######## design 1 ########
==> src/rtl/iiitb_fifo_pkg.sv <==
// Shared defaults and types for the FIFO read-side blocks.
package iiitb_fifo_pkg;

    localparam int unsigned DATA_WIDTH_DEFAULT = 8;
    localparam int unsigned LEN_WIDTH_DEFAULT  = 8;

    typedef enum logic [1:0] {
        IDLE  = 2'd0,
        READ  = 2'd1,
        DRAIN = 2'd2,
        DONE  = 2'd3
    } reader_state_e;

    typedef logic [1:0] occ_t;

endpackage

==> src/rtl/iiitb_skid_buffer.sv <==
// Two-entry registered skid buffer; entry0 is always the head.
module iiitb_skid_buffer
    import iiitb_fifo_pkg::*;
#(
    parameter int unsigned DATA_WIDTH = DATA_WIDTH_DEFAULT
) (
    input  logic                  clock,
    input  logic                  reset,
    input  logic                  push_i,
    input  logic [DATA_WIDTH-1:0] push_data_i,
    input  logic                  pop_i,
    output logic [DATA_WIDTH-1:0] head_data_o,
    output occ_t                  occupancy_o
);

    logic [DATA_WIDTH-1:0] entry0_q, entry0_d;
    logic [DATA_WIDTH-1:0] entry1_q, entry1_d;
    occ_t                  occ_q, occ_d;
    logic                  pop_ok;
    logic                  push_ok;

    always_comb begin
        entry0_d = entry0_q;
        entry1_d = entry1_q;
        occ_d    = occ_q;
        pop_ok   = pop_i && (occ_q != 2'd0);
        // A push into a full buffer is only legal when the head leaves the same cycle.
        push_ok  = push_i && ((occ_q != 2'd2) || pop_ok);
        case ({push_ok, pop_ok})
            2'b10: begin
                if (occ_q == 2'd0) begin
                    entry0_d = push_data_i;
                end else begin
                    entry1_d = push_data_i;
                end
                occ_d = occ_q + 2'd1;
            end
            2'b01: begin
                entry0_d = entry1_q;
                occ_d    = occ_q - 2'd1;
            end
            2'b11: begin
                if (occ_q == 2'd1) begin
                    entry0_d = push_data_i;
                end else begin
                    entry0_d = entry1_q;
                    entry1_d = push_data_i;
                end
            end
            default: ;
        endcase
    end

    always_ff @(posedge clock) begin
        if (!reset) begin
            entry0_q <= '0;
            entry1_q <= '0;
            occ_q    <= 2'd0;
        end else begin
            entry0_q <= entry0_d;
            entry1_q <= entry1_d;
            occ_q    <= occ_d;
        end
    end

    assign head_data_o = entry0_q;
    assign occupancy_o = occ_q;

endmodule

==> src/rtl/iiitb_fifo_reader.sv <==
// Burst drain engine: pops a programmed number of bytes from the FIFO into a valid/ready stream.
//   state | meaning
//   IDLE  | waiting for burst_Start, length captured on start
//   READ  | issuing pops while bytes remain and the skid has room
//   DRAIN | all pops issued, waiting for the sink to take the rest
//   DONE  | one-cycle burst_Done pulse, then back to IDLE
module iiitb_fifo_reader
    import iiitb_fifo_pkg::*;
#(
    parameter int unsigned DATA_WIDTH = DATA_WIDTH_DEFAULT,
    parameter int unsigned LEN_WIDTH  = LEN_WIDTH_DEFAULT
) (
    input  logic                  clock,
    input  logic                  reset,
    input  logic                  burst_Start,
    input  logic [LEN_WIDTH-1:0]  burst_Length,
    output logic                  read_Enable,
    input  logic [DATA_WIDTH-1:0] buffer_Output,
    input  logic                  sig_Empty,
    output logic [DATA_WIDTH-1:0] data_Out,
    output logic                  sig_Valid,
    input  logic                  sig_Ready,
    output logic                  sig_Busy,
    output logic                  burst_Done
);

    localparam int unsigned CNT_WIDTH = LEN_WIDTH + 1;

    reader_state_e         state_q, state_d;
    logic [CNT_WIDTH-1:0]  remaining_q, remaining_d;
    logic                  inflight_q, inflight_d;
    occ_t                  occ;
    logic                  accept;
    logic [2:0]            pending;

    iiitb_skid_buffer #(
        .DATA_WIDTH(DATA_WIDTH)
    ) u_skid (
        .clock      (clock),
        .reset      (reset),
        .push_i     (inflight_q),
        .push_data_i(buffer_Output),
        .pop_i      (accept),
        .head_data_o(data_Out),
        .occupancy_o(occ)
    );

    assign sig_Valid = (occ != 2'd0);
    assign accept    = sig_Valid && sig_Ready;
    assign sig_Busy  = (state_q != IDLE);

    // Bytes already owed to the skid; one more pop must still fit after this cycle's accept.
    assign pending     = {1'b0, occ} + {2'b00, inflight_q};
    assign read_Enable = reset && (state_q == READ) && (remaining_q != '0) && !sig_Empty &&
                         (pending <= (accept ? 3'd2 : 3'd1));

    always_comb begin
        state_d     = state_q;
        remaining_d = remaining_q;
        inflight_d  = read_Enable;
        burst_Done  = 1'b0;
        case (state_q)
            IDLE: begin
                if (burst_Start) begin
                    state_d     = READ;
                    remaining_d = (burst_Length == '0) ? (CNT_WIDTH'(1) << LEN_WIDTH)
                                                       : {1'b0, burst_Length};
                end
            end
            READ: begin
                if (read_Enable) begin
                    remaining_d = remaining_q - CNT_WIDTH'(1);
                    if (remaining_q == CNT_WIDTH'(1)) begin
                        state_d = DRAIN;
                    end
                end
            end
            DRAIN: begin
                if (!inflight_q && ((occ == 2'd0) || ((occ == 2'd1) && accept))) begin
                    state_d = DONE;
                end
            end
            DONE: begin
                burst_Done = 1'b1;
                state_d    = IDLE;
            end
            default: state_d = IDLE;
        endcase
    end

    always_ff @(posedge clock) begin
        if (!reset) begin
            state_q     <= IDLE;
            remaining_q <= '0;
            inflight_q  <= 1'b0;
        end else begin
            state_q     <= state_d;
            remaining_q <= remaining_d;
            inflight_q  <= inflight_d;
        end
    end

endmodule
==> config.mk <==
export PLATFORM = sky130hd
export DESIGN_NAME = iiitb_fifo_reader
export DESIGN_NICKNAME = d
export VERILOG_FILES = /design/src/rtl/iiitb_fifo_pkg.sv /design/src/rtl/iiitb_skid_buffer.sv /design/src/rtl/iiitb_fifo_reader.sv
export SDC_FILE = /design/constraint.sdc
export NUM_CORES = 1
export LEC_CHECK = 0
export CORE_MARGIN = 1
export CORE_UTILIZATION = 50
export CTS_CLUSTER_DIAMETER = 60
export DETAILED_ROUTE_END_ITERATION = 8
export GPL_ROUTABILITY_DRIVEN = 1
export PLACE_DENSITY_LB_ADDON = 0.1
export SETUP_SLACK_MARGIN = 0.05
export SYNTH_ARGS = -nofsm -noshare
export SYNTH_HDL_FRONTEND = slang
export SYNTH_SLANG_ARGS = --single-unit
==> constraint.sdc <==
create_clock -name clock -period 5.2 [get_ports clock]
set_clock_uncertainty 0.2 [all_clocks]
set_input_delay 1.56 -clock clock [delete_from_list [all_inputs] [get_ports clock]]
set_output_delay 1.56 -clock clock [all_outputs]
set_load 0.1 [all_outputs]
Design 1, wiring by layer:
Scale: 6 px per um.
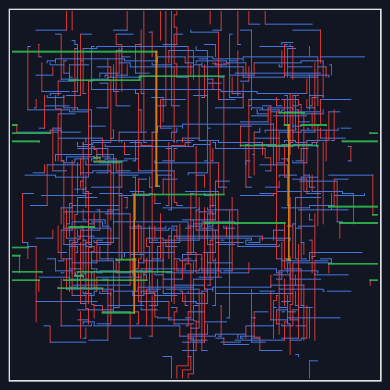
[M4] orange | wire length: 64.6 um
[M3] green | wire length: 213 um
[M2] red | wire length: 1930 um
[M1] blue | wire length: 1700 um
total track usage: 23.50%
wire length per cell: 13.55 um
final WL: 3902 um

Design 1, sequential cells coloured by netlist name:
Scale: 4 px per um. Other sequential cells in the stronger grey, the rest of the logic in the fainter grey.
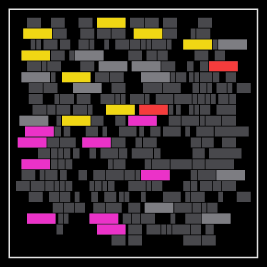
[u_skid.occupancy_o] red | sequential cells: 2
[u_skid.entry1_q] yellow | sequential cells: 8
[remaining_q] magenta | sequential cells: 9
not coloured: 11

==> impl_metrics.ini <==
; implementation run metrics
[run_status]
outcome = completed

[logic_synthesis]
topCombFamilyByArea = AND-OR/OR-AND gates
synth_cell_types = 46
ys_warn_count = 0
synth.top_cells.by_area = dfxtp_1 34%, mux2i_1 10%, ha_1 9.1%, nor2_1 4.4%, nand2_1 4.2%
ys_cells = 202

[critical_path]
critPathArrivalTime_ns = 3.27
crit_type = in -> out
slowest_delay_ns = 0.48
r2r_slack_ns = 1.82
slowest_stage = fa_2
startpoint = sig_Ready
cp-start-kind = primary input
endpoint = read_Enable

[pwr]
seq_power_mw = 0.371
maxPowerGroup = combinational logic

[timing]
fin_crit_ns = 5.025

[layout]
drive_gt1_share_pct = 14.46
flop_area_um2 = 600.6
fill_cells = 302

[global_routing]
globalRoute.busiestLayer = met2
gr-total-overflow = 0
grt_pass1_wl_um = 6472
grt_max_degree = 22
antenna_found_initial = 0

[routing]
drc_errors = 0
antenna_left = 0

[clocking]
ctsLongestPathBuffers = 2
hold_buffers = 0

[place]
place_area_um2 = 2178
post-place-cells = 278
dp_hpwl_um = 2841

[die]
rows = 21
io-pin-count = 33

######## design 2 ########
Design 2, the clock network:
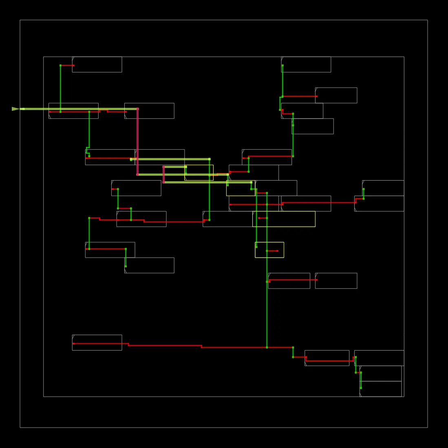
File: src/rtl/hazard_ctrl_pkg.sv
// Shared pipeline definitions: hazard controller state encoding, memory
// timeout default and PC source select encodings.
package hazard_ctrl_pkg;

  localparam int MEM_TIMEOUT_DEFAULT = 255;

  typedef enum logic [1:0] {
    ST_RUN     = 2'd0,
    ST_MEMWAIT = 2'd1,
    ST_TIMEOUT = 2'd2
  } hz_state_t;

  typedef enum logic [1:0] {
    PCSRC_SEQ    = 2'd0,
    PCSRC_BRANCH = 2'd1,
    PCSRC_JUMP   = 2'd2,
    PCSRC_JR     = 2'd3
  } pcsrc_t;

  localparam logic [4:0] REG_ZERO = 5'd0;

endpackage

File: src/rtl/hazard_cmp.sv
// Load-use detector: the load in EX writes a register the ID instruction reads.
module hazard_cmp
  import hazard_ctrl_pkg::*;
(
  input  logic [4:0] ID_Rs,
  input  logic [4:0] ID_Rt,
  input  logic       ID_UseRs,
  input  logic       ID_UseRt,
  input  logic       EX_MemRd,
  input  logic [4:0] EX_Rt,
  output logic       load_use
);

  logic rs_hit;
  logic rt_hit;

  assign rs_hit   = ID_UseRs & (ID_Rs == EX_Rt);
  assign rt_hit   = ID_UseRt & (ID_Rt == EX_Rt);
  // $zero is never really written, so a load targeting it cannot create a hazard
  assign load_use = EX_MemRd & (EX_Rt != REG_ZERO) & (rs_hit | rt_hit);

endmodule

File: src/rtl/hazard_ctrl.sv
// Pipeline hazard controller: load-use bubbles, branch/jump flushes, memory
// wait stalls with timeout, and a saturating stall-cycle counter.
module hazard_ctrl
  import hazard_ctrl_pkg::*;
#(
  parameter int MEM_TIMEOUT = MEM_TIMEOUT_DEFAULT
) (
  input  logic        clk,
  input  logic        reset,
  input  logic [4:0]  ID_Rs,
  input  logic [4:0]  ID_Rt,
  input  logic        ID_UseRs,
  input  logic        ID_UseRt,
  input  logic        EX_MemRd,
  input  logic [4:0]  EX_Rt,
  input  logic        EX_BranchTaken,
  input  logic        ID_Jump,
  input  logic        Mem_Req,
  input  logic        Mem_Ready,
  output logic        PC_stall,
  output logic        IFID_stall,
  output logic        IFID_clear,
  output logic        IDEX_stall,
  output logic        IDEX_clear,
  output logic        EXMEM_stall,
  output logic [15:0] Stall_Count,
  output logic        Mem_Timeout
);

  localparam int CW = $clog2(MEM_TIMEOUT + 2);

  hz_state_t     state;
  hz_state_t     next_state;
  logic [CW-1:0] wait_cnt;
  logic [CW-1:0] wait_next;
  logic          load_use;
  logic          mem_busy;

  hazard_cmp u_cmp (
    .ID_Rs    (ID_Rs),
    .ID_Rt    (ID_Rt),
    .ID_UseRs (ID_UseRs),
    .ID_UseRt (ID_UseRt),
    .EX_MemRd (EX_MemRd),
    .EX_Rt    (EX_Rt),
    .load_use (load_use)
  );

  // A dropped request while waiting counts as completion
  assign mem_busy = Mem_Req & ~Mem_Ready;

  // Control outputs (active low) and next-state / wait-counter decode
  always_comb begin
    PC_stall    = 1'b1;
    IFID_stall  = 1'b1;
    IFID_clear  = 1'b1;
    IDEX_stall  = 1'b1;
    IDEX_clear  = 1'b1;
    EXMEM_stall = 1'b1;
    next_state  = state;
    wait_next   = wait_cnt;
    if (reset) begin
      next_state = ST_RUN;
      wait_next  = '0;
    end else begin
      if ((state == ST_TIMEOUT) || mem_busy) begin
        PC_stall    = 1'b0;
        IFID_stall  = 1'b0;
        IDEX_stall  = 1'b0;
        EXMEM_stall = 1'b0;
      end else if (EX_BranchTaken) begin
        IFID_clear = 1'b0;
        IDEX_clear = 1'b0;
      end else if (load_use) begin
        PC_stall   = 1'b0;
        IFID_stall = 1'b0;
        IDEX_clear = 1'b0;
      end else if (ID_Jump) begin
        IFID_clear = 1'b0;
      end else begin
        PC_stall = 1'b1;
      end

      case (state)
        ST_RUN: begin
          if (mem_busy) begin
            next_state = ST_MEMWAIT;
            wait_next  = CW'(1);
          end else begin
            next_state = ST_RUN;
          end
        end
        ST_MEMWAIT: begin
          if (mem_busy) begin
            wait_next = wait_cnt + CW'(1);
            if ((int'(wait_cnt) + 1) >= MEM_TIMEOUT) begin
              next_state = ST_TIMEOUT;
            end else begin
              next_state = ST_MEMWAIT;
            end
          end else begin
            next_state = ST_RUN;
            wait_next  = '0;
          end
        end
        ST_TIMEOUT: begin
          next_state = ST_TIMEOUT;
        end
        default: begin
          next_state = ST_RUN;
          wait_next  = '0;
        end
      endcase
    end
  end

  // State, wait counter, stall counter and sticky timeout flag
  always_ff @(posedge clk) begin
    if (reset) begin
      state       <= ST_RUN;
      wait_cnt    <= '0;
      Stall_Count <= 16'd0;
      Mem_Timeout <= 1'b0;
    end else begin
      state    <= next_state;
      wait_cnt <= wait_next;
      if (!PC_stall && (Stall_Count != 16'hFFFF)) begin
        Stall_Count <= Stall_Count + 16'd1;
      end
      if (next_state == ST_TIMEOUT) begin
        Mem_Timeout <= 1'b1;
      end
    end
  end

endmodule

File: config.mk
export PLATFORM = sky130hd
export DESIGN_NAME = hazard_ctrl
export DESIGN_NICKNAME = d
export VERILOG_FILES = /design/src/rtl/hazard_ctrl_pkg.sv /design/src/rtl/hazard_cmp.sv /design/src/rtl/hazard_ctrl.sv
export SDC_FILE = /design/constraint.sdc
export NUM_CORES = 1
export LEC_CHECK = 0
export CAP_MARGIN = 20
export CORE_MARGIN = 4
export CORE_UTILIZATION = 41
export CTS_CLUSTER_SIZE = 16
export DETAILED_ROUTE_END_ITERATION = 8
export PLACE_DENSITY = 0.73
export SLEW_MARGIN = 20
export SYNTH_ARGS = -nofsm -noshare
export SYNTH_HDL_FRONTEND = slang
export SYNTH_SLANG_ARGS = --single-unit
File: constraint.sdc
create_clock -name clk -period 1.9 [get_ports clk]
set_clock_uncertainty 0.15 [all_clocks]
set_input_delay 0.38 -clock clk [delete_from_list [all_inputs] [get_ports clk]]
set_output_delay 0.38 -clock clk [all_outputs]
set_load 0.1 [all_outputs]
==> impl_metrics.ini <==
; implementation run metrics
[timing]
finalWorstSetupSlack_ns = -0.4649
rsz0062_at_grt = yes
whs_ns = 0.3488
period_used_pct = 124.5
setup_viol = 21
worst_pin_slew_ns = 0.5603
final_max_slew_viol_count = 0

[logic_synthesis]
syn_area_um2 = 1667
synth_chip_area_um2 = 1667
synth_top_flop_cell = dfxtp_1
synthTopCellsByCount = 28 x dfxtp_1, 23 x a21oi_1, 20 x nor2_1
synthArstFlopShare_pct = 0
ys_cells = 204
edf_count = 0
ys_warn_count = 0
synth_cells = 204
synth-simple-area-share_pct = 29.28
synth.most_common_cell = dfxtp_1
synthAdderAreaFrac_pct = 2.252

[layout]
final_util_pct = 88.54
largest_reg_flops = 16
seq_share_pct = 18.71
reg_top3 = Stall_Count x16, wait_cnt x9, state x2
final-clk-cell-share_pct = 2.121
layout.non_clock_inverters = 4
nets = 336
buf_share_pct = 36.20
logic_gate_count = 161
syn_to_final_growth_pct = 101.8
design_area_um2 = 3363

[place]
dp_hpwl_um = 3748
place_area_um2 = 2855
portBuffers = 46

[critical_path]
crit_type = in -> out
cp_top_family = simple AND/OR/NAND/NOR gates
reg2reg_depth = 10
r2r_slack_ns = -0.27
crit_chain = buf_6, or4_4, o21ai_4, and2b_4, a21boi_4, buf_12
endpoint = PC_stall
crit_buf_inv = 2

[clocking]
cts.sinks = 28
postCtsSetupRepairBufs = 16
hold_buffers = 0
cts_tree = yes

[global_routing]
grt_pass1_wl_um = 10330
track_usage_pct = 25.27

[run_status]
outcome = finished with violations
violations = negative setup slack

[pwr]
combinationalPowerShare_pct = 24.0
p_comb_mw = 0.334
total_power_mw = 1.394
p_per_area_nw_per_um2 = 414.6
p_clk_share_pct = 34.9
pwr-share-seq_pct = 41.1
power.leakage_nw = 1.302

[worst_hold_path]
hold_class = reg -> reg

[die]
die-width_um = 71.76
chip_area_um2 = 5149
core_area_um2 = 3799
rows = 22

[routing]
wl_met1_um = 2652
vias = 2154
dr_wl_met2_um = 4012
antenna_left = 0
dr.pass1.iters = 4
routedWlPerCell_um = 20.82
About 'the clock network' of design 2:
clk_buf instances: 3
clock buffer count from CTS: 3
Clock Power: 0.487 mW
num sequential: 28
clock latency on the worst-skew pair: 0.28 ns


######## design 3 ########
Design 3, nets reached from selected ports:
Scale: 8 px per um.
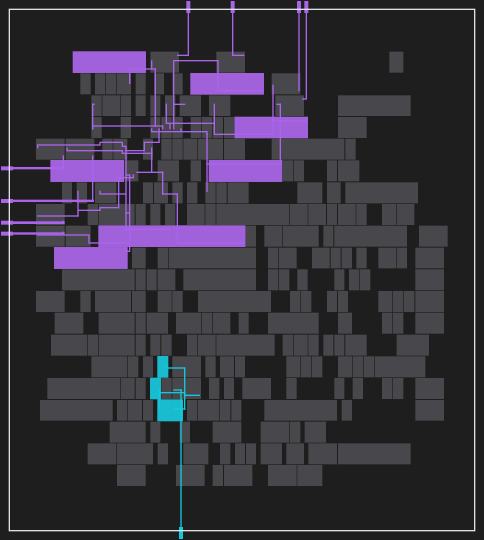
Design 3, logic cells by family:
Scale: 6 px per um.
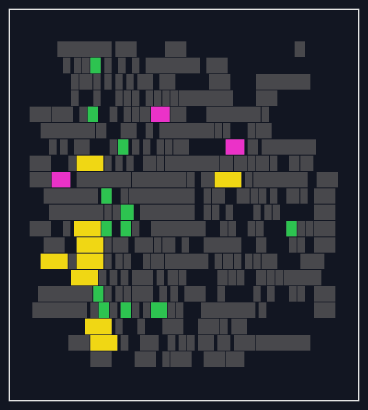
<file path="src/rtl/pipeline_controller.sv">
`default_nettype none
// ============================================================================
// Module      : pipeline_controller
// Description : Control FSM for a 3-stage pipeline (PC -> R1 -> R2 -> R3).
//               Sequences stalls on data-memory wait, flushes after taken
//               jumps, load-use freezes and HALT, and keeps saturating
//               counters of stall cycles and accepted jumps.
// Revision    : 1.0 - initial release
// ============================================================================
module pipeline_controller #(
    parameter int FLUSH_LEN = 1,
    parameter int CNT_W     = 8
) (
    input  logic             clk,
    input  logic             rst_n,
    input  logic             freeze,
    input  logic             update_pc,
    input  logic             mem_busy,
    input  logic             halt_req,
    input  logic             resume,
    output logic             pc_en,
    output logic             ir_en,
    output logic             r2_en,
    output logic             r3_en,
    output logic             bubble_r2,
    output logic             flush_r1,
    output logic             halted,
    output logic [1:0]       state,
    output logic [CNT_W-1:0] stall_cnt,
    output logic [CNT_W-1:0] flush_cnt
);

    typedef enum logic [1:0] {
        ST_RUN   = 2'b00,
        ST_STALL = 2'b01,
        ST_FLUSH = 2'b10,
        ST_HALT  = 2'b11
    } state_t;

    // Number of FLUSH cycles that follow the jump cycle itself.
    localparam logic [1:0] c_flush_init = 2'(FLUSH_LEN);

    state_t           state_q, state_d;
    logic [1:0]       fcnt_q, fcnt_d;
    logic [CNT_W-1:0] stall_cnt_q, stall_cnt_d;
    logic [CNT_W-1:0] flush_cnt_q, flush_cnt_d;

    logic w_pc_en, w_ir_en, w_r2_en, w_r3_en;
    logic w_bubble, w_flush, w_halted;
    logic w_jump_accepted;

    // State, flush-length counter and event counters; reset abandons any sequence.
    always_ff @(posedge clk or negedge rst_n) begin
        if (!rst_n) begin
            state_q     <= ST_RUN;
            fcnt_q      <= 2'd0;
            stall_cnt_q <= '0;
            flush_cnt_q <= '0;
        end else begin
            state_q     <= state_d;
            fcnt_q      <= fcnt_d;
            stall_cnt_q <= stall_cnt_d;
            flush_cnt_q <= flush_cnt_d;
        end
    end

    // Next state and pipeline enables; event priority mem_busy > update_pc > freeze > halt_req.
    always_comb begin
        state_d         = state_q;
        fcnt_d          = fcnt_q;
        w_pc_en         = 1'b1;
        w_ir_en         = 1'b1;
        w_r2_en         = 1'b1;
        w_r3_en         = 1'b1;
        w_bubble        = 1'b0;
        w_flush         = 1'b0;
        w_halted        = 1'b0;
        w_jump_accepted = 1'b0;

        unique case (state_q)
            ST_RUN: begin
                if (mem_busy) begin
                    {w_pc_en, w_ir_en, w_r2_en, w_r3_en} = 4'b0000;
                    state_d = ST_STALL;
                end else if (update_pc) begin
                    // Jump cycle: squash the wrong-path fetch and the instruction in R1.
                    w_flush         = 1'b1;
                    w_bubble        = 1'b1;
                    w_jump_accepted = 1'b1;
                    fcnt_d          = c_flush_init;
                    state_d         = ST_FLUSH;
                end else if (freeze || halt_req) begin
                    // Hold PC and R1, let the older instructions drain past a bubble.
                    w_pc_en  = 1'b0;
                    w_ir_en  = 1'b0;
                    w_bubble = 1'b1;
                    if (!freeze) begin
                        state_d = ST_HALT;
                    end
                end
            end
            ST_STALL: begin
                if (mem_busy) begin
                    {w_pc_en, w_ir_en, w_r2_en, w_r3_en} = 4'b0000;
                end else begin
                    state_d = ST_RUN;
                end
            end
            ST_FLUSH: begin
                w_bubble = 1'b1;
                if (mem_busy) begin
                    {w_pc_en, w_ir_en, w_r2_en, w_r3_en} = 4'b0000;
                end else begin
                    fcnt_d = (fcnt_q == 2'd0) ? 2'd0 : fcnt_q - 2'd1;
                    if (fcnt_q <= 2'd1) begin
                        state_d = ST_RUN;
                    end
                end
            end
            ST_HALT: begin
                w_pc_en  = 1'b0;
                w_ir_en  = 1'b0;
                w_bubble = 1'b1;
                w_halted = 1'b1;
                if (resume) begin
                    state_d = ST_RUN;
                end
            end
            default: begin
                state_d = ST_RUN;
            end
        endcase
    end

    // Saturating counters: stalled cycles outside HALT, and accepted jumps.
    always_comb begin
        stall_cnt_d = stall_cnt_q;
        flush_cnt_d = flush_cnt_q;
        if (!w_pc_en && (state_q != ST_HALT) && !(&stall_cnt_q)) begin
            stall_cnt_d = stall_cnt_q + CNT_W'(1);
        end
        if (w_jump_accepted && !(&flush_cnt_q)) begin
            flush_cnt_d = flush_cnt_q + CNT_W'(1);
        end
    end

    // While reset is asserted the pipeline is frozen and NOPs are forced in.
    assign pc_en     = rst_n & w_pc_en;
    assign ir_en     = rst_n & w_ir_en;
    assign r2_en     = rst_n & w_r2_en;
    assign r3_en     = rst_n & w_r3_en;
    assign bubble_r2 = ~rst_n | w_bubble;
    assign flush_r1  = ~rst_n | w_flush;
    assign halted    = rst_n & w_halted;
    assign state     = state_q;
    assign stall_cnt = stall_cnt_q;
    assign flush_cnt = flush_cnt_q;

endmodule
`default_nettype wire

</file>
<file path="config.mk">
export PLATFORM = sky130hd
export DESIGN_NAME = pipeline_controller
export DESIGN_NICKNAME = d
export VERILOG_FILES = /design/src/rtl/pipeline_controller.sv
export SDC_FILE = /design/constraint.sdc
export NUM_CORES = 1
export LEC_CHECK = 0
export ABC_AREA = 1
export CAP_MARGIN = 20
export CORE_AREA = 3 3 55 62
export DETAILED_ROUTE_END_ITERATION = 8
export DIE_AREA = 0 0 58 65
export GPL_TIMING_DRIVEN = 0
export PLACE_DENSITY = 0.84
export SLEW_MARGIN = 30
export SYNTH_ARGS = -nofsm -noshare
export SYNTH_HDL_FRONTEND = slang
export SYNTH_SLANG_ARGS = --single-unit
export TNS_END_PERCENT = 100
</file>
<file path="constraint.sdc">
create_clock -name clk -period 3.3 [get_ports clk]
set_clock_uncertainty 0.15 [all_clocks]
set_input_delay 0.66 -clock clk [delete_from_list [all_inputs] [get_ports clk]]
set_output_delay 0.66 -clock clk [all_outputs]
set_load 0.05 [all_outputs]
</file>
==> impl_metrics.ini <==
; implementation run metrics
[run_status]
outcome = completed

[die]
rows = 20

[logic_synthesis]
synth_flops = 20
mux_share_pct = 0
topCombFamilyByArea = simple AND/OR/NAND/NOR gates
top_cell_area_share_pct = 35.65
edf_count = 0
ys_cells = 195

[critical_path]
crit_required_ns = 2.49
startpoint = mem_busy
crit_chain = clkdlybuf4s50_1, inv_2, nand3_2, nand2_1, clkdlybuf4s50_1
rr_endpoint = stall_cnt[0]

[layout]
flop-count = 20
largest_cell_class = combinational gates

[pwr]
p_clk_share_pct = 13.3
p_comb_mw = 0.919
p_clk_mw = 0.206
swShare_pct = 51.08

[routing]
via_per_inst = 5.008
dr.pass1.iters = 6
vias = 1317

[timing]
finalWorstSetupSlack_ns = 0.1699
period_used_pct = 94.85

[global_routing]
globalRoute.busiestLayer = met2

[clocking]
ctsLongestPathBuffers = 2

[job]
tool_warnings = 32

[place]
gp_congestion = 0.8478
Notes on 'nets reached from selected ports' of design 3 above:
[flush_cnt] purple | bits: 8 | direction: output | end cells: 8 | buffers: 8 | wire: 302 um
[mem_busy] cyan | bits: 1 | direction: input | end cells: 4 | buffers: 1 | wire: 35.0 um
Ports: 32
Buffers on Ports: 31

Notes on 'logic cells by family' of design 3 above:
[fa/ha/maj cells] yellow | cells: 9
[xor and xnor cells] magenta | cells: 3
[aoi and oai cells] green | cells: 12


######## design 4 ########
Design 4, nets reached from selected ports:
Scale: 4 px per um.
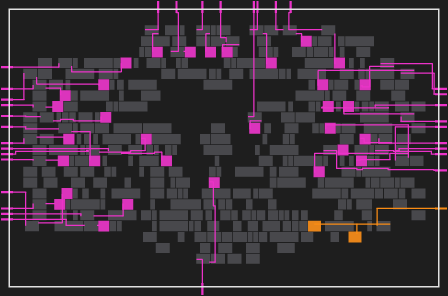
Design 4, logic cells by family:
Scale: 4 px per um.
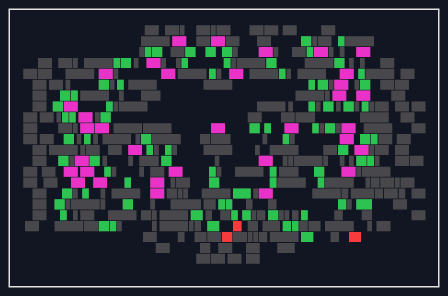
<file path="src/rtl/shift_ser.sv">
// shift_ser: parallel-load serializer/deserializer with variable beat count, LSB/MSB-first order.
// Build option: define SHIFT_SER_LOOPBACK_EN to compile in the lpbk_i rotate path.
module shift_ser #(
  parameter int DATA_WIDTH = 32,
  parameter int LANE_NUM = 1,
  localparam int BEAT_NUM = DATA_WIDTH / LANE_NUM,
  localparam int CNT_WIDTH = $clog2(BEAT_NUM) + 1
) (
  input  logic                  clk_i,
  input  logic                  rst_i,
  input  logic                  dir_i,
  input  logic [CNT_WIDTH-1:0]  len_i,
  input  logic                  tick_i,
  input  logic                  abort_i,
  input  logic                  lpbk_i,
  input  logic                  par_valid_i,
  output logic                  par_ready_o,
  input  logic [DATA_WIDTH-1:0] par_data_i,
  input  logic [LANE_NUM-1:0]   ser_dat_i,
  output logic [LANE_NUM-1:0]   ser_dat_o,
  output logic                  ser_vld_o,
  output logic [DATA_WIDTH-1:0] par_data_o,
  output logic                  par_valid_o,
  output logic                  busy_o
);
  typedef enum logic [1:0] {IDLE, SHIFT, DONE} state_t;
  state_t state_q, state_d;
  logic [DATA_WIDTH-1:0] shreg_q, shreg_d;
  logic [CNT_WIDTH-1:0] cnt_q, cnt_d, len_ld;
  logic dir_q, dir_d;
  logic [LANE_NUM-1:0] rx;
  logic [DATA_WIDTH+LANE_NUM-1:0] cat_l, cat_r;
`ifdef SHIFT_SER_LOOPBACK_EN
  assign rx = lpbk_i ? ser_dat_o : ser_dat_i;
`else
  logic unused_lpbk;
  assign unused_lpbk = lpbk_i;
  assign rx = ser_dat_i;
`endif
  // Wide concatenations keep the shifts legal even when LANE_NUM equals DATA_WIDTH
  assign cat_l = {shreg_q, rx};
  assign cat_r = {rx, shreg_q};
  assign len_ld = (len_i == '0 || len_i > CNT_WIDTH'(BEAT_NUM)) ? CNT_WIDTH'(BEAT_NUM) : len_i;
  assign par_ready_o = state_q == IDLE;
  assign ser_vld_o = state_q == SHIFT;
  assign par_valid_o = state_q == DONE;
  assign busy_o = state_q != IDLE;
  assign par_data_o = shreg_q;
  assign ser_dat_o = state_q != SHIFT ? '0 :
                     dir_q ? shreg_q[LANE_NUM-1:0] : shreg_q[DATA_WIDTH-1-:LANE_NUM];
  always_comb begin
    state_d = state_q;
    shreg_d = shreg_q;
    cnt_d = cnt_q;
    dir_d = dir_q;
    case (state_q)
      IDLE: if (par_valid_i) begin
        state_d = SHIFT;
        shreg_d = par_data_i;
        dir_d = dir_i;
        cnt_d = len_ld;
      end
      SHIFT: if (abort_i) state_d = IDLE;
      else if (tick_i) begin
        shreg_d = dir_q ? cat_r[DATA_WIDTH+LANE_NUM-1:LANE_NUM] : cat_l[DATA_WIDTH-1:0];
        cnt_d = cnt_q - CNT_WIDTH'(1);
        state_d = cnt_q == CNT_WIDTH'(1) ? DONE : SHIFT;
      end
      default: state_d = IDLE;
    endcase
  end
  always_ff @(posedge clk_i) begin
    if (rst_i) begin
      state_q <= IDLE;
      shreg_q <= '0;
      cnt_q <= '0;
      dir_q <= 1'b0;
    end else begin
      state_q <= state_d;
      shreg_q <= shreg_d;
      cnt_q <= cnt_d;
      dir_q <= dir_d;
    end
  end
endmodule

</file>
<file path="config.mk">
export PLATFORM = sky130hd
export DESIGN_NAME = shift_ser
export DESIGN_NICKNAME = d
export VERILOG_FILES = /design/src/rtl/shift_ser.sv
export SDC_FILE = /design/constraint.sdc
export NUM_CORES = 1
export LEC_CHECK = 0
export ABC_CLOCK_PERIOD_IN_PS = 4300
export CORE_AREA = 3 3 104 66
export CTS_CLUSTER_DIAMETER = 120
export CTS_CLUSTER_SIZE = 16
export DETAILED_ROUTE_END_ITERATION = 12
export DIE_AREA = 0 0 107 69
export PLACE_DENSITY = 0.77
export SKIP_LAST_GASP = 1
export SLEW_MARGIN = 40
export SYNTH_ARGS = -nofsm -noshare
export SYNTH_HDL_FRONTEND = slang
export SYNTH_SLANG_ARGS = --single-unit
</file>
<file path="constraint.sdc">
create_clock -name clk_i -period 4.3 [get_ports clk_i]
set_clock_uncertainty 0.2 [all_clocks]
set_input_delay 0.645 -clock clk_i [delete_from_list [all_inputs] [get_ports clk_i]]
set_output_delay 0.645 -clock clk_i [all_outputs]
set_load 0.05 [all_outputs]
</file>
==> impl_metrics.ini <==
; implementation run metrics
[layout]
nets = 400
flop-count = 41
final-clk-cell-share_pct = 2.515
drive_gt1_share_pct = 4.249
layout_top_cells = 80 x clkdlybuf4s50_1, 65 x nand2_1, 40 x dfxtp_1, 35 x a21oi_1, 34 x mux2i_1
flop_area_um2 = 822.0
design_area_um2 = 3184
signal_buffers = 85
syn_to_final_growth_pct = 37.79
seq_share_pct = 25.82
buf_share_pct = 26.25

[logic_synthesis]
ys_cells = 285
synth_area_per_cell_um2 = 8.109
synthAdderAreaFrac_pct = 1.083
ys_warn_count = 0
synth.most_common_cell = nand2_1
syn_area_um2 = 2311
syn_nets = 333
synth_cell_types = 31
synth-simple-area-share_pct = 17.33

[clocking]
hold_buffers = 0
cts-root-buf = clkbuf_8
numCtsBuffers = 5
cts_tree = yes
ctsLongestPathBuffers = 2
clock_latency_ns = 0.29

[global_routing]
antenna_found_initial = 0

[critical_path]
cp-start-kind = flop
crit_chain = nand2b_1, nor2_1, clkdlybuf4s50_1
crit_type = reg -> out
critPathArrivalTime_ns = 2.01

[pwr]
power.leakage_nw = 1.078
combinationalPowerShare_pct = 33.8
seq_power_mw = 0.446
p_clk_share_pct = 23.5
power.internal_mw = 0.6696
p_clk_mw = 0.245
p_per_area_nw_per_um2 = 327.8

[timing]
period_used_pct = 66.43
rsz0062_at_grt = no
fin_setup_tns_ns = 0
whs_ns = 0.2933

[run_status]
outcome = completed

[routing]
vias = 2271
wl_met1_um = 3263

[die]
rows = 22

[worst_hold_path]
min_delay_worst_endpoint = par_data_o[21]
min-delay-start = par_data_o[21]

[job]
cap_violations = 0
tool_warnings = 28
Notes on 'nets reached from selected ports' of design 4 above:
[tick_i] orange | bits: 1 | direction: input | end cells: 2 | buffers: 1 | wire: 40.0 um
[par_data_i] magenta | bits: 32 | direction: input | end cells: 32 | buffers: 32 | wire: 763 um
Ports: 83
Buffers on Ports: 81

Notes on 'logic cells by family' of design 4 above:
[and/or cells] red | cells: 3
[aoi and oai cells] green | cells: 80
[mux cells] magenta | cells: 34


######## design 5 ########
Design 5, the clock network:
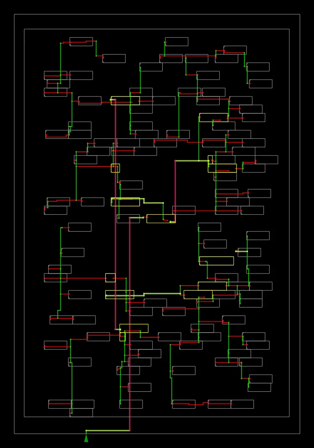
$ cat src/rtl/gpio_apb_arbiter_if.sv
// ---------------------------------------------------------------------------
// gpio_apb_arbiter_if
//
// Purpose:
//   Groups the two requester ports and the GPIO slave's APB pins that connect
//   to gpio_apb_arbiter into one bundle.
//
// Parameters:
//   OFS_W  width of the requester register byte offset
//
// Signals:
//   reqN_valid  request pending on port N            (requester -> arbiter)
//   reqN_ready  request accepted this cycle          (arbiter -> requester)
//   reqN_write  1 = write, 0 = read                  (requester -> arbiter)
//   reqN_ofs    register byte offset                 (requester -> arbiter)
//   reqN_wdata  write data                           (requester -> arbiter)
//   rspN_valid  one-cycle completion pulse           (arbiter -> requester)
//   rspN_rdata  read data, valid with rspN_valid     (arbiter -> requester)
//   PSEL, PENABLE, PWRITE, PADDR, PWDATA             (arbiter -> GPIO slave)
//   PRDATA      read data                            (GPIO slave -> arbiter)
//
// Modports:
//   master  the arbiter's view (it masters the APB side)
//   slave   the environment's view (requesters plus GPIO slave)
// ---------------------------------------------------------------------------
interface gpio_apb_arbiter_if #(
  parameter int OFS_W = 4
) ();

  logic             req0_valid;
  logic             req0_ready;
  logic             req0_write;
  logic [OFS_W-1:0] req0_ofs;
  logic [31:0]      req0_wdata;
  logic             rsp0_valid;
  logic [31:0]      rsp0_rdata;

  logic             req1_valid;
  logic             req1_ready;
  logic             req1_write;
  logic [OFS_W-1:0] req1_ofs;
  logic [31:0]      req1_wdata;
  logic             rsp1_valid;
  logic [31:0]      rsp1_rdata;

  logic             PSEL;
  logic             PENABLE;
  logic             PWRITE;
  logic [31:0]      PADDR;
  logic [31:0]      PWDATA;
  logic [31:0]      PRDATA;

  modport master (
    input  req0_valid, req0_write, req0_ofs, req0_wdata,
    input  req1_valid, req1_write, req1_ofs, req1_wdata,
    input  PRDATA,
    output req0_ready, rsp0_valid, rsp0_rdata,
    output req1_ready, rsp1_valid, rsp1_rdata,
    output PSEL, PENABLE, PWRITE, PADDR, PWDATA
  );

  modport slave (
    output req0_valid, req0_write, req0_ofs, req0_wdata,
    output req1_valid, req1_write, req1_ofs, req1_wdata,
    output PRDATA,
    input  req0_ready, rsp0_valid, rsp0_rdata,
    input  req1_ready, rsp1_valid, rsp1_rdata,
    input  PSEL, PENABLE, PWRITE, PADDR, PWDATA
  );

endinterface

$ cat src/rtl/gpio_apb_arbiter.sv
// ---------------------------------------------------------------------------
// gpio_apb_arbiter
//
// Purpose:
//   Shares the GPIO peripheral's APB slave between two requesters (port 0:
//   core-side register access, port 1: pattern/sampling engine). Requests are
//   granted round-robin and each accepted request runs as a two-phase APB
//   transfer (SETUP, ACCESS), followed by a one-cycle response pulse on the
//   granted port in the first IDLE cycle.
//
// Parameters:
//   BASE_ADDR  GPIO slave base address, OR'ed into PADDR
//   OFS_W      width of the requester byte offset
//
// Ports:
//   PCLK    clock, all logic on the rising edge
//   PRESET  synchronous active-high reset
//   bus     gpio_apb_arbiter_if.master: requester handshakes, responses and
//           the APB pins toward the GPIO slave
// ---------------------------------------------------------------------------
module gpio_apb_arbiter #(
  parameter logic [31:0] BASE_ADDR = 32'h4000_0000,
  parameter int          OFS_W     = 4
) (
  input  logic               PCLK,
  input  logic               PRESET,
  gpio_apb_arbiter_if.master bus
);

  typedef enum logic [1:0] {
    IDLE,
    SETUP,
    ACCESS
  } state_e;

  state_e      state_q, state_d;

  // Port that won the previous grant; it loses the next tie.
  logic        lastGrant_q, lastGrant_d;
  // Port that owns the transfer currently in flight.
  logic        grantPort_q, grantPort_d;

  logic        psel_q, psel_d;
  logic        penable_q, penable_d;
  logic        pwrite_q, pwrite_d;
  logic [31:0] paddr_q, paddr_d;
  logic [31:0] pwdata_q, pwdata_d;

  logic        rsp0Valid_q, rsp0Valid_d;
  logic        rsp1Valid_q, rsp1Valid_d;
  logic [31:0] rsp0Rdata_q, rsp0Rdata_d;
  logic [31:0] rsp1Rdata_q, rsp1Rdata_d;

  logic        grant;
  logic        ready0;
  logic        ready1;
  logic [31:0] accessRdata;

  // Register addresses are word aligned: the two low offset bits are
  // discarded so a sub-word offset still hits the containing register.
  function automatic logic [31:0] alignedAddr(input logic [OFS_W-1:0] ofs);
    return BASE_ADDR | (32'(ofs) & ~32'h0000_0003);
  endfunction

  // Round-robin grant. A lone requester always wins; on a tie the port that
  // did not win last time goes next, which makes grants alternate 0,1,0,1
  // while both ports stay valid.
  always_comb begin
    grant = 1'b0;
    if (bus.req0_valid && !bus.req1_valid) begin
      grant = 1'b0;
    end else if (bus.req1_valid && !bus.req0_valid) begin
      grant = 1'b1;
    end else if (bus.req0_valid && bus.req1_valid) begin
      grant = ~lastGrant_q;
    end
  end

  assign ready0 = (state_q == IDLE) && bus.req0_valid && (grant == 1'b0);
  assign ready1 = (state_q == IDLE) && bus.req1_valid && (grant == 1'b1);

  // Read data returned to the requester: a write completes with zero.
  assign accessRdata = pwrite_q ? 32'h0000_0000 : bus.PRDATA;

  // Next-state and next-output logic. The APB pins are computed one cycle
  // ahead so that they come straight from flops. The accepted request's
  // direction, address and write data are captured directly into the PWRITE,
  // PADDR and PWDATA registers at the acceptance edge, which is also what
  // holds them stable through ACCESS and afterwards in IDLE.
  always_comb begin
    state_d     = state_q;
    lastGrant_d = lastGrant_q;
    grantPort_d = grantPort_q;
    psel_d      = psel_q;
    penable_d   = penable_q;
    pwrite_d    = pwrite_q;
    paddr_d     = paddr_q;
    pwdata_d    = pwdata_q;
    rsp0Valid_d = 1'b0;
    rsp1Valid_d = 1'b0;
    rsp0Rdata_d = rsp0Rdata_q;
    rsp1Rdata_d = rsp1Rdata_q;

    case (state_q)
      IDLE: begin
        psel_d    = 1'b0;
        penable_d = 1'b0;
        if (ready0 || ready1) begin
          state_d     = SETUP;
          grantPort_d = grant;
          lastGrant_d = grant;
          psel_d      = 1'b1;
          if (grant) begin
            pwrite_d = bus.req1_write;
            paddr_d  = alignedAddr(bus.req1_ofs);
            pwdata_d = bus.req1_write ? bus.req1_wdata : 32'h0000_0000;
          end else begin
            pwrite_d = bus.req0_write;
            paddr_d  = alignedAddr(bus.req0_ofs);
            pwdata_d = bus.req0_write ? bus.req0_wdata : 32'h0000_0000;
          end
        end
      end

      SETUP: begin
        state_d   = ACCESS;
        psel_d    = 1'b1;
        penable_d = 1'b1;
      end

      ACCESS: begin
        // No PREADY on this slave, so ACCESS always closes after one cycle.
        state_d   = IDLE;
        psel_d    = 1'b0;
        penable_d = 1'b0;
        if (grantPort_q) begin
          rsp1Valid_d = 1'b1;
          rsp1Rdata_d = accessRdata;
        end else begin
          rsp0Valid_d = 1'b1;
          rsp0Rdata_d = accessRdata;
        end
      end

      default: begin
        state_d   = IDLE;
        psel_d    = 1'b0;
        penable_d = 1'b0;
      end
    endcase
  end

  // State and output registers. Reset abandons any transfer in flight:
  // nothing is signalled back to the requester and the bus is idle on the
  // following cycle. lastGrant resets to port 1 so port 0 wins the first tie.
  always_ff @(posedge PCLK) begin
    if (PRESET) begin
      state_q     <= IDLE;
      lastGrant_q <= 1'b1;
      grantPort_q <= 1'b0;
      psel_q      <= 1'b0;
      penable_q   <= 1'b0;
      pwrite_q    <= 1'b0;
      paddr_q     <= 32'h0000_0000;
      pwdata_q    <= 32'h0000_0000;
      rsp0Valid_q <= 1'b0;
      rsp1Valid_q <= 1'b0;
      rsp0Rdata_q <= 32'h0000_0000;
      rsp1Rdata_q <= 32'h0000_0000;
    end else begin
      state_q     <= state_d;
      lastGrant_q <= lastGrant_d;
      grantPort_q <= grantPort_d;
      psel_q      <= psel_d;
      penable_q   <= penable_d;
      pwrite_q    <= pwrite_d;
      paddr_q     <= paddr_d;
      pwdata_q    <= pwdata_d;
      rsp0Valid_q <= rsp0Valid_d;
      rsp1Valid_q <= rsp1Valid_d;
      rsp0Rdata_q <= rsp0Rdata_d;
      rsp1Rdata_q <= rsp1Rdata_d;
    end
  end

  assign bus.req0_ready = ready0;
  assign bus.req1_ready = ready1;
  assign bus.rsp0_valid = rsp0Valid_q;
  assign bus.rsp1_valid = rsp1Valid_q;
  assign bus.rsp0_rdata = rsp0Rdata_q;
  assign bus.rsp1_rdata = rsp1Rdata_q;
  assign bus.PSEL       = psel_q;
  assign bus.PENABLE    = penable_q;
  assign bus.PWRITE     = pwrite_q;
  assign bus.PADDR      = paddr_q;
  assign bus.PWDATA     = pwdata_q;

endmodule

$ cat src/flat_wrapper.sv
// flat-port wrapper written by rule: the top's interface ports become plain ports
module gpio_apb_arbiter_flat 
#(
  parameter logic [31:0] BASE_ADDR = 32'h4000_0000,
  parameter int          OFS_W     = 4
)
  (PCLK, PRESET, bus_req0_valid, bus_req0_write, bus_req0_ofs, bus_req0_wdata, bus_req1_valid, bus_req1_write, bus_req1_ofs, bus_req1_wdata, bus_PRDATA, bus_req0_ready, bus_rsp0_valid, bus_rsp0_rdata, bus_req1_ready, bus_rsp1_valid, bus_rsp1_rdata, bus_PSEL, bus_PENABLE, bus_PWRITE, bus_PADDR, bus_PWDATA);
  gpio_apb_arbiter_if #(.OFS_W(OFS_W)) bus_i ();
  input  logic PCLK;
  input  logic PRESET;
  input wire logic [$bits(bus_i.req0_valid)-1:0] bus_req0_valid;
  input wire logic [$bits(bus_i.req0_write)-1:0] bus_req0_write;
  input wire logic [$bits(bus_i.req0_ofs)-1:0] bus_req0_ofs;
  input wire logic [$bits(bus_i.req0_wdata)-1:0] bus_req0_wdata;
  input wire logic [$bits(bus_i.req1_valid)-1:0] bus_req1_valid;
  input wire logic [$bits(bus_i.req1_write)-1:0] bus_req1_write;
  input wire logic [$bits(bus_i.req1_ofs)-1:0] bus_req1_ofs;
  input wire logic [$bits(bus_i.req1_wdata)-1:0] bus_req1_wdata;
  input wire logic [$bits(bus_i.PRDATA)-1:0] bus_PRDATA;
  output wire logic [$bits(bus_i.req0_ready)-1:0] bus_req0_ready;
  output wire logic [$bits(bus_i.rsp0_valid)-1:0] bus_rsp0_valid;
  output wire logic [$bits(bus_i.rsp0_rdata)-1:0] bus_rsp0_rdata;
  output wire logic [$bits(bus_i.req1_ready)-1:0] bus_req1_ready;
  output wire logic [$bits(bus_i.rsp1_valid)-1:0] bus_rsp1_valid;
  output wire logic [$bits(bus_i.rsp1_rdata)-1:0] bus_rsp1_rdata;
  output wire logic [$bits(bus_i.PSEL)-1:0] bus_PSEL;
  output wire logic [$bits(bus_i.PENABLE)-1:0] bus_PENABLE;
  output wire logic [$bits(bus_i.PWRITE)-1:0] bus_PWRITE;
  output wire logic [$bits(bus_i.PADDR)-1:0] bus_PADDR;
  output wire logic [$bits(bus_i.PWDATA)-1:0] bus_PWDATA;
  assign bus_i.req0_valid = bus_req0_valid;
  assign bus_i.req0_write = bus_req0_write;
  assign bus_i.req0_ofs = bus_req0_ofs;
  assign bus_i.req0_wdata = bus_req0_wdata;
  assign bus_i.req1_valid = bus_req1_valid;
  assign bus_i.req1_write = bus_req1_write;
  assign bus_i.req1_ofs = bus_req1_ofs;
  assign bus_i.req1_wdata = bus_req1_wdata;
  assign bus_i.PRDATA = bus_PRDATA;
  assign bus_req0_ready = bus_i.req0_ready;
  assign bus_rsp0_valid = bus_i.rsp0_valid;
  assign bus_rsp0_rdata = bus_i.rsp0_rdata;
  assign bus_req1_ready = bus_i.req1_ready;
  assign bus_rsp1_valid = bus_i.rsp1_valid;
  assign bus_rsp1_rdata = bus_i.rsp1_rdata;
  assign bus_PSEL = bus_i.PSEL;
  assign bus_PENABLE = bus_i.PENABLE;
  assign bus_PWRITE = bus_i.PWRITE;
  assign bus_PADDR = bus_i.PADDR;
  assign bus_PWDATA = bus_i.PWDATA;
  gpio_apb_arbiter #(.BASE_ADDR(BASE_ADDR), .OFS_W(OFS_W)) u_core (.PCLK(PCLK), .PRESET(PRESET), .bus(bus_i));
endmodule
$ cat config.mk
export PLATFORM = sky130hd
export DESIGN_NAME = gpio_apb_arbiter_flat
export DESIGN_NICKNAME = d
export VERILOG_FILES = /design/src/rtl/gpio_apb_arbiter_if.sv /design/src/rtl/gpio_apb_arbiter.sv /design/src/flat_wrapper.sv
export SDC_FILE = /design/constraint.sdc
export NUM_CORES = 1
export LEC_CHECK = 0
export CAP_MARGIN = 5
export CORE_ASPECT_RATIO = 1.5
export CORE_MARGIN = 3
export CORE_UTILIZATION = 44
export DETAILED_ROUTE_END_ITERATION = 12
export GPL_TIMING_DRIVEN = 1
export PLACE_DENSITY = 0.93
export SLEW_MARGIN = 40
export SYNTH_ARGS = -nofsm -noshare
export SYNTH_HDL_FRONTEND = slang
export SYNTH_SLANG_ARGS = --single-unit
$ cat constraint.sdc
create_clock -name PCLK -period 2.5 [get_ports PCLK]
set_input_delay 0.5 -clock PCLK [delete_from_list [all_inputs] [get_ports PCLK]]
set_output_delay 0.5 -clock PCLK [all_outputs]
set_load 0.02 [all_outputs]
==> impl_metrics.ini <==
; implementation run metrics
[timing]
setup_viol = 0
clock_skew_ns = 0.006049
relSlewSlack_pct = 50.88
period_used_pct = 95.12
rsz0062_at_grt = no
finalWorstSetupSlack_ns = 0.1221

[place]
portBuffers = 211
dp_hpwl_um = 10810
place_area_um2 = 6923
gp_congestion = 0.7923

[layout]
fin_cells = 913
comb_share_pct = 32.09
layout.non_clock_inverters = 0
drive_gt1_share_pct = 8.843
antenna_cells = 0
seq_share_pct = 30.03
fill_cells = 834
flop_area_um2 = 2162
signal_buffers = 229
nets = 876
logic_gate_count = 418

[pwr]
p_per_area_nw_per_um2 = 587.4
combinationalPowerShare_pct = 23.4
power.leakage_nw = 2.482
irDropWorstVdd_mv = 0.3642
maxPowerGroup = sequential cells
total_power_mw = 4.230
seq_power_mw = 1.87
p_comb_mw = 0.992

[global_routing]
grt_pass1_vias = 4717
globalRoute.busiestLayer = met2
grt_max_degree = 64
track_usage_pct = 22.53

[run_status]
outcome = completed

[logic_synthesis]
syn_area_um2 = 4906
ys_cells = 584
synth_flops = 108
synth.most_common_cell = nand2_1
ys_seq_share_pct = 44.07
synth_chip_area_um2 = 4906
synthAdderAreaFrac_pct = 0
synth-simple-area-share_pct = 23.36
synthTopCellsByCount = 135 x nand2_1, 108 x dfxtp_1, 100 x a21oi_1
synth_cells = 584
synth.top_cells.by_area = dfxtp_1 44%, nand2_1 10%, a21oi_1 10%, a311oi_2 9.2%, nand3_1 6.5%
synth.largest_area_cell = dfxtp_1

[routing]
drc_errors = 0
drt_iter0_drc = 163
wl_met1_um = 5313
via_per_inst = 5.288
vias = 4828
dr.pass1.iters = 4

[die]
tapCellCount = 144
chip_area_um2 = 12480

[critical_path]
crit_buf_inv = 2
slowest_stage = clkdlybuf4s50_1
critPathArrivalTime_ns = 1.88
r2r_slack_ns = 0.81
rr_endpoint = u_core.bus.rsp0_rdata[21]
cp_top_family = buffers and inverters
endpoint = bus_req0_ready
crit_chain = clkdlybuf4s50_1, or3b_1, nor2_1, dlygate4sd2_1
cp-start-kind = primary input

[worst_hold_path]
whs_path_depth = 2
min-delay-start = u_core.bus.rsp1_rdata[18]
hold_class = reg -> reg

[clocking]
cts_htree_levels = 3
cts_tree = yes
postCtsSetupRepairBufs = 0
ctsLongestPathBuffers = 2
## Picture notes: 'the clock network' of design 5
Clock Sinks: 108
clk_buf instances: 10
Clock Power: 1.37 mW
clock latency on the worst-skew pair: 0.34 ns
num sequential: 108


######## design 6 ########
`src/rtl/alu_cell_sequencer.sv`:
```
// alu_cell_sequencer: issue-side controller for the ripple ALU-cell array.
// Drives operands and shared cell controls into the chain. Waits for the ripple
// to settle, then samples the chain and derives SLT/SLTU from it. Shifts run
// iteratively in the controller. The result is held until the consumer takes it.
// Optional feature macro: ALU_SHIFT_EN (iterative SLL/SRL/SRA). When it is not
// defined, ops 7-9 behave like the unused opcodes (result 0, latency 1).
module alu_cell_sequencer #(
    parameter int WIDTH         = 32,
    parameter int SETTLE_CYCLES = 2
) (
    input  logic             clk,
    input  logic             rst_n,
    input  logic             in_valid,
    output logic             in_ready,
    input  logic [3:0]       in_op,
    input  logic [WIDTH-1:0] in_a,
    input  logic [WIDTH-1:0] in_b,
    output logic [WIDTH-1:0] cell_a,
    output logic [WIDTH-1:0] cell_b,
    output logic             cell_inv_a,
    output logic             cell_inv_b,
    output logic             cell_or,
    output logic             cell_flood,
    output logic             cell_cin,
    input  logic [WIDTH-1:0] cell_out,
    input  logic             cell_cout,
    output logic             out_valid,
    input  logic             out_ready,
    output logic [WIDTH-1:0] out_result,
    output logic             out_zero
);

    localparam int SetW = (SETTLE_CYCLES > 1) ? $clog2(SETTLE_CYCLES) : 1;
    localparam logic [SetW-1:0] SettleLast = SetW'(SETTLE_CYCLES - 1);

`ifdef ALU_SHIFT_EN
    typedef enum logic [1:0] {Idle, Eval, Shift, Done} state_t;
`else
    typedef enum logic [1:0] {Idle, Eval, Done} state_t;
`endif

    state_t           state, nextState;
    logic [3:0]       opReg;
    logic [SetW-1:0]  settleCnt;
    logic [WIDTH-1:0] cellA, cellB, resultReg;
    logic [4:0]       ctrl;        // {inv_a, inv_b, or, flood, cin}
    logic             accept, sample;
`ifdef ALU_SHIFT_EN
    logic [4:0]       shiftCnt;
    logic             shiftStep;
`endif

    // Ops 0-6 are evaluated by the cell chain.
    function automatic logic isEvalOp(input logic [3:0] op);
        return op <= 4'd6;
    endfunction

`ifdef ALU_SHIFT_EN
    function automatic logic isShiftOp(input logic [3:0] op);
        return (op >= 4'd7) && (op <= 4'd9);
    endfunction

    // One bit position per call; SRA replicates the sign bit, which stays a[W-1].
    function automatic logic [WIDTH-1:0] shiftOnce(input logic [3:0] op,
                                                   input logic [WIDTH-1:0] v);
        case (op)
            4'd7:    return {v[WIDTH-2:0], 1'b0};
            4'd8:    return {1'b0, v[WIDTH-1:1]};
            default: return {v[WIDTH-1], v[WIDTH-1:1]};
        endcase
    endfunction
`endif

    // Shared cell control word per op: {inv_a inv_b or flood cin}.
    function automatic logic [4:0] ctrlFor(input logic [3:0] op);
        case (op)
            4'd0:             return 5'b00000;
            4'd1, 4'd5, 4'd6: return 5'b01001;
            4'd2:             return 5'b11110;
            4'd3:             return 5'b00100;
            4'd4:             return 5'b01010;
            default:          return 5'b00000;
        endcase
    endfunction

    // Turns the settled chain output into the op result. SLT corrects the
    // sign of the difference for signed overflow; SLTU uses the borrow.
    function automatic logic [WIDTH-1:0] evalResult(input logic [3:0] op,
                                                    input logic [WIDTH-1:0] r,
                                                    input logic cout,
                                                    input logic [WIDTH-1:0] a,
                                                    input logic [WIDTH-1:0] b);
        logic ovf;
        ovf = (a[WIDTH-1] ^ b[WIDTH-1]) & (r[WIDTH-1] ^ a[WIDTH-1]);
        case (op)
            4'd5:    return {{(WIDTH-1){1'b0}}, r[WIDTH-1] ^ ovf};
            4'd6:    return {{(WIDTH-1){1'b0}}, ~cout};
            default: return r;
        endcase
    endfunction

    // State register; reset aborts any op in flight.
    always_ff @(posedge clk or negedge rst_n) begin
        if (!rst_n) state <= Idle;
        else        state <= nextState;
    end

    // Next-state logic and per-cycle strobes.
    always_comb begin
        nextState = state;
        accept    = 1'b0;
        sample    = 1'b0;
`ifdef ALU_SHIFT_EN
        shiftStep = 1'b0;
`endif
        case (state)
            Idle: begin
                if (in_valid) begin
                    accept = 1'b1;
                    if (isEvalOp(in_op))
                        nextState = Eval;
`ifdef ALU_SHIFT_EN
                    else if (isShiftOp(in_op) && (in_b[4:0] != 5'd0))
                        nextState = Shift;
`endif
                    else
                        nextState = Done;
                end
            end
            Eval: begin
                if (settleCnt == SettleLast) begin
                    sample    = 1'b1;
                    nextState = Done;
                end
            end
`ifdef ALU_SHIFT_EN
            Shift: begin
                shiftStep = 1'b1;
                if (shiftCnt == 5'd1) nextState = Done;
            end
`endif
            Done: begin
                if (out_ready) nextState = Idle;
            end
            default: nextState = Idle;
        endcase
    end

    // Operand/control launch, settle counting, sampling and shifting.
    always_ff @(posedge clk or negedge rst_n) begin
        if (!rst_n) begin
            opReg     <= '0;
            settleCnt <= '0;
            cellA     <= '0;
            cellB     <= '0;
            ctrl      <= '0;
            resultReg <= '0;
`ifdef ALU_SHIFT_EN
            shiftCnt  <= '0;
`endif
        end else begin
            if (accept) begin
                opReg     <= in_op;
                settleCnt <= '0;
                if (isEvalOp(in_op)) begin
                    cellA <= in_a;
                    cellB <= in_b;
                    ctrl  <= ctrlFor(in_op);
                end
`ifdef ALU_SHIFT_EN
                else if (isShiftOp(in_op)) begin
                    resultReg <= in_a;
                    shiftCnt  <= in_b[4:0];
                end
`endif
                else begin
                    resultReg <= '0;
                end
            end else if (sample) begin
                resultReg <= evalResult(opReg, cell_out, cell_cout, cellA, cellB);
                cellA     <= '0;
                cellB     <= '0;
                ctrl      <= '0;
            end else if (state == Eval) begin
                settleCnt <= settleCnt + 1'b1;
            end
`ifdef ALU_SHIFT_EN
            else if (shiftStep) begin
                resultReg <= shiftOnce(opReg, resultReg);
                shiftCnt  <= shiftCnt - 5'd1;
            end
`endif
        end
    end

    assign in_ready   = (state == Idle);
    assign out_valid  = (state == Done);
    assign out_result = resultReg;
    assign out_zero   = (state == Done) && (resultReg == '0);
    assign cell_a     = cellA;
    assign cell_b     = cellB;
    assign cell_inv_a = ctrl[4];
    assign cell_inv_b = ctrl[3];
    assign cell_or    = ctrl[2];
    assign cell_flood = ctrl[1];
    assign cell_cin   = ctrl[0];

endmodule

```
`config.mk`:
```
export PLATFORM = sky130hd
export DESIGN_NAME = alu_cell_sequencer
export DESIGN_NICKNAME = d
export VERILOG_FILES = /design/src/rtl/alu_cell_sequencer.sv
export SDC_FILE = /design/constraint.sdc
export NUM_CORES = 1
export LEC_CHECK = 0
export ABC_AREA = 1
export CELL_PAD_IN_SITES_DETAIL_PLACEMENT = 1
export CELL_PAD_IN_SITES_GLOBAL_PLACEMENT = 1
export CORE_MARGIN = 5
export CORE_UTILIZATION = 29
export CTS_CLUSTER_DIAMETER = 200
export DETAILED_ROUTE_END_ITERATION = 10
export PLACE_DENSITY_LB_ADDON = 0.05
export SYNTH_ARGS = -nofsm -noshare
export SYNTH_HDL_FRONTEND = slang
export SYNTH_SLANG_ARGS = --single-unit
```
`constraint.sdc`:
```
create_clock -name clk -period 1.5 [get_ports clk]
set_clock_uncertainty 0.1 [all_clocks]
set_input_delay 0.375 -clock clk [delete_from_list [all_inputs] [get_ports clk]]
set_output_delay 0.375 -clock clk [all_outputs]
set_load 0.005 [all_outputs]
```
Design 6, wiring by layer:
Scale: 3 px per um.
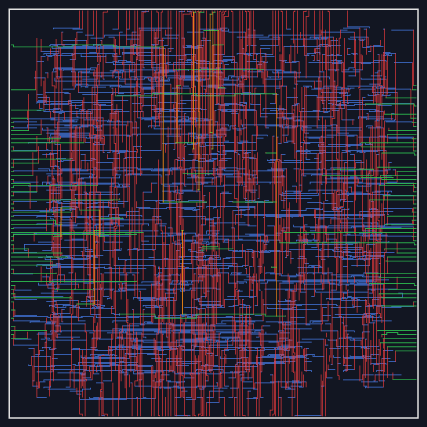
[M4] orange | wire length: 424 um
[M1] blue | wire length: 8460 um
[M2] red | wire length: 12100 um
[M3] green | wire length: 1420 um

==> impl_metrics.ini <==
; implementation run metrics
[layout]
largest_cell_class = non-clock buffers
buf_share_pct = 39.62
comb_share_pct = 27.03
clock_buffer_count = 12
drive_gt1_share_pct = 48.21
fin_cells = 1083
final-clk-cell-share_pct = 2.773
flop-count = 108
signal_buffers = 352
logic_gate_count = 377

[critical_path]
cp_max_fo = 2
reg2reg_depth = 10
critPathArrivalTime_ns = 1.38
slowest_delay_ns = 0.40
slowest_stage = dfrtp_1
crit_path_end_kind = output pin
crit_type = reg -> out

[global_routing]
globalRoute.busiestLayer = met2
track_usage_pct = 23.72

[place]
place_area_um2 = 7365
dp_hpwl_um = 12200
portBuffers = 208

[timing]
whs_ns = 0.3066
fmaxAchievable_ghz = 0.5393
finalWorstSetupSlack_ns = -0.3544
setup_viol = 107

[logic_synthesis]
ys_cells = 534
synth_top_flop_cell = dfrtp_1
synth.most_common_cell = nand2_1
synth.top_cells.by_area = dfrtp_1 59%, nand2_1 16%, nand3_1 15%, buf_2 2.4%, nor2_1 2.0%
topCombFamilyByArea = simple AND/OR/NAND/NOR gates
synthAdderAreaFrac_pct = 0
synth_chip_area_um2 = 4583
synth_cells = 534
syn_area_um2 = 4583
ys_warn_count = 0
synth_cell_types = 19

[pwr]
seq_power_mw = 5.09
swShare_pct = 37.56
combinationalPowerShare_pct = 58.4
total_power_mw = 17.83
pwr-share-seq_pct = 28.5
p_comb_mw = 10.4

[die]
chip_area_um2 = 18420

[job]
tool_warnings = 28

[routing]
routed.top_layer = met4
wl_met3_um = 1421
via_per_inst = 4.813
drc_errors = 0
vias = 5212

[run_status]
outcome = finished with violations
violations = negative setup slack

[clocking]
ctsLongestPathBuffers = 2
clkTransAtPathRegs_ns = 0.07

[worst_hold_path]
hold_class = in -> async

######## design 7 ########
Design 7, nets reached from selected ports:
Scale: 4 px per um.
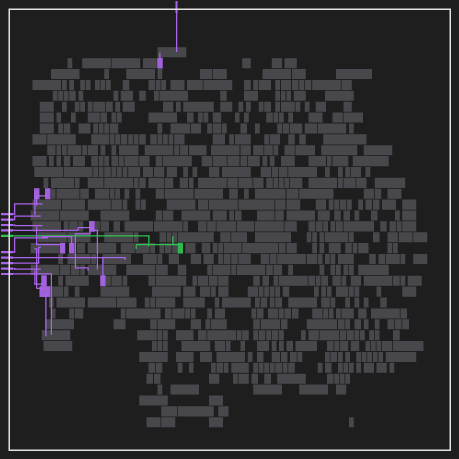
Design 7, wiring by layer:
Scale: 3 px per um.
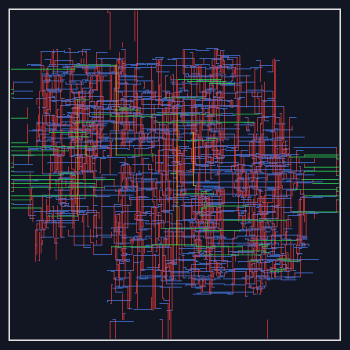
[src/rtl/ram_rd_pkg.sv]
// rtl/ram_rd_pkg.sv - shared types and constants for the RAM stream reader
// Contents: rd_state_t (reader FSM states), BUF_DEPTH (output buffer depth).
package ram_rd_pkg;

  typedef enum logic [1:0] {IDLE, RUN, FIN} rd_state_t;

  localparam int BUF_DEPTH = 2;

endpackage

[src/rtl/stream_fifo2.sv]
// rtl/stream_fifo2.sv - 2-entry FIFO that hides the RAM read latency
// Ports:
//   i_clk, i_rst_n      clock, synchronous active-low reset
//   i_push, i_data      write strobe and word
//   i_pop               read strobe (only while not empty)
//   o_data              head word (0 after reset)
//   o_full, o_empty     occupancy flags
//   o_count             number of stored words, 0..2
module stream_fifo2
  import ram_rd_pkg::*;
#(
  parameter int DATA_WIDTH = 1
) (
  input  logic                  i_clk,
  input  logic                  i_rst_n,
  input  logic                  i_push,
  input  logic [DATA_WIDTH-1:0] i_data,
  input  logic                  i_pop,
  output logic [DATA_WIDTH-1:0] o_data,
  output logic                  o_full,
  output logic                  o_empty,
  output logic [1:0]            o_count
);

  localparam logic [1:0] LP_FULL = 2'(BUF_DEPTH);

  logic [DATA_WIDTH-1:0] r_mem [2];
  logic                  r_wr_ptr;
  logic                  r_rd_ptr;
  logic [1:0]            r_count;

  always_ff @(posedge i_clk) begin
    if (!i_rst_n) begin
      r_mem[0] <= '0;
      r_mem[1] <= '0;
      r_wr_ptr <= 1'b0;
      r_rd_ptr <= 1'b0;
      r_count  <= 2'd0;
    end else begin
      if (i_push) begin
        r_mem[r_wr_ptr] <= i_data;
        r_wr_ptr        <= ~r_wr_ptr;
      end
      if (i_pop) begin
        r_rd_ptr <= ~r_rd_ptr;
      end
      case ({i_push, i_pop})
        2'b10:   r_count <= r_count + 2'd1;
        2'b01:   r_count <= r_count - 2'd1;
        default: r_count <= r_count;
      endcase
    end
  end

  assign o_data  = r_mem[r_rd_ptr];
  assign o_full  = (r_count == LP_FULL);
  assign o_empty = (r_count == 2'd0);
  assign o_count = r_count;

endmodule

[src/rtl/ram_stream_reader.sv]
// rtl/ram_stream_reader.sv - reads a contiguous RAM range and streams it out in order
// Ports:
//   i_clk, i_rst_n            clock, synchronous active-low reset
//   i_start                   transfer request, honoured only in IDLE
//   i_base_addr, i_length     first address and word count (0..2**ADDR_WIDTH)
//   o_busy, o_done            transfer in progress / 1-cycle completion pulse
//   o_ram_addr, o_ram_we      RAM address (held when idle), write enable (always 0)
//   i_ram_q                   RAM read data, one cycle after the address
//   o_out_data, o_out_valid   stream word and valid
//   o_out_last                marks the final word
//   i_out_ready               consumer ready
module ram_stream_reader
  import ram_rd_pkg::*;
#(
  parameter int DATA_WIDTH = 1,
  parameter int ADDR_WIDTH = 10
) (
  input  logic                  i_clk,
  input  logic                  i_rst_n,
  input  logic                  i_start,
  input  logic [ADDR_WIDTH-1:0] i_base_addr,
  input  logic [ADDR_WIDTH:0]   i_length,
  output logic                  o_busy,
  output logic                  o_done,
  output logic [ADDR_WIDTH-1:0] o_ram_addr,
  output logic                  o_ram_we,
  input  logic [DATA_WIDTH-1:0] i_ram_q,
  output logic [DATA_WIDTH-1:0] o_out_data,
  output logic                  o_out_valid,
  output logic                  o_out_last,
  input  logic                  i_out_ready
);

  rd_state_t             r_state;
  rd_state_t             w_state_nxt;
  logic [ADDR_WIDTH-1:0] r_ptr;
  logic [ADDR_WIDTH-1:0] r_addr_hold;
  logic [ADDR_WIDTH:0]   r_len;
  logic [ADDR_WIDTH:0]   r_issued;
  logic [ADDR_WIDTH:0]   r_popped;
  logic                  r_inflight;

  logic                  w_pop;
  logic                  w_push;
  logic                  w_issue;
  logic [2:0]            w_occ;
  logic                  w_full;
  logic                  w_empty;
  logic [1:0]            w_count;

  stream_fifo2 #(.DATA_WIDTH(DATA_WIDTH)) u_buf (
    .i_clk   (i_clk),
    .i_rst_n (i_rst_n),
    .i_push  (w_push),
    .i_data  (i_ram_q),
    .i_pop   (w_pop),
    .o_data  (o_out_data),
    .o_full  (w_full),
    .o_empty (w_empty),
    .o_count (w_count)
  );

  // The issue rule already keeps the buffer from overflowing; the full
  // gate only makes the buffer safe on its own.
  assign w_push = r_inflight & ~w_full;
  assign w_pop  = o_out_valid & i_out_ready;
  assign w_occ  = {1'b0, w_count} + {2'b00, r_inflight};

  always_comb begin
    w_issue     = 1'b0;
    w_state_nxt = r_state;
    // Count the word already in flight so a slot is reserved for it;
    // a pop this cycle frees one slot.
    if (r_state == RUN && r_issued < r_len && w_occ < (3'd2 + {2'b00, w_pop})) begin
      w_issue = 1'b1;
    end
    case (r_state)
      IDLE: begin
        if (i_start) begin
          w_state_nxt = (i_length == '0) ? FIN : RUN;
        end
      end
      RUN: begin
        // Leave as the final word is taken, so done follows it directly.
        if (r_issued == r_len && !r_inflight &&
            (w_empty || (w_count == 2'd1 && w_pop))) begin
          w_state_nxt = FIN;
        end
      end
      FIN:     w_state_nxt = IDLE;
      default: w_state_nxt = IDLE;
    endcase
  end

  always_ff @(posedge i_clk) begin
    if (!i_rst_n) begin
      r_state     <= IDLE;
      r_ptr       <= '0;
      r_addr_hold <= '0;
      r_len       <= '0;
      r_issued    <= '0;
      r_popped    <= '0;
      r_inflight  <= 1'b0;
    end else begin
      r_state    <= w_state_nxt;
      r_inflight <= w_issue;
      if (r_state == IDLE && i_start) begin
        r_ptr    <= i_base_addr;
        r_len    <= i_length;
        r_issued <= '0;
        r_popped <= '0;
      end
      if (w_issue) begin
        r_ptr       <= r_ptr + 1'b1;
        r_issued    <= r_issued + 1'b1;
        r_addr_hold <= r_ptr;
      end
      if (w_pop) begin
        r_popped <= r_popped + 1'b1;
      end
    end
  end

  // The RAM registers its address, so the pointer goes out combinationally
  // on an issue cycle and the data comes back while r_inflight is set.
  assign o_ram_addr  = w_issue ? r_ptr : r_addr_hold;
  assign o_ram_we    = 1'b0;
  assign o_out_valid = ~w_empty;
  assign o_out_last  = o_out_valid && (r_popped == r_len - {{ADDR_WIDTH{1'b0}}, 1'b1});
  assign o_busy      = (r_state == RUN);
  assign o_done      = (r_state == FIN);

endmodule

[config.mk]
export PLATFORM = sky130hd
export DESIGN_NAME = ram_stream_reader
export DESIGN_NICKNAME = d
export VERILOG_FILES = /design/src/rtl/ram_rd_pkg.sv /design/src/rtl/stream_fifo2.sv /design/src/rtl/ram_stream_reader.sv
export SDC_FILE = /design/constraint.sdc
export NUM_CORES = 1
export LEC_CHECK = 0
export ABC_AREA = 1
export CORE_MARGIN = 5
export CORE_UTILIZATION = 39
export DETAILED_ROUTE_END_ITERATION = 8
export HOLD_SLACK_MARGIN = 0.08
export PLACE_DENSITY = 0.67
export SKIP_CTS_REPAIR_TIMING = 1
export SLEW_MARGIN = 20
export SYNTH_ARGS = -nofsm -noshare
export SYNTH_HDL_FRONTEND = slang
export SYNTH_SLANG_ARGS = --single-unit
export TNS_END_PERCENT = 50
[constraint.sdc]
create_clock -name i_clk -period 2.4 [get_ports i_clk]
set_clock_uncertainty 0.15 [all_clocks]
set_input_delay 0.36 -clock i_clk [delete_from_list [all_inputs] [get_ports i_clk]]
set_output_delay 0.36 -clock i_clk [all_outputs]
set_load 0.05 [all_outputs]
==> impl_metrics.ini <==
; implementation run metrics
[layout]
flop-count = 63
clock_buffer_count = 11
antenna_cells = 0
combGateArea_um2 = 2575
final_util_pct = 55.70
nets = 706
comb_share_pct = 47.52
flop_area_um2 = 1280
layout_top_cells = 141 x nand2_1, 53 x inv_1, 52 x dfxtp_1, 51 x nor2_1, 48 x buf_4
fill_cells = 923

[critical_path]
crit_required_ns = 1.89
cp.depth = 12
cp_top_family = buffers and inverters
reg2reg_depth = 15
crit_path_end_kind = output pin
r2r-start = r_len[6]
slowest_delay_ns = 0.38

[logic_synthesis]
ys_seq_share_pct = 32.43
synth_chip_area_um2 = 3889
mux_share_pct = 0.2896
syn_nets = 620
synthAdderAreaFrac_pct = 6.757
synth.top_cells.by_area = dfxtp_1 32%, nand2_1 15%, inv_1 6.9%, ha_1 6.8%, nor2_1 5.3%
yosys.area_share.xor_xnor_pct = 4.505
topCombFamilyByArea = simple AND/OR/NAND/NOR gates
top_cell_area_share_pct = 32.43

[pwr]
irDropWorstVdd_mv = 0.6677
p_per_area_nw_per_um2 = 819.4
pwr-share-seq_pct = 29.6
combinationalPowerShare_pct = 48.9
total_power_mw = 4.440
p_clk_share_pct = 21.5

[die]
fp-utilization_pct = 39.97
die_h_um = 109.9
core_area_um2 = 9729
die-width_um = 109.9
rows = 36

[global_routing]
grt_max_degree = 25
globalRoute.busiestLayer = met2
met1_usage_pct = 20.86
antenna_found_initial = 0

[job]
tool_warnings = 30

[routing]
routed.top_layer = met4
antenna_left = 0
drt_wl_total_um = 11200
via_per_inst = 5.004

[place]
place_ws_ns = -0.07900
post-place-cells = 766
dp_hpwl_um = 7727

[timing]
setup_viol = 11
finalWorstSetupSlack_ns = -0.2235
whs_ns = 0.3106
fmaxAchievable_ghz = 0.3812
rsz0062_at_grt = yes
hold_viol = 0

[run_status]
outcome = finished with violations
violations = negative setup slack

[worst_hold_path]
whs_path_depth = 1

[clocking]
clkTransAtPathRegs_ns = 0.08
cts.sinks = 63
numCtsBuffers = 9
## Picture notes: 'nets reached from selected ports' of design 7
[o_ram_addr] purple | bits: 10 | direction: output | end cells: 10 | buffers: 10 | wire: 237 um
[o_busy] green | bits: 1 | direction: output | end cells: 1 | buffers: 1 | wire: 51.1 um

## Picture notes: 'wiring by layer' of design 7
[M4] orange | wire length: 137 um
[M3] green | wire length: 805 um
[M1] blue | wire length: 4680 um
[M2] red | wire length: 5580 um


######## design 8 ########
Design 8, logic cells by family:
Scale: 6 px per um.
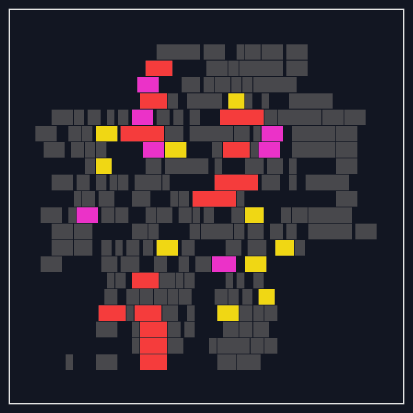
Design 8, wiring by layer:
Scale: 6 px per um.
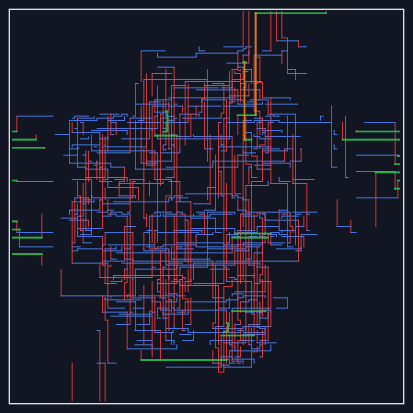
### src/rtl/tx_encoder_8b10b.sv
// tx_encoder_8b10b: 8b/10b transmit encoder with running-disparity tracking, K28.5 fill on idle
// Ports: BitCLK_10 clock; Reset sync active-low; TxParallel_8 {HGF,EDCBA}, TxDataK, TxValid inputs;
//        TxParallel_10 {abcdei,fghj} (a = bit 9), TxRD (disparity after the group), TxCodeErr (illegal K pulse), all registered.
// Macro TX_ENCODER_KCHECK_EN: illegal K requests become K28.5 with a TxCodeErr pulse; otherwise they encode as D.x.y.
module tx_encoder_8b10b (
  input  logic       BitCLK_10,
  input  logic       Reset,
  input  logic [7:0] TxParallel_8,
  input  logic       TxDataK,
  input  logic       TxValid,
  output logic [9:0] TxParallel_10,
  output logic       TxRD,
  output logic       TxCodeErr
);
  // RD- column of the 5b/6b table, entry 31 first
  localparam logic [191:0] C6 = {
    6'b101011, 6'b011110, 6'b101110, 6'b001110, 6'b110110, 6'b010110, 6'b100110, 6'b110011,
    6'b111010, 6'b011010, 6'b101010, 6'b001011, 6'b110010, 6'b010011, 6'b100011, 6'b011011,
    6'b010111, 6'b011100, 6'b101100, 6'b001101, 6'b110100, 6'b010101, 6'b100101, 6'b111001,
    6'b111000, 6'b011001, 6'b101001, 6'b110101, 6'b110001, 6'b101101, 6'b011101, 6'b100111};
  // RD- column of the 3b/4b table (P7 for y=7), entry 7 first
  localparam logic [31:0] C4 = {4'b1110, 4'b0110, 4'b1010, 4'b1101, 4'b1100, 4'b0101, 4'b1001, 4'b1011};
  logic       w_legal, w_err, w_k, w_k28, w_unb6, w_rd6, w_a7, w_unb4, w_rd;
  logic [7:0] w_b;
  logic [4:0] w_x;
  logic [2:0] w_y;
  logic [5:0] w_c6n, w_c6;
  logic [3:0] w_c4n, w_c4;
  always_comb begin
    w_legal = TxParallel_8[4:0] == 5'd28 || TxParallel_8 inside {8'hF7, 8'hFB, 8'hFD, 8'hFE};
`ifdef TX_ENCODER_KCHECK_EN
    w_err = TxValid && TxDataK && !w_legal;
    w_b   = (!TxValid || w_err) ? 8'hBC : TxParallel_8;
    w_k   = !TxValid || TxDataK;
`else
    w_err = 1'b0;
    w_b   = TxValid ? TxParallel_8 : 8'hBC;
    w_k   = !TxValid || (TxDataK && w_legal);
`endif
    w_x    = w_b[4:0];
    w_y    = w_b[7:5];
    w_k28  = w_k && w_x == 5'd28;
    w_c6n  = w_k28 ? 6'b001111 : C6[int'(w_x)*6 +: 6];
    w_unb6 = $countones(w_c6n) != 3;
    // D.7 is balanced but still alternates between 111000 and 000111
    w_c6   = (TxRD && (w_unb6 || w_x == 5'd7)) ? ~w_c6n : w_c6n;
    w_rd6  = TxRD ^ w_unb6;
    // A7 avoids a run of five equal bits across the 6b/4b boundary
    w_a7   = w_k || (w_rd6 ? w_x inside {5'd11, 5'd13, 5'd14} : w_x inside {5'd17, 5'd18, 5'd20});
    w_c4n  = (w_y == 3'd7 && w_a7) ? 4'b0111 : C4[int'(w_y)*4 +: 4];
    w_unb4 = $countones(w_c4n) != 2;
    // K28.1/2/5/6 keep the data code after the RD- 6b group (RD+ here) and invert otherwise
    w_c4   = (w_k28 && w_y inside {3'd1, 3'd2, 3'd5, 3'd6}) ? (w_rd6 ? w_c4n : ~w_c4n)
           : ((w_rd6 && (w_unb4 || w_y == 3'd3)) ? ~w_c4n : w_c4n);
    w_rd   = w_rd6 ^ w_unb4;
  end
  always_ff @(posedge BitCLK_10) begin
    if (!Reset) begin
      TxParallel_10 <= 10'h000;
      TxRD          <= 1'b0;
      TxCodeErr     <= 1'b0;
    end else begin
      TxParallel_10 <= {w_c6, w_c4};
      TxRD          <= w_rd;
      TxCodeErr     <= w_err;
    end
  end
endmodule

### config.mk
export PLATFORM = sky130hd
export DESIGN_NAME = tx_encoder_8b10b
export DESIGN_NICKNAME = d
export VERILOG_FILES = /design/src/rtl/tx_encoder_8b10b.sv
export SDC_FILE = /design/constraint.sdc
export NUM_CORES = 1
export LEC_CHECK = 0
export CELL_PAD_IN_SITES_DETAIL_PLACEMENT = 0
export CELL_PAD_IN_SITES_GLOBAL_PLACEMENT = 1
export CORE_MARGIN = 4
export CORE_UTILIZATION = 42
export DETAILED_ROUTE_END_ITERATION = 10
export HOLD_SLACK_MARGIN = 0.15
export PLACE_DENSITY = 0.95
export SLEW_MARGIN = 0
export SYNTH_ARGS = -nofsm -noshare
export SYNTH_HDL_FRONTEND = slang
export SYNTH_SLANG_ARGS = --single-unit
### constraint.sdc
create_clock -name BitCLK_10 -period 23.8 [get_ports BitCLK_10]
set_clock_uncertainty 0.15 [all_clocks]
set_input_delay 5.95 -clock BitCLK_10 [delete_from_list [all_inputs] [get_ports BitCLK_10]]
set_output_delay 5.95 -clock BitCLK_10 [all_outputs]
set_load 0.01 [all_outputs]
==> impl_metrics.ini <==
; implementation run metrics
[global_routing]
grt_pass1_vias = 1153
grtUsageMet3_pct = 1.538
antenna_found_initial = 0
grt_max_degree = 30

[logic_synthesis]
synthArstFlopShare_pct = 0
syn_area_um2 = 1388
synth.most_common_cell = a21oi_1
mux_share_pct = 5.140
edf_count = 0
synth_chip_area_um2 = 1388
synth.top_cells.by_area = dfxtp_1 16%, ha_1 8.1%, fa_1 5.8%, a21oi_1 4.7%, mux2i_1 4.3%
ys_warn_count = 0
ys_cells = 173

[layout]
largest-register = TxParallel_10
layout_top_cells = 22 x clkdlybuf4s50_1, 13 x a21oi_1, 11 x dfxtp_1, 11 x nand2_1, 10 x nand3_1
largest_cell_class = combinational gates
combGateArea_um2 = 1061
reg_top3 = TxParallel_10 x10, TxRD x1
design_area_um2 = 1613
seq_share_pct = 13.65

[pwr]
pwr-share-seq_pct = 26.5
power.internal_mw = 0.06117
p_clk_mw = 0.0125
p_per_area_nw_per_um2 = 61.35

[routing]
wl_met3_um = 108
dr.pass1.iters = 4

[critical_path]
crit_chain = clkdlybuf4s50_1, and2_1, inv_1, ha_1, or3b_2, a21boi_0, o211a_1, fa_1, fa_1, inv_1, ha_1, inv_1, fa_1, nand3b_4, xnor2_2, mux2i_1, a311o_1, fa_1, ha_1, ha_1, nor3b_1, a221oi_1, o21ai_0, mux2i_1
reg2reg_depth = 10
slowest_stage = clkdlybuf4s50_1
crit_buf_inv = 4
cp.depth = 24
crit_type = in -> reg
r2r_slack_ns = 20.41

[timing]
rsz0062_at_grt = no
period_used_pct = 55.38
setup_viol = 0

[clocking]
cts.sinks = 11
cts_htree_levels = 1

[run_status]
outcome = completed

[place]
place_area_um2 = 1587
gp_congestion = 0.8013
About 'logic cells by family' of design 8:
[mux cells] magenta | cells: 7
[fa/ha/maj cells] red | cells: 13
[non-inverting ao/oa cells] yellow | cells: 10
Finished Layout Cells: 231
Comb/total area: 65.79%
Top cell excl fill/tap: clkdlybuf4s50_1

About 'wiring by layer' of design 8:
[M1] blue | wire length: 1380 um
[M2] red | wire length: 1530 um
[M4] orange | wire length: 29.9 um
[M3] green | wire length: 108 um
final WL: 3049 um
total track usage: 15.04%
Via Count: 1289
wire length per cell: 13.20 um


######## design 9 ########
Design 9, nets reached from selected ports:
Scale: 4 px per um.
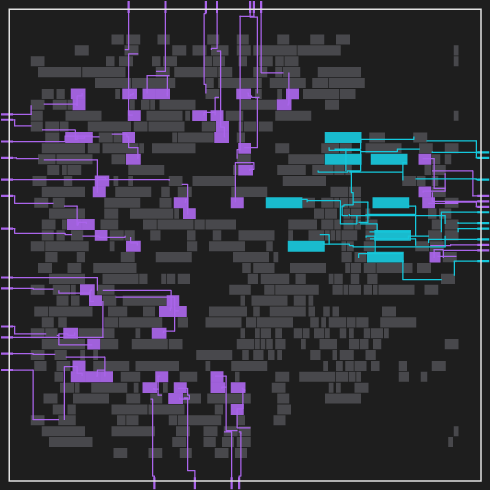
Design 9, wiring by layer:
Scale: 3 px per um.
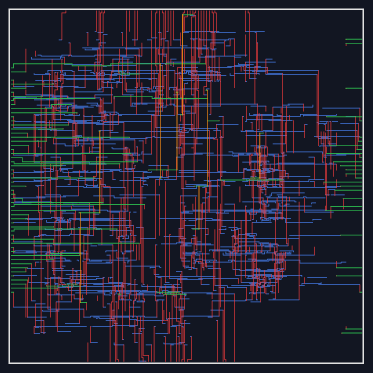
### src/rtl/config_reg_initiator.sv
// -----------------------------------------------------------------------------
// config_reg_initiator
//
// Purpose:
//   Host-side initiator for an 8-entry configuration register target. The host
//   issues one read or write request at a time. The initiator drives a command
//   packet and a single strobe toward the target. For reads it waits a bounded
//   number of cycles for the target response and checks that response. It then
//   holds the result for the host until the host accepts it. Writes can
//   optionally be confirmed by a read-back compare.
//
// Parameters:
//   WIDTH          packet width in bits. Must be at least 32, because the
//                  target response is WIDTH-3 bits and carries a 29-bit frame.
//   TIMEOUT        maximum number of RD cycles spent waiting for target valid
//   VERIFY_WRITES  1 = every write is followed by a read-back compare
//
// Ports:
//   clk, rst_n                 clock, asynchronous active-low reset
//   req_valid/req_ready        host request handshake (ready only in IDLE)
//   req_write/addr/wdata       request fields: 1 = write, register 0-7, 24b data
//   packet                     command to target: [26:24] addr, [23:0] data
//   cfg_write_en/cfg_read_en   target strobes (mutually exclusive)
//   read_data/valid            target response {2'b10, addr, data} and its valid
//   rsp_valid/rsp_ready        host response handshake
//   rsp_addr/data/status       completed register index, data, status code
//   err_count                  saturating count of non-OK responses
// -----------------------------------------------------------------------------
module config_reg_initiator #(
    parameter int WIDTH         = 32,
    parameter int TIMEOUT       = 15,
    parameter int VERIFY_WRITES = 0
) (
    input  logic             clk,
    input  logic             rst_n,
    input  logic             req_valid,
    output logic             req_ready,
    input  logic             req_write,
    input  logic [2:0]       req_addr,
    input  logic [23:0]      req_wdata,
    output logic [WIDTH-1:0] packet,
    output logic             cfg_write_en,
    output logic             cfg_read_en,
    input  logic [WIDTH-4:0] read_data,
    input  logic             valid,
    output logic             rsp_valid,
    input  logic             rsp_ready,
    output logic [2:0]       rsp_addr,
    output logic [23:0]      rsp_data,
    output logic [1:0]       rsp_status,
    output logic [7:0]       err_count
);

    localparam logic [1:0] S_IDLE = 2'd0;
    localparam logic [1:0] S_WR   = 2'd1;
    localparam logic [1:0] S_RD   = 2'd2;
    localparam logic [1:0] S_RESP = 2'd3;

    localparam logic [1:0] ST_OK      = 2'b00;
    localparam logic [1:0] ST_TIMEOUT = 2'b01;
    localparam logic [1:0] ST_HEADER  = 2'b10;
    localparam logic [1:0] ST_VERIFY  = 2'b11;

    // The wait counter runs 0..TIMEOUT-1 across the TIMEOUT RD cycles.
    localparam int              CNT_W    = (TIMEOUT < 2) ? 1 : $clog2(TIMEOUT);
    localparam logic [CNT_W-1:0] CNT_LAST = CNT_W'(TIMEOUT - 1);

    logic [1:0]       state;
    logic [CNT_W-1:0] wait_cnt;
    logic             is_write;
    logic [2:0]       addr_q;
    logic [23:0]      wdata_q;
    logic [1:0]       rd_st;

    // Saturating increment for the error counter.
    function automatic logic [7:0] sat_inc(input logic [7:0] v);
        return (v == 8'hFF) ? v : v + 8'd1;
    endfunction

    // Classify a target response. The header is checked first. The data
    // compare only applies when the read is a write verification.
    function automatic logic [1:0] rd_status(input logic [WIDTH-4:0] rd,
                                             input logic [2:0]       a,
                                             input logic [23:0]      w,
                                             input logic             vfy);
        if (rd[28:27] != 2'b10 || rd[26:24] != a)
            return ST_HEADER;
        else if (vfy && rd[23:0] != w)
            return ST_VERIFY;
        else
            return ST_OK;
    endfunction

    assign rd_st = rd_status(read_data, addr_q, wdata_q, is_write);

    // Request fields are pure data and are only meaningful outside IDLE.
    always_ff @(posedge clk) begin
        if (state == S_IDLE && req_valid) begin
            addr_q  <= req_addr;
            wdata_q <= req_wdata;
        end
    end

    always_ff @(posedge clk or negedge rst_n) begin
        if (!rst_n) begin
            state      <= S_IDLE;
            wait_cnt   <= '0;
            is_write   <= 1'b0;
            rsp_addr   <= 3'd0;
            rsp_data   <= 24'd0;
            rsp_status <= ST_OK;
            err_count  <= 8'd0;
        end else begin
            case (state)
                S_IDLE: begin
                    if (req_valid) begin
                        is_write <= req_write;
                        wait_cnt <= '0;
                        state    <= req_write ? S_WR : S_RD;
                    end
                end
                S_WR: begin
                    if (VERIFY_WRITES != 0) begin
                        wait_cnt <= '0;
                        state    <= S_RD;
                    end else begin
                        rsp_addr   <= addr_q;
                        rsp_data   <= wdata_q;
                        rsp_status <= ST_OK;
                        state      <= S_RESP;
                    end
                end
                S_RD: begin
                    if (valid) begin
                        rsp_addr   <= addr_q;
                        rsp_data   <= read_data[23:0];
                        rsp_status <= rd_st;
                        if (rd_st != ST_OK)
                            err_count <= sat_inc(err_count);
                        state <= S_RESP;
                    end else if (wait_cnt == CNT_LAST) begin
                        rsp_addr   <= addr_q;
                        rsp_data   <= 24'd0;
                        rsp_status <= ST_TIMEOUT;
                        err_count  <= sat_inc(err_count);
                        state      <= S_RESP;
                    end else begin
                        wait_cnt <= wait_cnt + 1'b1;
                    end
                end
                default: begin
                    if (rsp_ready)
                        state <= S_IDLE;
                end
            endcase
        end
    end

    // Strobes and packet decode straight from state, so an asynchronous reset
    // removes them immediately.
    always_comb begin
        packet       = '0;
        cfg_write_en = 1'b0;
        cfg_read_en  = 1'b0;
        case (state)
            S_WR: begin
                cfg_write_en = 1'b1;
                packet[26:0] = {addr_q, wdata_q};
            end
            S_RD: begin
                cfg_read_en  = 1'b1;
                packet[26:0] = {addr_q, 24'h000000};
            end
            default: begin
            end
        endcase
    end

    // rst_n gates ready so that no request can be accepted while reset is low.
    assign req_ready = (state == S_IDLE) && rst_n;
    assign rsp_valid = (state == S_RESP);

endmodule

### config.mk
export PLATFORM = sky130hd
export DESIGN_NAME = config_reg_initiator
export DESIGN_NICKNAME = d
export VERILOG_FILES = /design/src/rtl/config_reg_initiator.sv
export SDC_FILE = /design/constraint.sdc
export NUM_CORES = 1
export LEC_CHECK = 0
export CORE_MARGIN = 5
export CORE_UTILIZATION = 30
export CTS_CLUSTER_DIAMETER = 100
export DETAILED_ROUTE_END_ITERATION = 6
export PLACE_DENSITY_LB_ADDON = 0.15
export SYNTH_ARGS = -nofsm -noshare
export SYNTH_HDL_FRONTEND = slang
export SYNTH_SLANG_ARGS = --single-unit
export TNS_END_PERCENT = 30
### constraint.sdc
create_clock -name clk -period 2.5 [get_ports clk]
set_input_delay 0.75 -clock clk [delete_from_list [all_inputs] [get_ports clk]]
set_output_delay 0.75 -clock clk [all_outputs]
set_load 0.01 [all_outputs]
==> impl_metrics.ini <==
; implementation run metrics
[critical_path]
reg2reg_depth = 7
cp.depth = 8
endpoint = err_count[1]
r2r_slack_ns = 0.31
slowest_stage = o31ai_4
startpoint = read_data[21]
crit_required_ns = 2.71
cp-start-kind = primary input
cp_max_fo = 5
slowest_delay_ns = 0.39

[place]
gp_congestion = 0.7870
place_area_um2 = 5066
post-place-cells = 582
portBuffers = 129
place_ws_ns = -0.4909

[layout]
antenna_cells = 0
nets = 522
logic_gate_count = 186
reg_top3 = rsp_data x24, wdata_q x24, err_count x8
final-clk-cell-share_pct = 5.579
layout_top_cells = 83 x clkdlybuf4s50_1, 43 x dfrtp_1, 34 x dlygate4sd2_1, 31 x and2_1, 29 x inv_1
clock_buffer_count = 13
final_util_pct = 47.74
seq_share_pct = 35.25
flop-count = 71
fill_cells = 1089
layout.non_clock_inverters = 31
signal_buffers = 154

[die]
chip_area_um2 = 13820
core_area_um2 = 11370
rows = 39

[global_routing]
grtUsageMet3_pct = 6.920
track_usage_pct = 15.12
globalRoute.busiestLayer = met2
met1_usage_pct = 17.88

[routing]
dr.pass1.iters = 6
routedWlPerCell_um = 17.20
wl_met1_um = 4327
antenna_left = 0

[pwr]
p_per_area_nw_per_um2 = 1119
power.internal_mw = 3.912
pwr-share-seq_pct = 31.7
maxPowerGroup = combinational logic

[clocking]
cts_htree_levels = 3
clock_latency_ns = 0.33
hold_buffers = 0
postCtsSetupRepairBufs = 2
ctsLongestPathBuffers = 2

[logic_synthesis]
synth.most_common_cell = dfrtp_1
ys_warn_count = 0
synth_flops = 71
synth_cell_types = 39
ys_cells = 303
synth_cells = 303
synth_top_flop_cell = dfrtp_1
synth-simple-area-share_pct = 12.69
edf_count = 27

[timing]
fin_crit_ns = 2.393
period_used_pct = 95.74
rsz0062_at_grt = no
whs_ns = 0.4886
relSlewSlack_pct = 23.73

[job]
tool_warnings = 31

[worst_hold_path]
min_delay_worst_endpoint = rsp_data[22]

[run_status]
outcome = completed
About 'nets reached from selected ports' of design 9:
[read_data] purple | bits: 29 | direction: input | end cells: 52 | buffers: 30 | wire: 927 um
[err_count] cyan | bits: 8 | direction: output | end cells: 8 | buffers: 8 | wire: 386 um

About 'wiring by layer' of design 9:
[M4] orange | wire length: 216 um
[M1] blue | wire length: 4330 um
[M3] green | wire length: 1070 um
[M2] red | wire length: 4730 um


######## design 10 ########
Design 10, nets reached from selected ports:
Scale: 12 px per um.
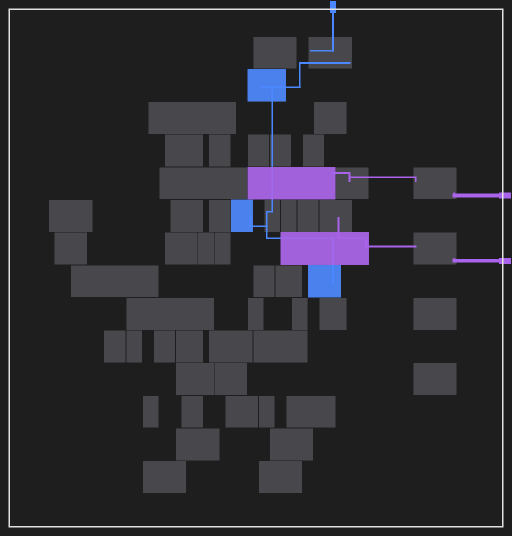
Design 10, sizing map:
Scale: 8 px per um.
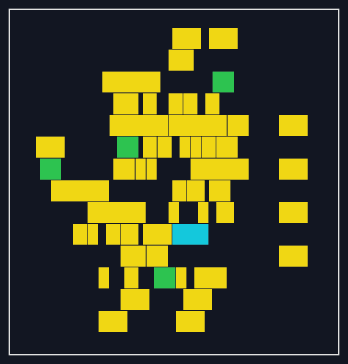
Design 10, wiring by layer:
Scale: 8 px per um.
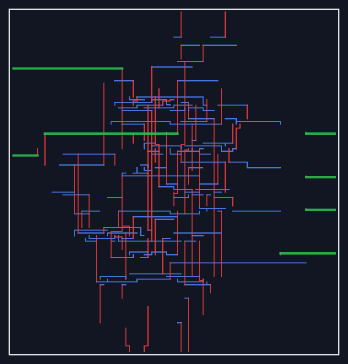
## src/rtl/cst_mask_refresh.sv

```systemverilog
// rtl/cst_mask_refresh.sv - masked encoding and refresh of unmasked constants into a 2-entry output FIFO
//
// Purpose:
//   Turns an unmasked constant word into a d-share Boolean sharing.
//   For each constant bit, shares 0..d-2 take fresh randomness.
//   Share d-1 is the constant bit XORed with that randomness.
//   The shared word is registered and queued in a 2-entry FIFO for masked gadgets downstream.
//   There is no combinational path from cst_in or rnd to out.
//
// Parameters:
//   d      number of shares (>= 2)
//   count  constant bits per word
//
// Ports:
//   clk        rising-edge clock
//   rst        synchronous active-high reset
//   cst_in     [count]        unmasked constant word
//   in_valid   cst_in valid
//   in_ready   block can accept a word (registered state and rst only)
//   rnd        [count*(d-1)]  fresh randomness, rnd[i*(d-1)+j] = sharing i, share j
//   rnd_valid  rnd valid
//   rnd_ready  rnd consumed this cycle (equals accept)
//   out        [count*d]      head entry, share j of bit i at out[i*d+j]
//   out_valid  FIFO holds at least one word
//   out_ready  consumer takes out this cycle
//
// Build option:
//   CST_MASK_REFRESH_CLEAR_EN  zero each vacated entry on pop; out reads 0 while empty
module cst_mask_refresh #(
   parameter int d     = 2,
   parameter int count = 1
) (
   input  logic                     clk,
   input  logic                     rst,
   input  logic [count-1:0]         cst_in,
   input  logic                     in_valid,
   output logic                     in_ready,
   input  logic [count*(d-1)-1:0]   rnd,
   input  logic                     rnd_valid,
   output logic                     rnd_ready,
   output logic [count*d-1:0]       out,
   output logic                     out_valid,
   input  logic                     out_ready
);

`ifdef CST_MASK_REFRESH_CLEAR_EN
   localparam bit CLEAR_EN = 1'b1;
`else
   localparam bit CLEAR_EN = 1'b0;
`endif

   typedef enum logic [1:0] {
      S_EMPTY = 2'd0,
      S_ONE   = 2'd1,
      S_FULL  = 2'd2
   } state_t;

   state_t                 state_q, state_d;
   logic [count*d-1:0]     head_q, head_d;
   logic [count*d-1:0]     tail_q, tail_d;
   logic [count*d-1:0]     enc;
   logic                   par;
   logic                   accept;
   logic                   pop;

   // in_ready depends on registered state and rst only, so a pop in FULL
   // never opens the input in the same cycle.
   assign in_ready  = (state_q != S_FULL) & ~rst;
   assign accept    = in_valid & rnd_valid & in_ready;
   assign rnd_ready = accept;
   assign out_valid = (state_q != S_EMPTY);
   assign pop       = out_valid & out_ready;
   assign out       = head_q;

   // Encode and refresh in one step: the fresh randomness fills the low
   // shares, and the top share absorbs the constant.
   always_comb begin
      enc = '0;
      par = 1'b0;
      for (int i = 0; i < count; i++) begin
         par = cst_in[i];
         for (int j = 0; j < d - 1; j++) begin
            enc[i*d + j] = rnd[i*(d-1) + j];
            par          = par ^ rnd[i*(d-1) + j];
         end
         enc[i*d + d - 1] = par;
      end
   end

   always_comb begin
      state_d = state_q;
      head_d  = head_q;
      tail_d  = tail_q;
      case (state_q)
         S_EMPTY: begin
            if (accept) begin
               head_d  = enc;
               state_d = S_ONE;
            end
         end
         S_ONE: begin
            if (accept && pop) begin
               // The head leaves and the new word replaces it directly.
               head_d = enc;
            end else if (accept) begin
               tail_d  = enc;
               state_d = S_FULL;
            end else if (pop) begin
               state_d = S_EMPTY;
               if (CLEAR_EN) head_d = '0;
            end
         end
         S_FULL: begin
            if (pop) begin
               head_d  = tail_q;
               state_d = S_ONE;
               if (CLEAR_EN) tail_d = '0;
            end
         end
         default: begin
            state_d = S_EMPTY;
         end
      endcase
   end

   always_ff @(posedge clk) begin
      if (rst) begin
         state_q <= S_EMPTY;
         head_q  <= '0;
         tail_q  <= '0;
      end else begin
         state_q <= state_d;
         head_q  <= head_d;
         tail_q  <= tail_d;
      end
   end

endmodule
```

## config.mk

```make
export PLATFORM = sky130hd
export DESIGN_NAME = cst_mask_refresh
export DESIGN_NICKNAME = d
export VERILOG_FILES = /design/src/rtl/cst_mask_refresh.sv
export SDC_FILE = /design/constraint.sdc
export NUM_CORES = 1
export LEC_CHECK = 0
export CORE_AREA = 2 2 39 41
export DETAILED_ROUTE_END_ITERATION = 8
export DIE_AREA = 0 0 41 43
export PLACE_DENSITY = 0.48
export SYNTH_ARGS = -nofsm -noshare
export SYNTH_HDL_FRONTEND = slang
export SYNTH_SLANG_ARGS = --single-unit
export TNS_END_PERCENT = 100
```

## constraint.sdc

```tcl
create_clock -name clk -period 2.6 [get_ports clk]
set_clock_uncertainty 0.1 [all_clocks]
set_input_delay 0.52 -clock clk [delete_from_list [all_inputs] [get_ports clk]]
set_output_delay 0.52 -clock clk [all_outputs]
set_load 0.01 [all_outputs]
```

==> impl_metrics.ini <==
; implementation run metrics
[layout]
seq_share_pct = 24.74
final-clk-cell-share_pct = 4.639
antenna_cells = 0
drive_gt1_share_pct = 9.091
largest_cell_class = combinational gates
comb_share_pct = 42.27
fin_cells = 71
flop-count = 6
flop_area_um2 = 120.1
combGateArea_um2 = 205.2
clock_buffer_count = 3

[pwr]
pwr-share-seq_pct = 43.3
irDropWorstVdd_mv = 0.2589

[timing]
relSlewSlack_pct = 82.87
hold_viol = 0
fmaxAchievable_ghz = 0.4061
period_used_pct = 94.72

[critical_path]
startpoint = in_valid
cp_common_cell = clkdlybuf4s50_1
crit_type = in -> out
r2r_slack_ns = 1.22
slowest_delay_ns = 0.55
cp-start-kind = primary input

[die]
die_h_um = 43
fp-utilization_pct = 24.59
core_area_um2 = 1384
rows = 14
tapCellCount = 16

[worst_hold_path]
whs_path_depth = 2
hold_class = reg -> reg
min-delay-start = tail_q[0]

[routing]
routedWlPerCell_um = 10.38
drt_iter0_drc = 8
drt_wl_total_um = 737
routed.top_layer = met3
vias = 343

[logic_synthesis]
yosys.area_share.aoi_pct = 18.38
top_cell_area_share_pct = 35.29
ys_warn_count = 0
synth_top_flop_cell = dfxtp_1
synth_chip_area_um2 = 340.3
synth_cell_types = 22
synthTopCellsByCount = 6 x a21oi_1, 6 x dfxtp_1, 6 x nand2_1
syn_area_um2 = 340.3
ys_seq_share_pct = 35.29

[global_routing]
grt_use_met2_pct = 14.06
track_usage_pct = 11.38
globalRoute.busiestLayer = met1
grt_max_degree = 10

[job]
cap_violations = 0
tool_warnings = 26

[clocking]
cts.sinks = 6
clkTransAtPathRegs_ns = 0.04
cts-root-buf = clkbuf_4
ctsResizeCount = 0
hold_buffers = 0
postCtsSetupRepairBufs = 0

[run_status]
outcome = completed

[place]
post-place-cells = 68
About 'nets reached from selected ports' of design 10:
[out] purple | bits: 2 | direction: output | end cells: 2 | buffers: 2 | wire: 24.2 um
[rnd] blue | bits: 1 | direction: input | end cells: 3 | buffers: 1 | wire: 38.7 um
Buffers on Ports: 11
Ports: 12

About 'sizing map' of design 10:
[x1 and smaller] yellow | cells: 50 | share: 91% | most used: clkdlybuf4s50_1
[x3 and x4] green | cells: 4 | share: 7.3% | most used: clkbuf_4
[x2] cyan | cells: 1 | share: 1.8% | most used: and4bb_2
Non-clk bufs: 12
Area Growth Syn to Fin: 42.65%
design area: 485.5 um^2

About 'wiring by layer' of design 10:
[M3] green | wire length: 50.6 um
[M1] blue | wire length: 344 um
[M2] red | wire length: 343 um


######## design 11 ########
<file path="config.mk">
export PLATFORM = sky130hd
export DESIGN_NAME = lsu_access_seq
export DESIGN_NICKNAME = d
export VERILOG_FILES = /design/src/rtl/lsu_access_seq.sv
export SDC_FILE = /design/constraint.sdc
export NUM_CORES = 1
export LEC_CHECK = 0
export ABC_AREA = 1
export CELL_PAD_IN_SITES_DETAIL_PLACEMENT = 1
export CELL_PAD_IN_SITES_GLOBAL_PLACEMENT = 2
export CORE_MARGIN = 3
export CORE_UTILIZATION = 30
export DETAILED_ROUTE_END_ITERATION = 6
export GPL_ROUTABILITY_DRIVEN = 0
export HOLD_SLACK_MARGIN = 0.1
export PLACE_DENSITY_LB_ADDON = 0.1
export SYNTH_ARGS = -nofsm -noshare
export SYNTH_HDL_FRONTEND = slang
export SYNTH_SLANG_ARGS = --single-unit
</file>
<file path="constraint.sdc">
create_clock -name clock -period 5 [get_ports clock]
set_input_delay 1 -clock clock [delete_from_list [all_inputs] [get_ports clock]]
set_output_delay 1 -clock clock [all_outputs]
set_load 0.01 [all_outputs]
</file>
<file path="src/rtl/lsu_access_seq.sv">
// Load/store sequencer between the MEM stage and dmemory: registers one request,
// splits misaligned halfword/word accesses into byte accesses and returns extended load data.
module lsu_access_seq #(
    parameter bit          ALLOW_MISALIGNED = 1'b1,
    parameter int unsigned ADDR_W           = 32
) (
    input  logic              clock,
    input  logic              reset_n,
    input  logic              req_valid,
    output logic              req_ready,
    input  logic [ADDR_W-1:0] req_addr,
    input  logic [31:0]       req_wdata,
    input  logic [1:0]        req_size,
    input  logic              req_unsigned,
    input  logic              req_write,
    output logic              resp_valid,
    output logic [31:0]       resp_rdata,
    output logic              resp_err,
    output logic [ADDR_W-1:0] mem_addr,
    output logic [31:0]       mem_data,
    output logic [1:0]        mem_accsize,
    output logic              mem_un,
    output logic              mem_wen,
    input  logic [31:0]       mem_rdata
);

    typedef enum logic [1:0] {IDLE, SINGLE, BYTES, DONE} state_t;

    state_t            state, state_nx;
    logic              ready_en;
    logic [ADDR_W-1:0] r_addr;
    logic [31:0]       r_wdata;
    logic [31:0]       acc;
    logic [1:0]        r_size;
    logic [1:0]        cnt;
    logic [1:0]        cnt_nx;
    logic              r_un;
    logic              r_write;
    logic              r_err;
    logic              misaligned;
    logic              accept;
    logic              last_byte;
    logic [31:0]       ext;

    always_comb begin
        misaligned = 1'b0;
        if (req_size == 2'd1)
            misaligned = req_addr[0];
        else if (req_size[1])
            misaligned = |req_addr[1:0];
        // ready is held off for the first cycle after reset release
        req_ready = ready_en && (state == IDLE);
        accept    = req_valid && req_ready;
        last_byte = (cnt == ((r_size == 2'd1) ? 2'd1 : 2'd3));
        cnt_nx    = cnt + 2'd1;
    end

    always_comb begin
        state_nx = state;
        case (state)
            IDLE: begin
                if (accept) begin
                    if (!misaligned)
                        state_nx = SINGLE;
                    else if (ALLOW_MISALIGNED)
                        state_nx = BYTES;
                    else
                        state_nx = DONE;
                end
            end
            SINGLE: state_nx = DONE;
            BYTES:  if (last_byte) state_nx = DONE;
            DONE:   state_nx = IDLE;
            default: state_nx = IDLE;
        endcase
    end

    always_comb begin
        ext = acc;
        case (r_size)
            2'd0: ext = r_un ? {24'b0, acc[7:0]}  : {{24{acc[7]}}, acc[7:0]};
            2'd1: ext = r_un ? {16'b0, acc[15:0]} : {{16{acc[15]}}, acc[15:0]};
            default: ext = acc;
        endcase
        resp_valid = (state == DONE);
        resp_err   = (state == DONE) && r_err;
        resp_rdata = ((state == DONE) && !r_err && !r_write) ? ext : '0;
    end

    always_ff @(posedge clock or negedge reset_n) begin
        if (!reset_n) begin
            state       <= IDLE;
            ready_en    <= 1'b0;
            r_addr      <= '0;
            r_wdata     <= '0;
            r_size      <= '0;
            r_un        <= 1'b0;
            r_write     <= 1'b0;
            r_err       <= 1'b0;
            cnt         <= '0;
            acc         <= '0;
            mem_addr    <= '0;
            mem_data    <= '0;
            mem_accsize <= '0;
            mem_un      <= 1'b0;
            mem_wen     <= 1'b0;
        end else begin
            state    <= state_nx;
            ready_en <= 1'b1;
            case (state)
                IDLE: begin
                    if (accept) begin
                        r_addr  <= req_addr;
                        r_wdata <= req_wdata;
                        r_size  <= req_size;
                        r_un    <= req_unsigned;
                        r_write <= req_write;
                        r_err   <= misaligned && !ALLOW_MISALIGNED;
                        cnt     <= '0;
                        acc     <= '0;
                        // memory drive is set up here so it is valid throughout the first access cycle
                        if (!misaligned) begin
                            mem_addr    <= req_addr;
                            mem_accsize <= req_size;
                            mem_un      <= req_unsigned;
                            mem_wen     <= req_write;
                            mem_data    <= req_wdata;
                        end else if (ALLOW_MISALIGNED) begin
                            mem_addr    <= req_addr;
                            mem_accsize <= 2'd0;
                            mem_un      <= 1'b1;
                            mem_wen     <= req_write;
                            mem_data    <= {24'b0, req_wdata[7:0]};
                        end
                    end
                end
                SINGLE: begin
                    if (!r_write)
                        acc <= mem_rdata;
                    mem_wen <= 1'b0;
                end
                BYTES: begin
                    if (!r_write)
                        acc[8*cnt +: 8] <= mem_rdata[7:0];
                    cnt <= cnt_nx;
                    if (last_byte) begin
                        mem_wen <= 1'b0;
                    end else begin
                        mem_addr <= r_addr + ADDR_W'(cnt_nx);
                        mem_data <= {24'b0, r_wdata[8*cnt_nx +: 8]};
                    end
                end
                default: ;
            endcase
        end
    end

endmodule

</file>
Design 11, wiring by layer:
Scale: 2 px per um.
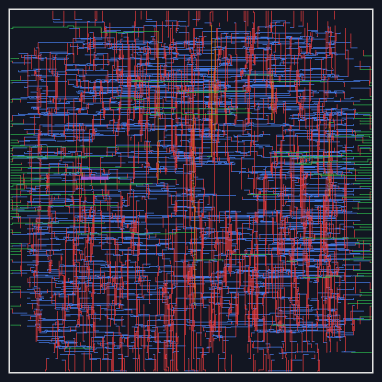
[M5] purple | wire length: 12.0 um
[M3] green | wire length: 1860 um
[M2] red | wire length: 14000 um
[M1] blue | wire length: 15900 um
[M4] orange | wire length: 342 um
total track usage: 19.81%
Via Count: 8755
final WL: 32070 um

==> impl_metrics.ini <==
; implementation run metrics
[pwr]
maxPowerGroup = combinational logic
irDropWorstVdd_mv = 0.2867
swShare_pct = 44.93
total_power_mw = 7.702
seq_power_mw = 2.42
p_comb_mw = 3.83

[critical_path]
reg2reg_depth = 9
cp_max_fo = 19
cp-start-kind = flop
crit_type = reg -> out
crit_buf_inv = 1
critPathArrivalTime_ns = 2.95
crit_path_end_kind = output pin

[clocking]
hold_buffers = 0
cts_tree = yes
numCtsBuffers = 17

[layout]
largest_cell_class = registers
layout_top_cells = 444 x nand2_1, 203 x clkdlybuf4s50_1, 195 x o21ai_0, 173 x dfrtp_1, 110 x nor2_1
fin_cells = 1842
flop_area_um2 = 4329
clock_buffer_count = 20
drive_gt1_share_pct = 3.650
layout.non_clock_inverters = 110
lay_top_count = nand2_1
final_util_pct = 40.61
buf_share_pct = 17.63
design_area_um2 = 12130

[logic_synthesis]
synth_cells = 1271
synth.top_cells.by_area = dfrtp_1 47%, nand2_1 18%, o21ai_0 11%, nor2_1 4.5%, inv_1 4.4%
synthAdderAreaFrac_pct = 1.716
synth-simple-area-share_pct = 27.22
synth_top_flop_cell = dfrtp_1
synth.largest_area_cell = dfrtp_1
top_cell_area_share_pct = 47.12
ys_seq_share_pct = 47.12
ys_warn_count = 0
synth.most_common_cell = nand2_1
ys_cells = 1271

[timing]
clock_skew_ns = 0.01058
fin_setup_tns_ns = 0

[global_routing]
gr-total-overflow = 0

[die]
chip_area_um2 = 32760
tapCellCount = 390
core_area_um2 = 29870
fp-utilization_pct = 30.75

[place]
post-place-cells = 1810

[routing]
routedWlPerCell_um = 17.41
dr_wl_met2_um = 13980
drc_errors = 0
dr.pass1.iters = 5

[job]
cap_violations = 0

[run_status]
outcome = completed

######## design 12 ########
===== src/rtl/snes_poller.sv =====
// SNES controller poller: generates latch/clock, shifts in 16 bits, publishes 12 buttons.
// Optional SNES_DEBOUNCE_EN: publish a good frame only when it matches the previous good frame.
module snes_poller #(
  parameter int CLK_DIV     = 300,
  parameter int POLL_CYCLES = 833333
) (
  input  logic        clk,
  input  logic        reset,
  input  logic        serial_data,
  output logic        snes_clk,
  output logic        data_latch,
  output logic [11:0] button_data,
  output logic        buttons_valid,
  output logic        frame_err
);

  localparam int TW = (CLK_DIV > 1) ? $clog2(CLK_DIV) : 1;

  typedef enum logic [2:0] {IDLE, LATCH, SHIFT_LO, SHIFT_HI, DONE} state_t;

  state_t        state, state_nx;
  logic [TW-1:0] tick_cnt;
  logic          tick;
  logic [19:0]   poll_cnt;
  logic          poll_req;
  logic          pending;
  logic          start;
  logic          lat_half, lat_half_nx;
  logic [3:0]    idx, idx_nx;
  logic [15:0]   shift;
  logic          sample;
  logic          frame_done;
  logic          good;
  logic [11:0]   frame_btn;

  assign tick      = (tick_cnt == TW'(CLK_DIV - 1));
  assign poll_req  = (poll_cnt == 20'(POLL_CYCLES - 1));
  assign good      = &shift[15:12];
  assign frame_btn = ~shift[11:0];

  always_ff @(posedge clk or posedge reset) begin
    if (reset) begin
      tick_cnt <= '0;
      poll_cnt <= '0;
      pending  <= 1'b0;
    end else begin
      tick_cnt <= tick ? '0 : tick_cnt + 1'b1;
      poll_cnt <= poll_req ? '0 : poll_cnt + 1'b1;
      if (poll_req)
        pending <= 1'b1;
      else if (start)
        pending <= 1'b0;
    end
  end

  always_comb begin
    state_nx    = state;
    idx_nx      = idx;
    lat_half_nx = lat_half;
    sample      = 1'b0;
    frame_done  = 1'b0;
    start       = 1'b0;
    case (state)
      IDLE: begin
        if (pending && tick) begin
          start       = 1'b1;
          state_nx    = LATCH;
          lat_half_nx = 1'b0;
        end
      end
      LATCH: begin
        if (tick) begin
          if (lat_half) begin
            state_nx = SHIFT_LO;
            idx_nx   = '0;
            sample   = 1'b1;
          end else begin
            lat_half_nx = 1'b1;
          end
        end
      end
      SHIFT_LO: begin
        if (tick) state_nx = SHIFT_HI;
      end
      SHIFT_HI: begin
        if (tick) begin
          if (idx == 4'd15) begin
            state_nx   = DONE;
            frame_done = 1'b1;
          end else begin
            idx_nx   = idx + 1'b1;
            state_nx = SHIFT_LO;
            sample   = 1'b1;
          end
        end
      end
      DONE:    state_nx = IDLE;
      default: state_nx = IDLE;
    endcase
  end

  // Outputs are registered from the next state so they line up exactly with the
  // state they describe; the frame verdict lands in the DONE cycle itself.
  always_ff @(posedge clk or posedge reset) begin
    if (reset) begin
      state         <= IDLE;
      idx           <= '0;
      lat_half      <= 1'b0;
      shift         <= '0;
      snes_clk      <= 1'b1;
      data_latch    <= 1'b0;
      buttons_valid <= 1'b0;
      frame_err     <= 1'b0;
    end else begin
      state         <= state_nx;
      idx           <= idx_nx;
      lat_half      <= lat_half_nx;
      if (sample) shift[idx_nx] <= serial_data;
      snes_clk      <= (state_nx != SHIFT_LO);
      data_latch    <= (state_nx == LATCH);
      buttons_valid <= frame_done && good;
      frame_err     <= frame_done && !good;
    end
  end

`ifdef SNES_DEBOUNCE_EN
  logic [11:0] last_good;

  always_ff @(posedge clk or posedge reset) begin
    if (reset) begin
      button_data <= '0;
      last_good   <= '0;
    end else if (frame_done && good) begin
      if (frame_btn == last_good) button_data <= frame_btn;
      last_good <= frame_btn;
    end
  end
`else
  always_ff @(posedge clk or posedge reset) begin
    if (reset)
      button_data <= '0;
    else if (frame_done && good)
      button_data <= frame_btn;
  end
`endif

endmodule


===== config.mk =====
export PLATFORM = sky130hd
export DESIGN_NAME = snes_poller
export DESIGN_NICKNAME = d
export VERILOG_FILES = /design/src/rtl/snes_poller.sv
export SDC_FILE = /design/constraint.sdc
export NUM_CORES = 1
export LEC_CHECK = 0
export CAP_MARGIN = 20
export CELL_PAD_IN_SITES_DETAIL_PLACEMENT = 1
export CELL_PAD_IN_SITES_GLOBAL_PLACEMENT = 2
export CORE_ASPECT_RATIO = 1.5
export CORE_MARGIN = 4
export CORE_UTILIZATION = 35
export CTS_CLUSTER_DIAMETER = 60
export CTS_CLUSTER_SIZE = 14
export DETAILED_ROUTE_END_ITERATION = 8
export PLACE_DENSITY_LB_ADDON = 0.1
export SYNTH_ARGS = -nofsm -noshare
export SYNTH_HDL_FRONTEND = slang
export SYNTH_SLANG_ARGS = --single-unit

===== constraint.sdc =====
create_clock -name clk -period 2.2 [get_ports clk]
set_input_delay 0.22 -clock clk [delete_from_list [all_inputs] [get_ports clk]]
set_output_delay 0.22 -clock clk [all_outputs]
set_load 0.005 [all_outputs]

Design 12, wiring by layer:
Scale: 3 px per um.
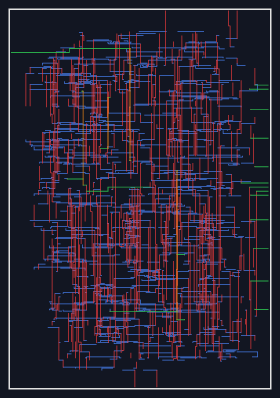
[M4] orange | wire length: 135 um
[M1] blue | wire length: 3320 um
[M2] red | wire length: 4500 um
[M3] green | wire length: 173 um

Design 12, nets reached from selected ports:
Scale: 4 px per um.
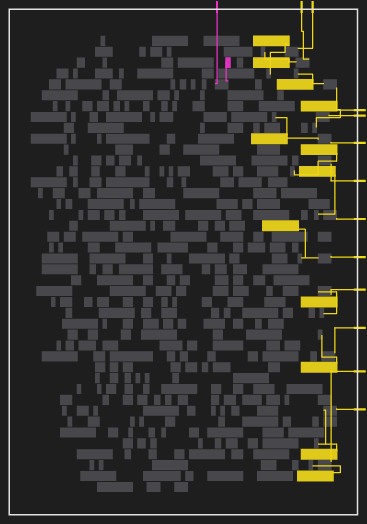
[button_data] yellow | bits: 12 | direction: output | end cells: 12 | buffers: 12 | wire: 272 um
[reset] magenta | bits: 1 | direction: input | end cells: 1 | buffers: 1 | wire: 23.9 um
Buffers on Ports: 18
Ports: 19

==> impl_metrics.ini <==
; implementation run metrics
[run_status]
outcome = completed

[logic_synthesis]
synthTopCellsByCount = 69 x dfrtp_1, 34 x nor2_1, 30 x nand2_1
synth_top_flop_cell = dfrtp_1
syn_area_um2 = 3251

[routing]
routedWlPerCell_um = 16.78

[pwr]
maxPowerGroup = the clock network
p_per_area_nw_per_um2 = 694.8
power.leakage_nw = 1.974

[layout]
largest_reg_flops = 20
layout.non_clock_inverters = 8
comb_share_pct = 35.67
largest-register = poll_cnt
fin_cells = 484
signal_buffers = 63
nets = 376
logic_gate_count = 217

[timing]
hold_viol = 0
clock_skew_ns = 0.003708

[die]
core_area_um2 = 8934
die-width_um = 86.69

[clocking]
numCtsBuffers = 9
cts_tree = yes
clkTransAtPathRegs_ns = 0.06
cts_htree_levels = 3

[global_routing]
globalRoute.busiestLayer = met2
track_usage_pct = 15.27

[place]
dp_hpwl_um = 5652

[job]
cap_violations = 0

[critical_path]
slowest_stage = dfrtp_1
rr_endpoint = shift[3]

[worst_hold_path]
hold_class = in -> async

######## design 13 ########
Design 13, the clock network:
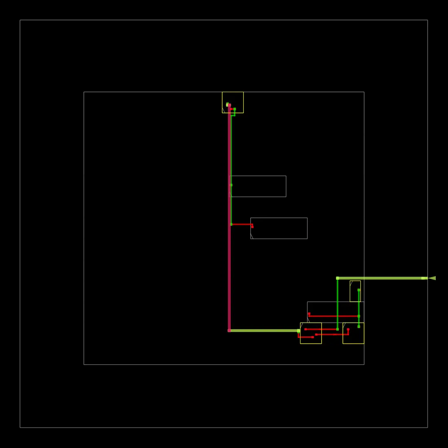
Design 13, wiring by layer:
Scale: 8 px per um.
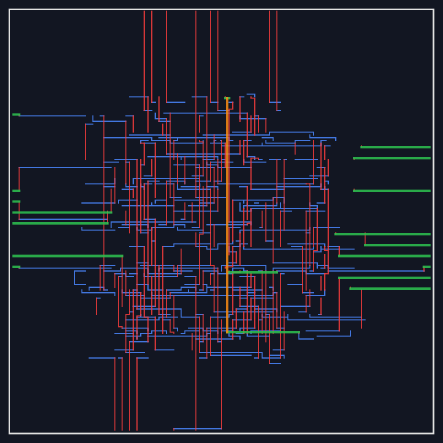
Design 13, logic cells by family:
Scale: 8 px per um.
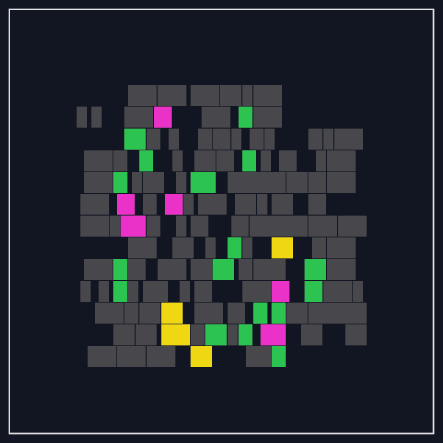
`config.mk`:
```
export PLATFORM = sky130hd
export DESIGN_NAME = control_sequencer
export DESIGN_NICKNAME = d
export VERILOG_FILES = /design/src/rtl/control_sequencer.sv
export SDC_FILE = /design/constraint.sdc
export NUM_CORES = 1
export LEC_CHECK = 0
export CORE_MARGIN = 8
export CORE_UTILIZATION = 41
export DETAILED_ROUTE_END_ITERATION = 6
export HOLD_SLACK_MARGIN = 0.15
export PLACE_DENSITY_LB_ADDON = 0.2
export REMOVE_ABC_BUFFERS = 1
export SYNTH_ARGS = -nofsm -noshare
export SYNTH_HDL_FRONTEND = slang
export SYNTH_SLANG_ARGS = --single-unit
```
`constraint.sdc`:
```
create_clock -name clk -period 3 [get_ports clk]
set_input_delay 0.3 -clock clk [delete_from_list [all_inputs] [get_ports clk]]
set_output_delay 0.3 -clock clk [all_outputs]
set_load 0.01 [all_outputs]
```
`src/rtl/control_sequencer.sv`:
```
// Hardwired T-state control unit for the fpg8 datapath: fetch/decode/execute micro-steps.
// One micro-step per enabled clock; run=0 freezes the step and masks every strobe.
module control_sequencer #(
    parameter logic [3:0] HALT_OPCODE = 4'hF,
    parameter logic [2:0] ALU_PASS    = 3'b000
) (
    input  logic       clk,
    input  logic       reset,
    input  logic       run,
    input  logic [3:0] opcode,
    output logic [2:0] ALU_control,
    output logic       GPR_in,
    output logic       GPR_out,
    output logic [2:0] GPR_select,
    output logic       IR_in,
    output logic       RAM_enable_read,
    output logic       RAM_enable_write,
    output logic       PC_out,
    output logic       PC_inc,
    output logic       MAR_in,
    output logic       MDR_in,
    output logic       MDR_out,
    output logic       Y_in,
    output logic       Z_in,
    output logic       Z_out,
    output logic       halted,
    output logic [2:0] t_state
);

    typedef enum logic [2:0] {
        S_T0   = 3'd0,
        S_T1   = 3'd1,
        S_T2   = 3'd2,
        S_T3   = 3'd3,
        S_T4   = 3'd4,
        S_T5   = 3'd5,
        S_HALT = 3'd6
    } state_t;

    localparam logic [2:0] SEL_RD1 = 3'd0;
    localparam logic [2:0] SEL_RS1 = 3'd2;
    localparam logic [2:0] SEL_RS2 = 3'd3;
    localparam logic [2:0] ALU_NOT = 3'b110;

    state_t state_q, state_d;

    logic is_alu, is_unary, is_mem, strobe_en;

    assign is_alu    = (opcode >= 4'd1) && (opcode <= 4'd5);
    assign is_unary  = (opcode == 4'd6) || (opcode == 4'd7);
    assign is_mem    = (opcode == 4'd8) || (opcode == 4'd9);
    assign strobe_en = run & reset;

    always_ff @(posedge clk) begin
        if (!reset) begin
            state_q <= S_T0;
        end else begin
            state_q <= state_d;
        end
    end

    always_comb begin
        state_d = state_q;
        if (run) begin
            case (state_q)
                S_T0: state_d = S_T1;
                S_T1: state_d = S_T2;
                S_T2: state_d = S_T3;
                S_T3: begin
                    if (opcode == HALT_OPCODE)                state_d = S_HALT;
                    else if (is_alu || is_unary || is_mem)    state_d = S_T4;
                    else                                      state_d = S_T0;
                end
                S_T4: state_d = (is_alu || is_mem) ? S_T5 : S_T0;
                S_T5: state_d = S_T0;
                S_HALT: state_d = S_HALT;
                default: state_d = S_T0;
            endcase
        end
    end

    always_comb begin
        ALU_control      = ALU_PASS;
        GPR_in           = 1'b0;
        GPR_out          = 1'b0;
        GPR_select       = SEL_RD1;
        IR_in            = 1'b0;
        RAM_enable_read  = 1'b0;
        RAM_enable_write = 1'b0;
        PC_out           = 1'b0;
        PC_inc           = 1'b0;
        MAR_in           = 1'b0;
        MDR_in           = 1'b0;
        MDR_out          = 1'b0;
        Y_in             = 1'b0;
        Z_in             = 1'b0;
        Z_out            = 1'b0;
        if (strobe_en) begin
            case (state_q)
                S_T0: begin
                    PC_out = 1'b1;
                    MAR_in = 1'b1;
                end
                S_T1: begin
                    RAM_enable_read = 1'b1;
                    PC_inc          = 1'b1;
                end
                S_T2: begin
                    MDR_out = 1'b1;
                    IR_in   = 1'b1;
                end
                S_T3: begin
                    if (is_alu || is_unary || is_mem) begin
                        GPR_out    = 1'b1;
                        GPR_select = SEL_RS1;
                    end
                    if (is_alu) Y_in = 1'b1;
                    if (is_unary) begin
                        ALU_control = (opcode == 4'd6) ? ALU_NOT : ALU_PASS;
                        Z_in        = 1'b1;
                    end
                    if (is_mem) MAR_in = 1'b1;
                end
                S_T4: begin
                    if (is_alu) begin
                        GPR_out     = 1'b1;
                        GPR_select  = SEL_RS2;
                        ALU_control = opcode[2:0];
                        Z_in        = 1'b1;
                    end else if (is_unary) begin
                        Z_out  = 1'b1;
                        GPR_in = 1'b1;
                    end else if (opcode == 4'd8) begin
                        RAM_enable_read = 1'b1;
                    end else if (opcode == 4'd9) begin
                        GPR_out = 1'b1;
                        MDR_in  = 1'b1;
                    end
                end
                S_T5: begin
                    if (is_alu) begin
                        Z_out  = 1'b1;
                        GPR_in = 1'b1;
                    end else if (opcode == 4'd8) begin
                        MDR_out = 1'b1;
                        GPR_in  = 1'b1;
                    end else if (opcode == 4'd9) begin
                        RAM_enable_write = 1'b1;
                    end
                end
                default: ;
            endcase
        end
    end

    assign halted  = (state_q == S_HALT);
    assign t_state = state_q;

endmodule
```
==> impl_metrics.ini <==
; implementation run metrics
[run_status]
outcome = completed

[routing]
dr.pass1.iters = 4
antenna_left = 0
drt_wl_total_um = 1839
drc_errors = 0
routedWlPerCell_um = 13.52
routed.top_layer = met4

[pwr]
power.leakage_nw = 0.3016
pwr-share-seq_pct = 23.3
combinationalPowerShare_pct = 40.7
seq_power_mw = 0.0493

[layout]
design_area_um2 = 885.9

[critical_path]
cp_top_family = AND-OR/OR-AND gates
slowest_stage = clkdlybuf4s50_1
crit_path_end_kind = output pin

[logic_synthesis]
topCombFamilyByArea = simple AND/OR/NAND/NOR gates
top_cell_area_share_pct = 10.79
synth.top_cells.by_area = dfxtp_1 11%, nor2_1 10%, a21oi_1 9.0%, nor3_1 8.1%, nand2_1 4.0%
yosys.area_share.xor_xnor_pct = 1.573
mux_share_pct = 0
synth_top_flop_cell = dfxtp_1

[timing]
hold_viol = 0
final_max_slew_viol_count = 0

[global_routing]
antenna_found_initial = 0
grt_pass1_wl_um = 2877
grt_pass1_vias = 649

[clocking]
cts_htree_levels = 1
cts_tree = yes

[job]
tool_warnings = 25
Notes on 'the clock network' of design 13 above:
clock buffer count from CTS: 3
num sequential: 3
Clock Power: 0.0764 mW
clock latency on the worst-skew pair: 0.25 ns
clk_skew: 0.002050 ns

Notes on 'wiring by layer' of design 13 above:
[M2] red | wire length: 874 um
[M3] green | wire length: 136 um
[M4] orange | wire length: 29.2 um
[M1] blue | wire length: 800 um

Notes on 'logic cells by family' of design 13 above:
[non-inverting ao/oa cells] yellow | cells: 4 | where: bottom centre
[and/or cells] magenta | cells: 6
[aoi and oai cells] green | cells: 17
Top cell excl fill/tap: clkdlybuf4s50_1
Comb/total area: 50.14%
Finished Layout Cells: 136



==> gallery <==
Sizing map.
picture 1
Scale: 2 px per um.
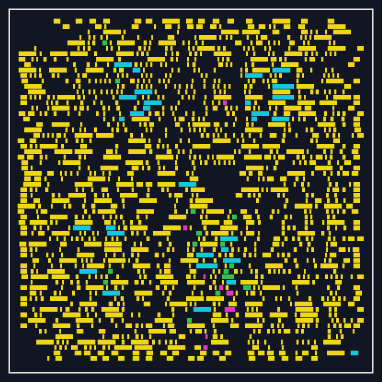
picture 2
Scale: 6 px per um.
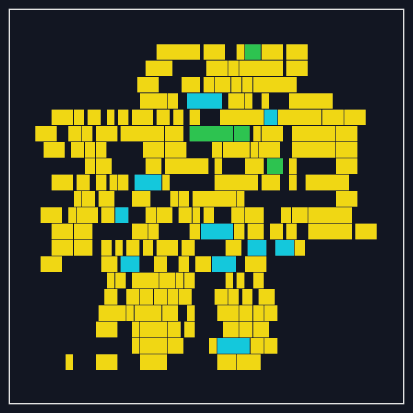
picture 3
Scale: 8 px per um.
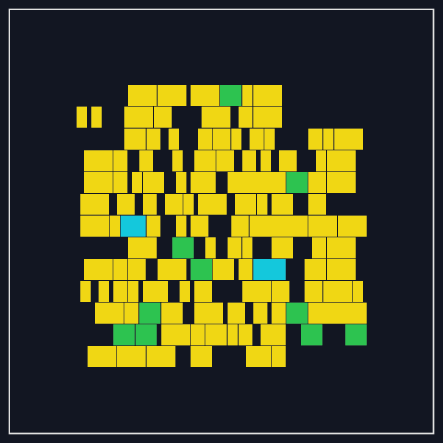
The one with the most cells is picture 1.
The one with the largest die is picture 1.
For design 11, see picture 1.
For design 8, see picture 2.
For design 13, see picture 3.

Key to picture 1:
[x2] magenta | cells: 8 | share: 0.55%
[x1 and smaller] yellow | cells: 1399 | share: 96% | most used: nand2_1
[x6 and larger] cyan | cells: 30 | share: 2.1% | most used: clkbuf_16
[x3 and x4] green | cells: 15 | share: 1.0% | most used: buf_4


## Gallery

Wiring by layer.
shot_01.png
Scale: 3 px per um.
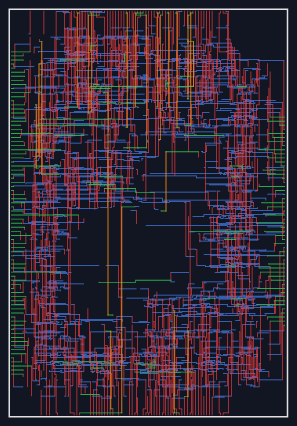
shot_02.png
Scale: 6 px per um.
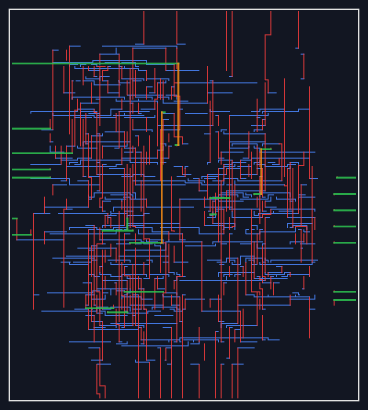
shot_03.png
Scale: 4 px per um.
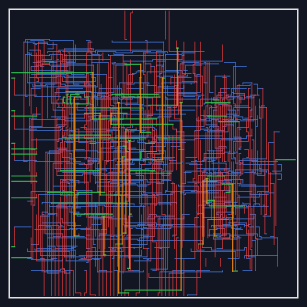
shot_04.png
Scale: 4 px per um.
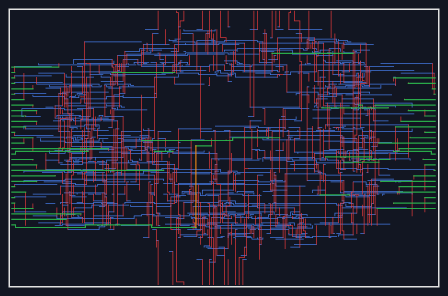
shot_01.png comes from design 5.
shot_03.png comes from design 2.
shot_02.png comes from design 3.
shot_04.png comes from design 4.

Power figures rest on the tool's default switching activity, not on a simulated workload.
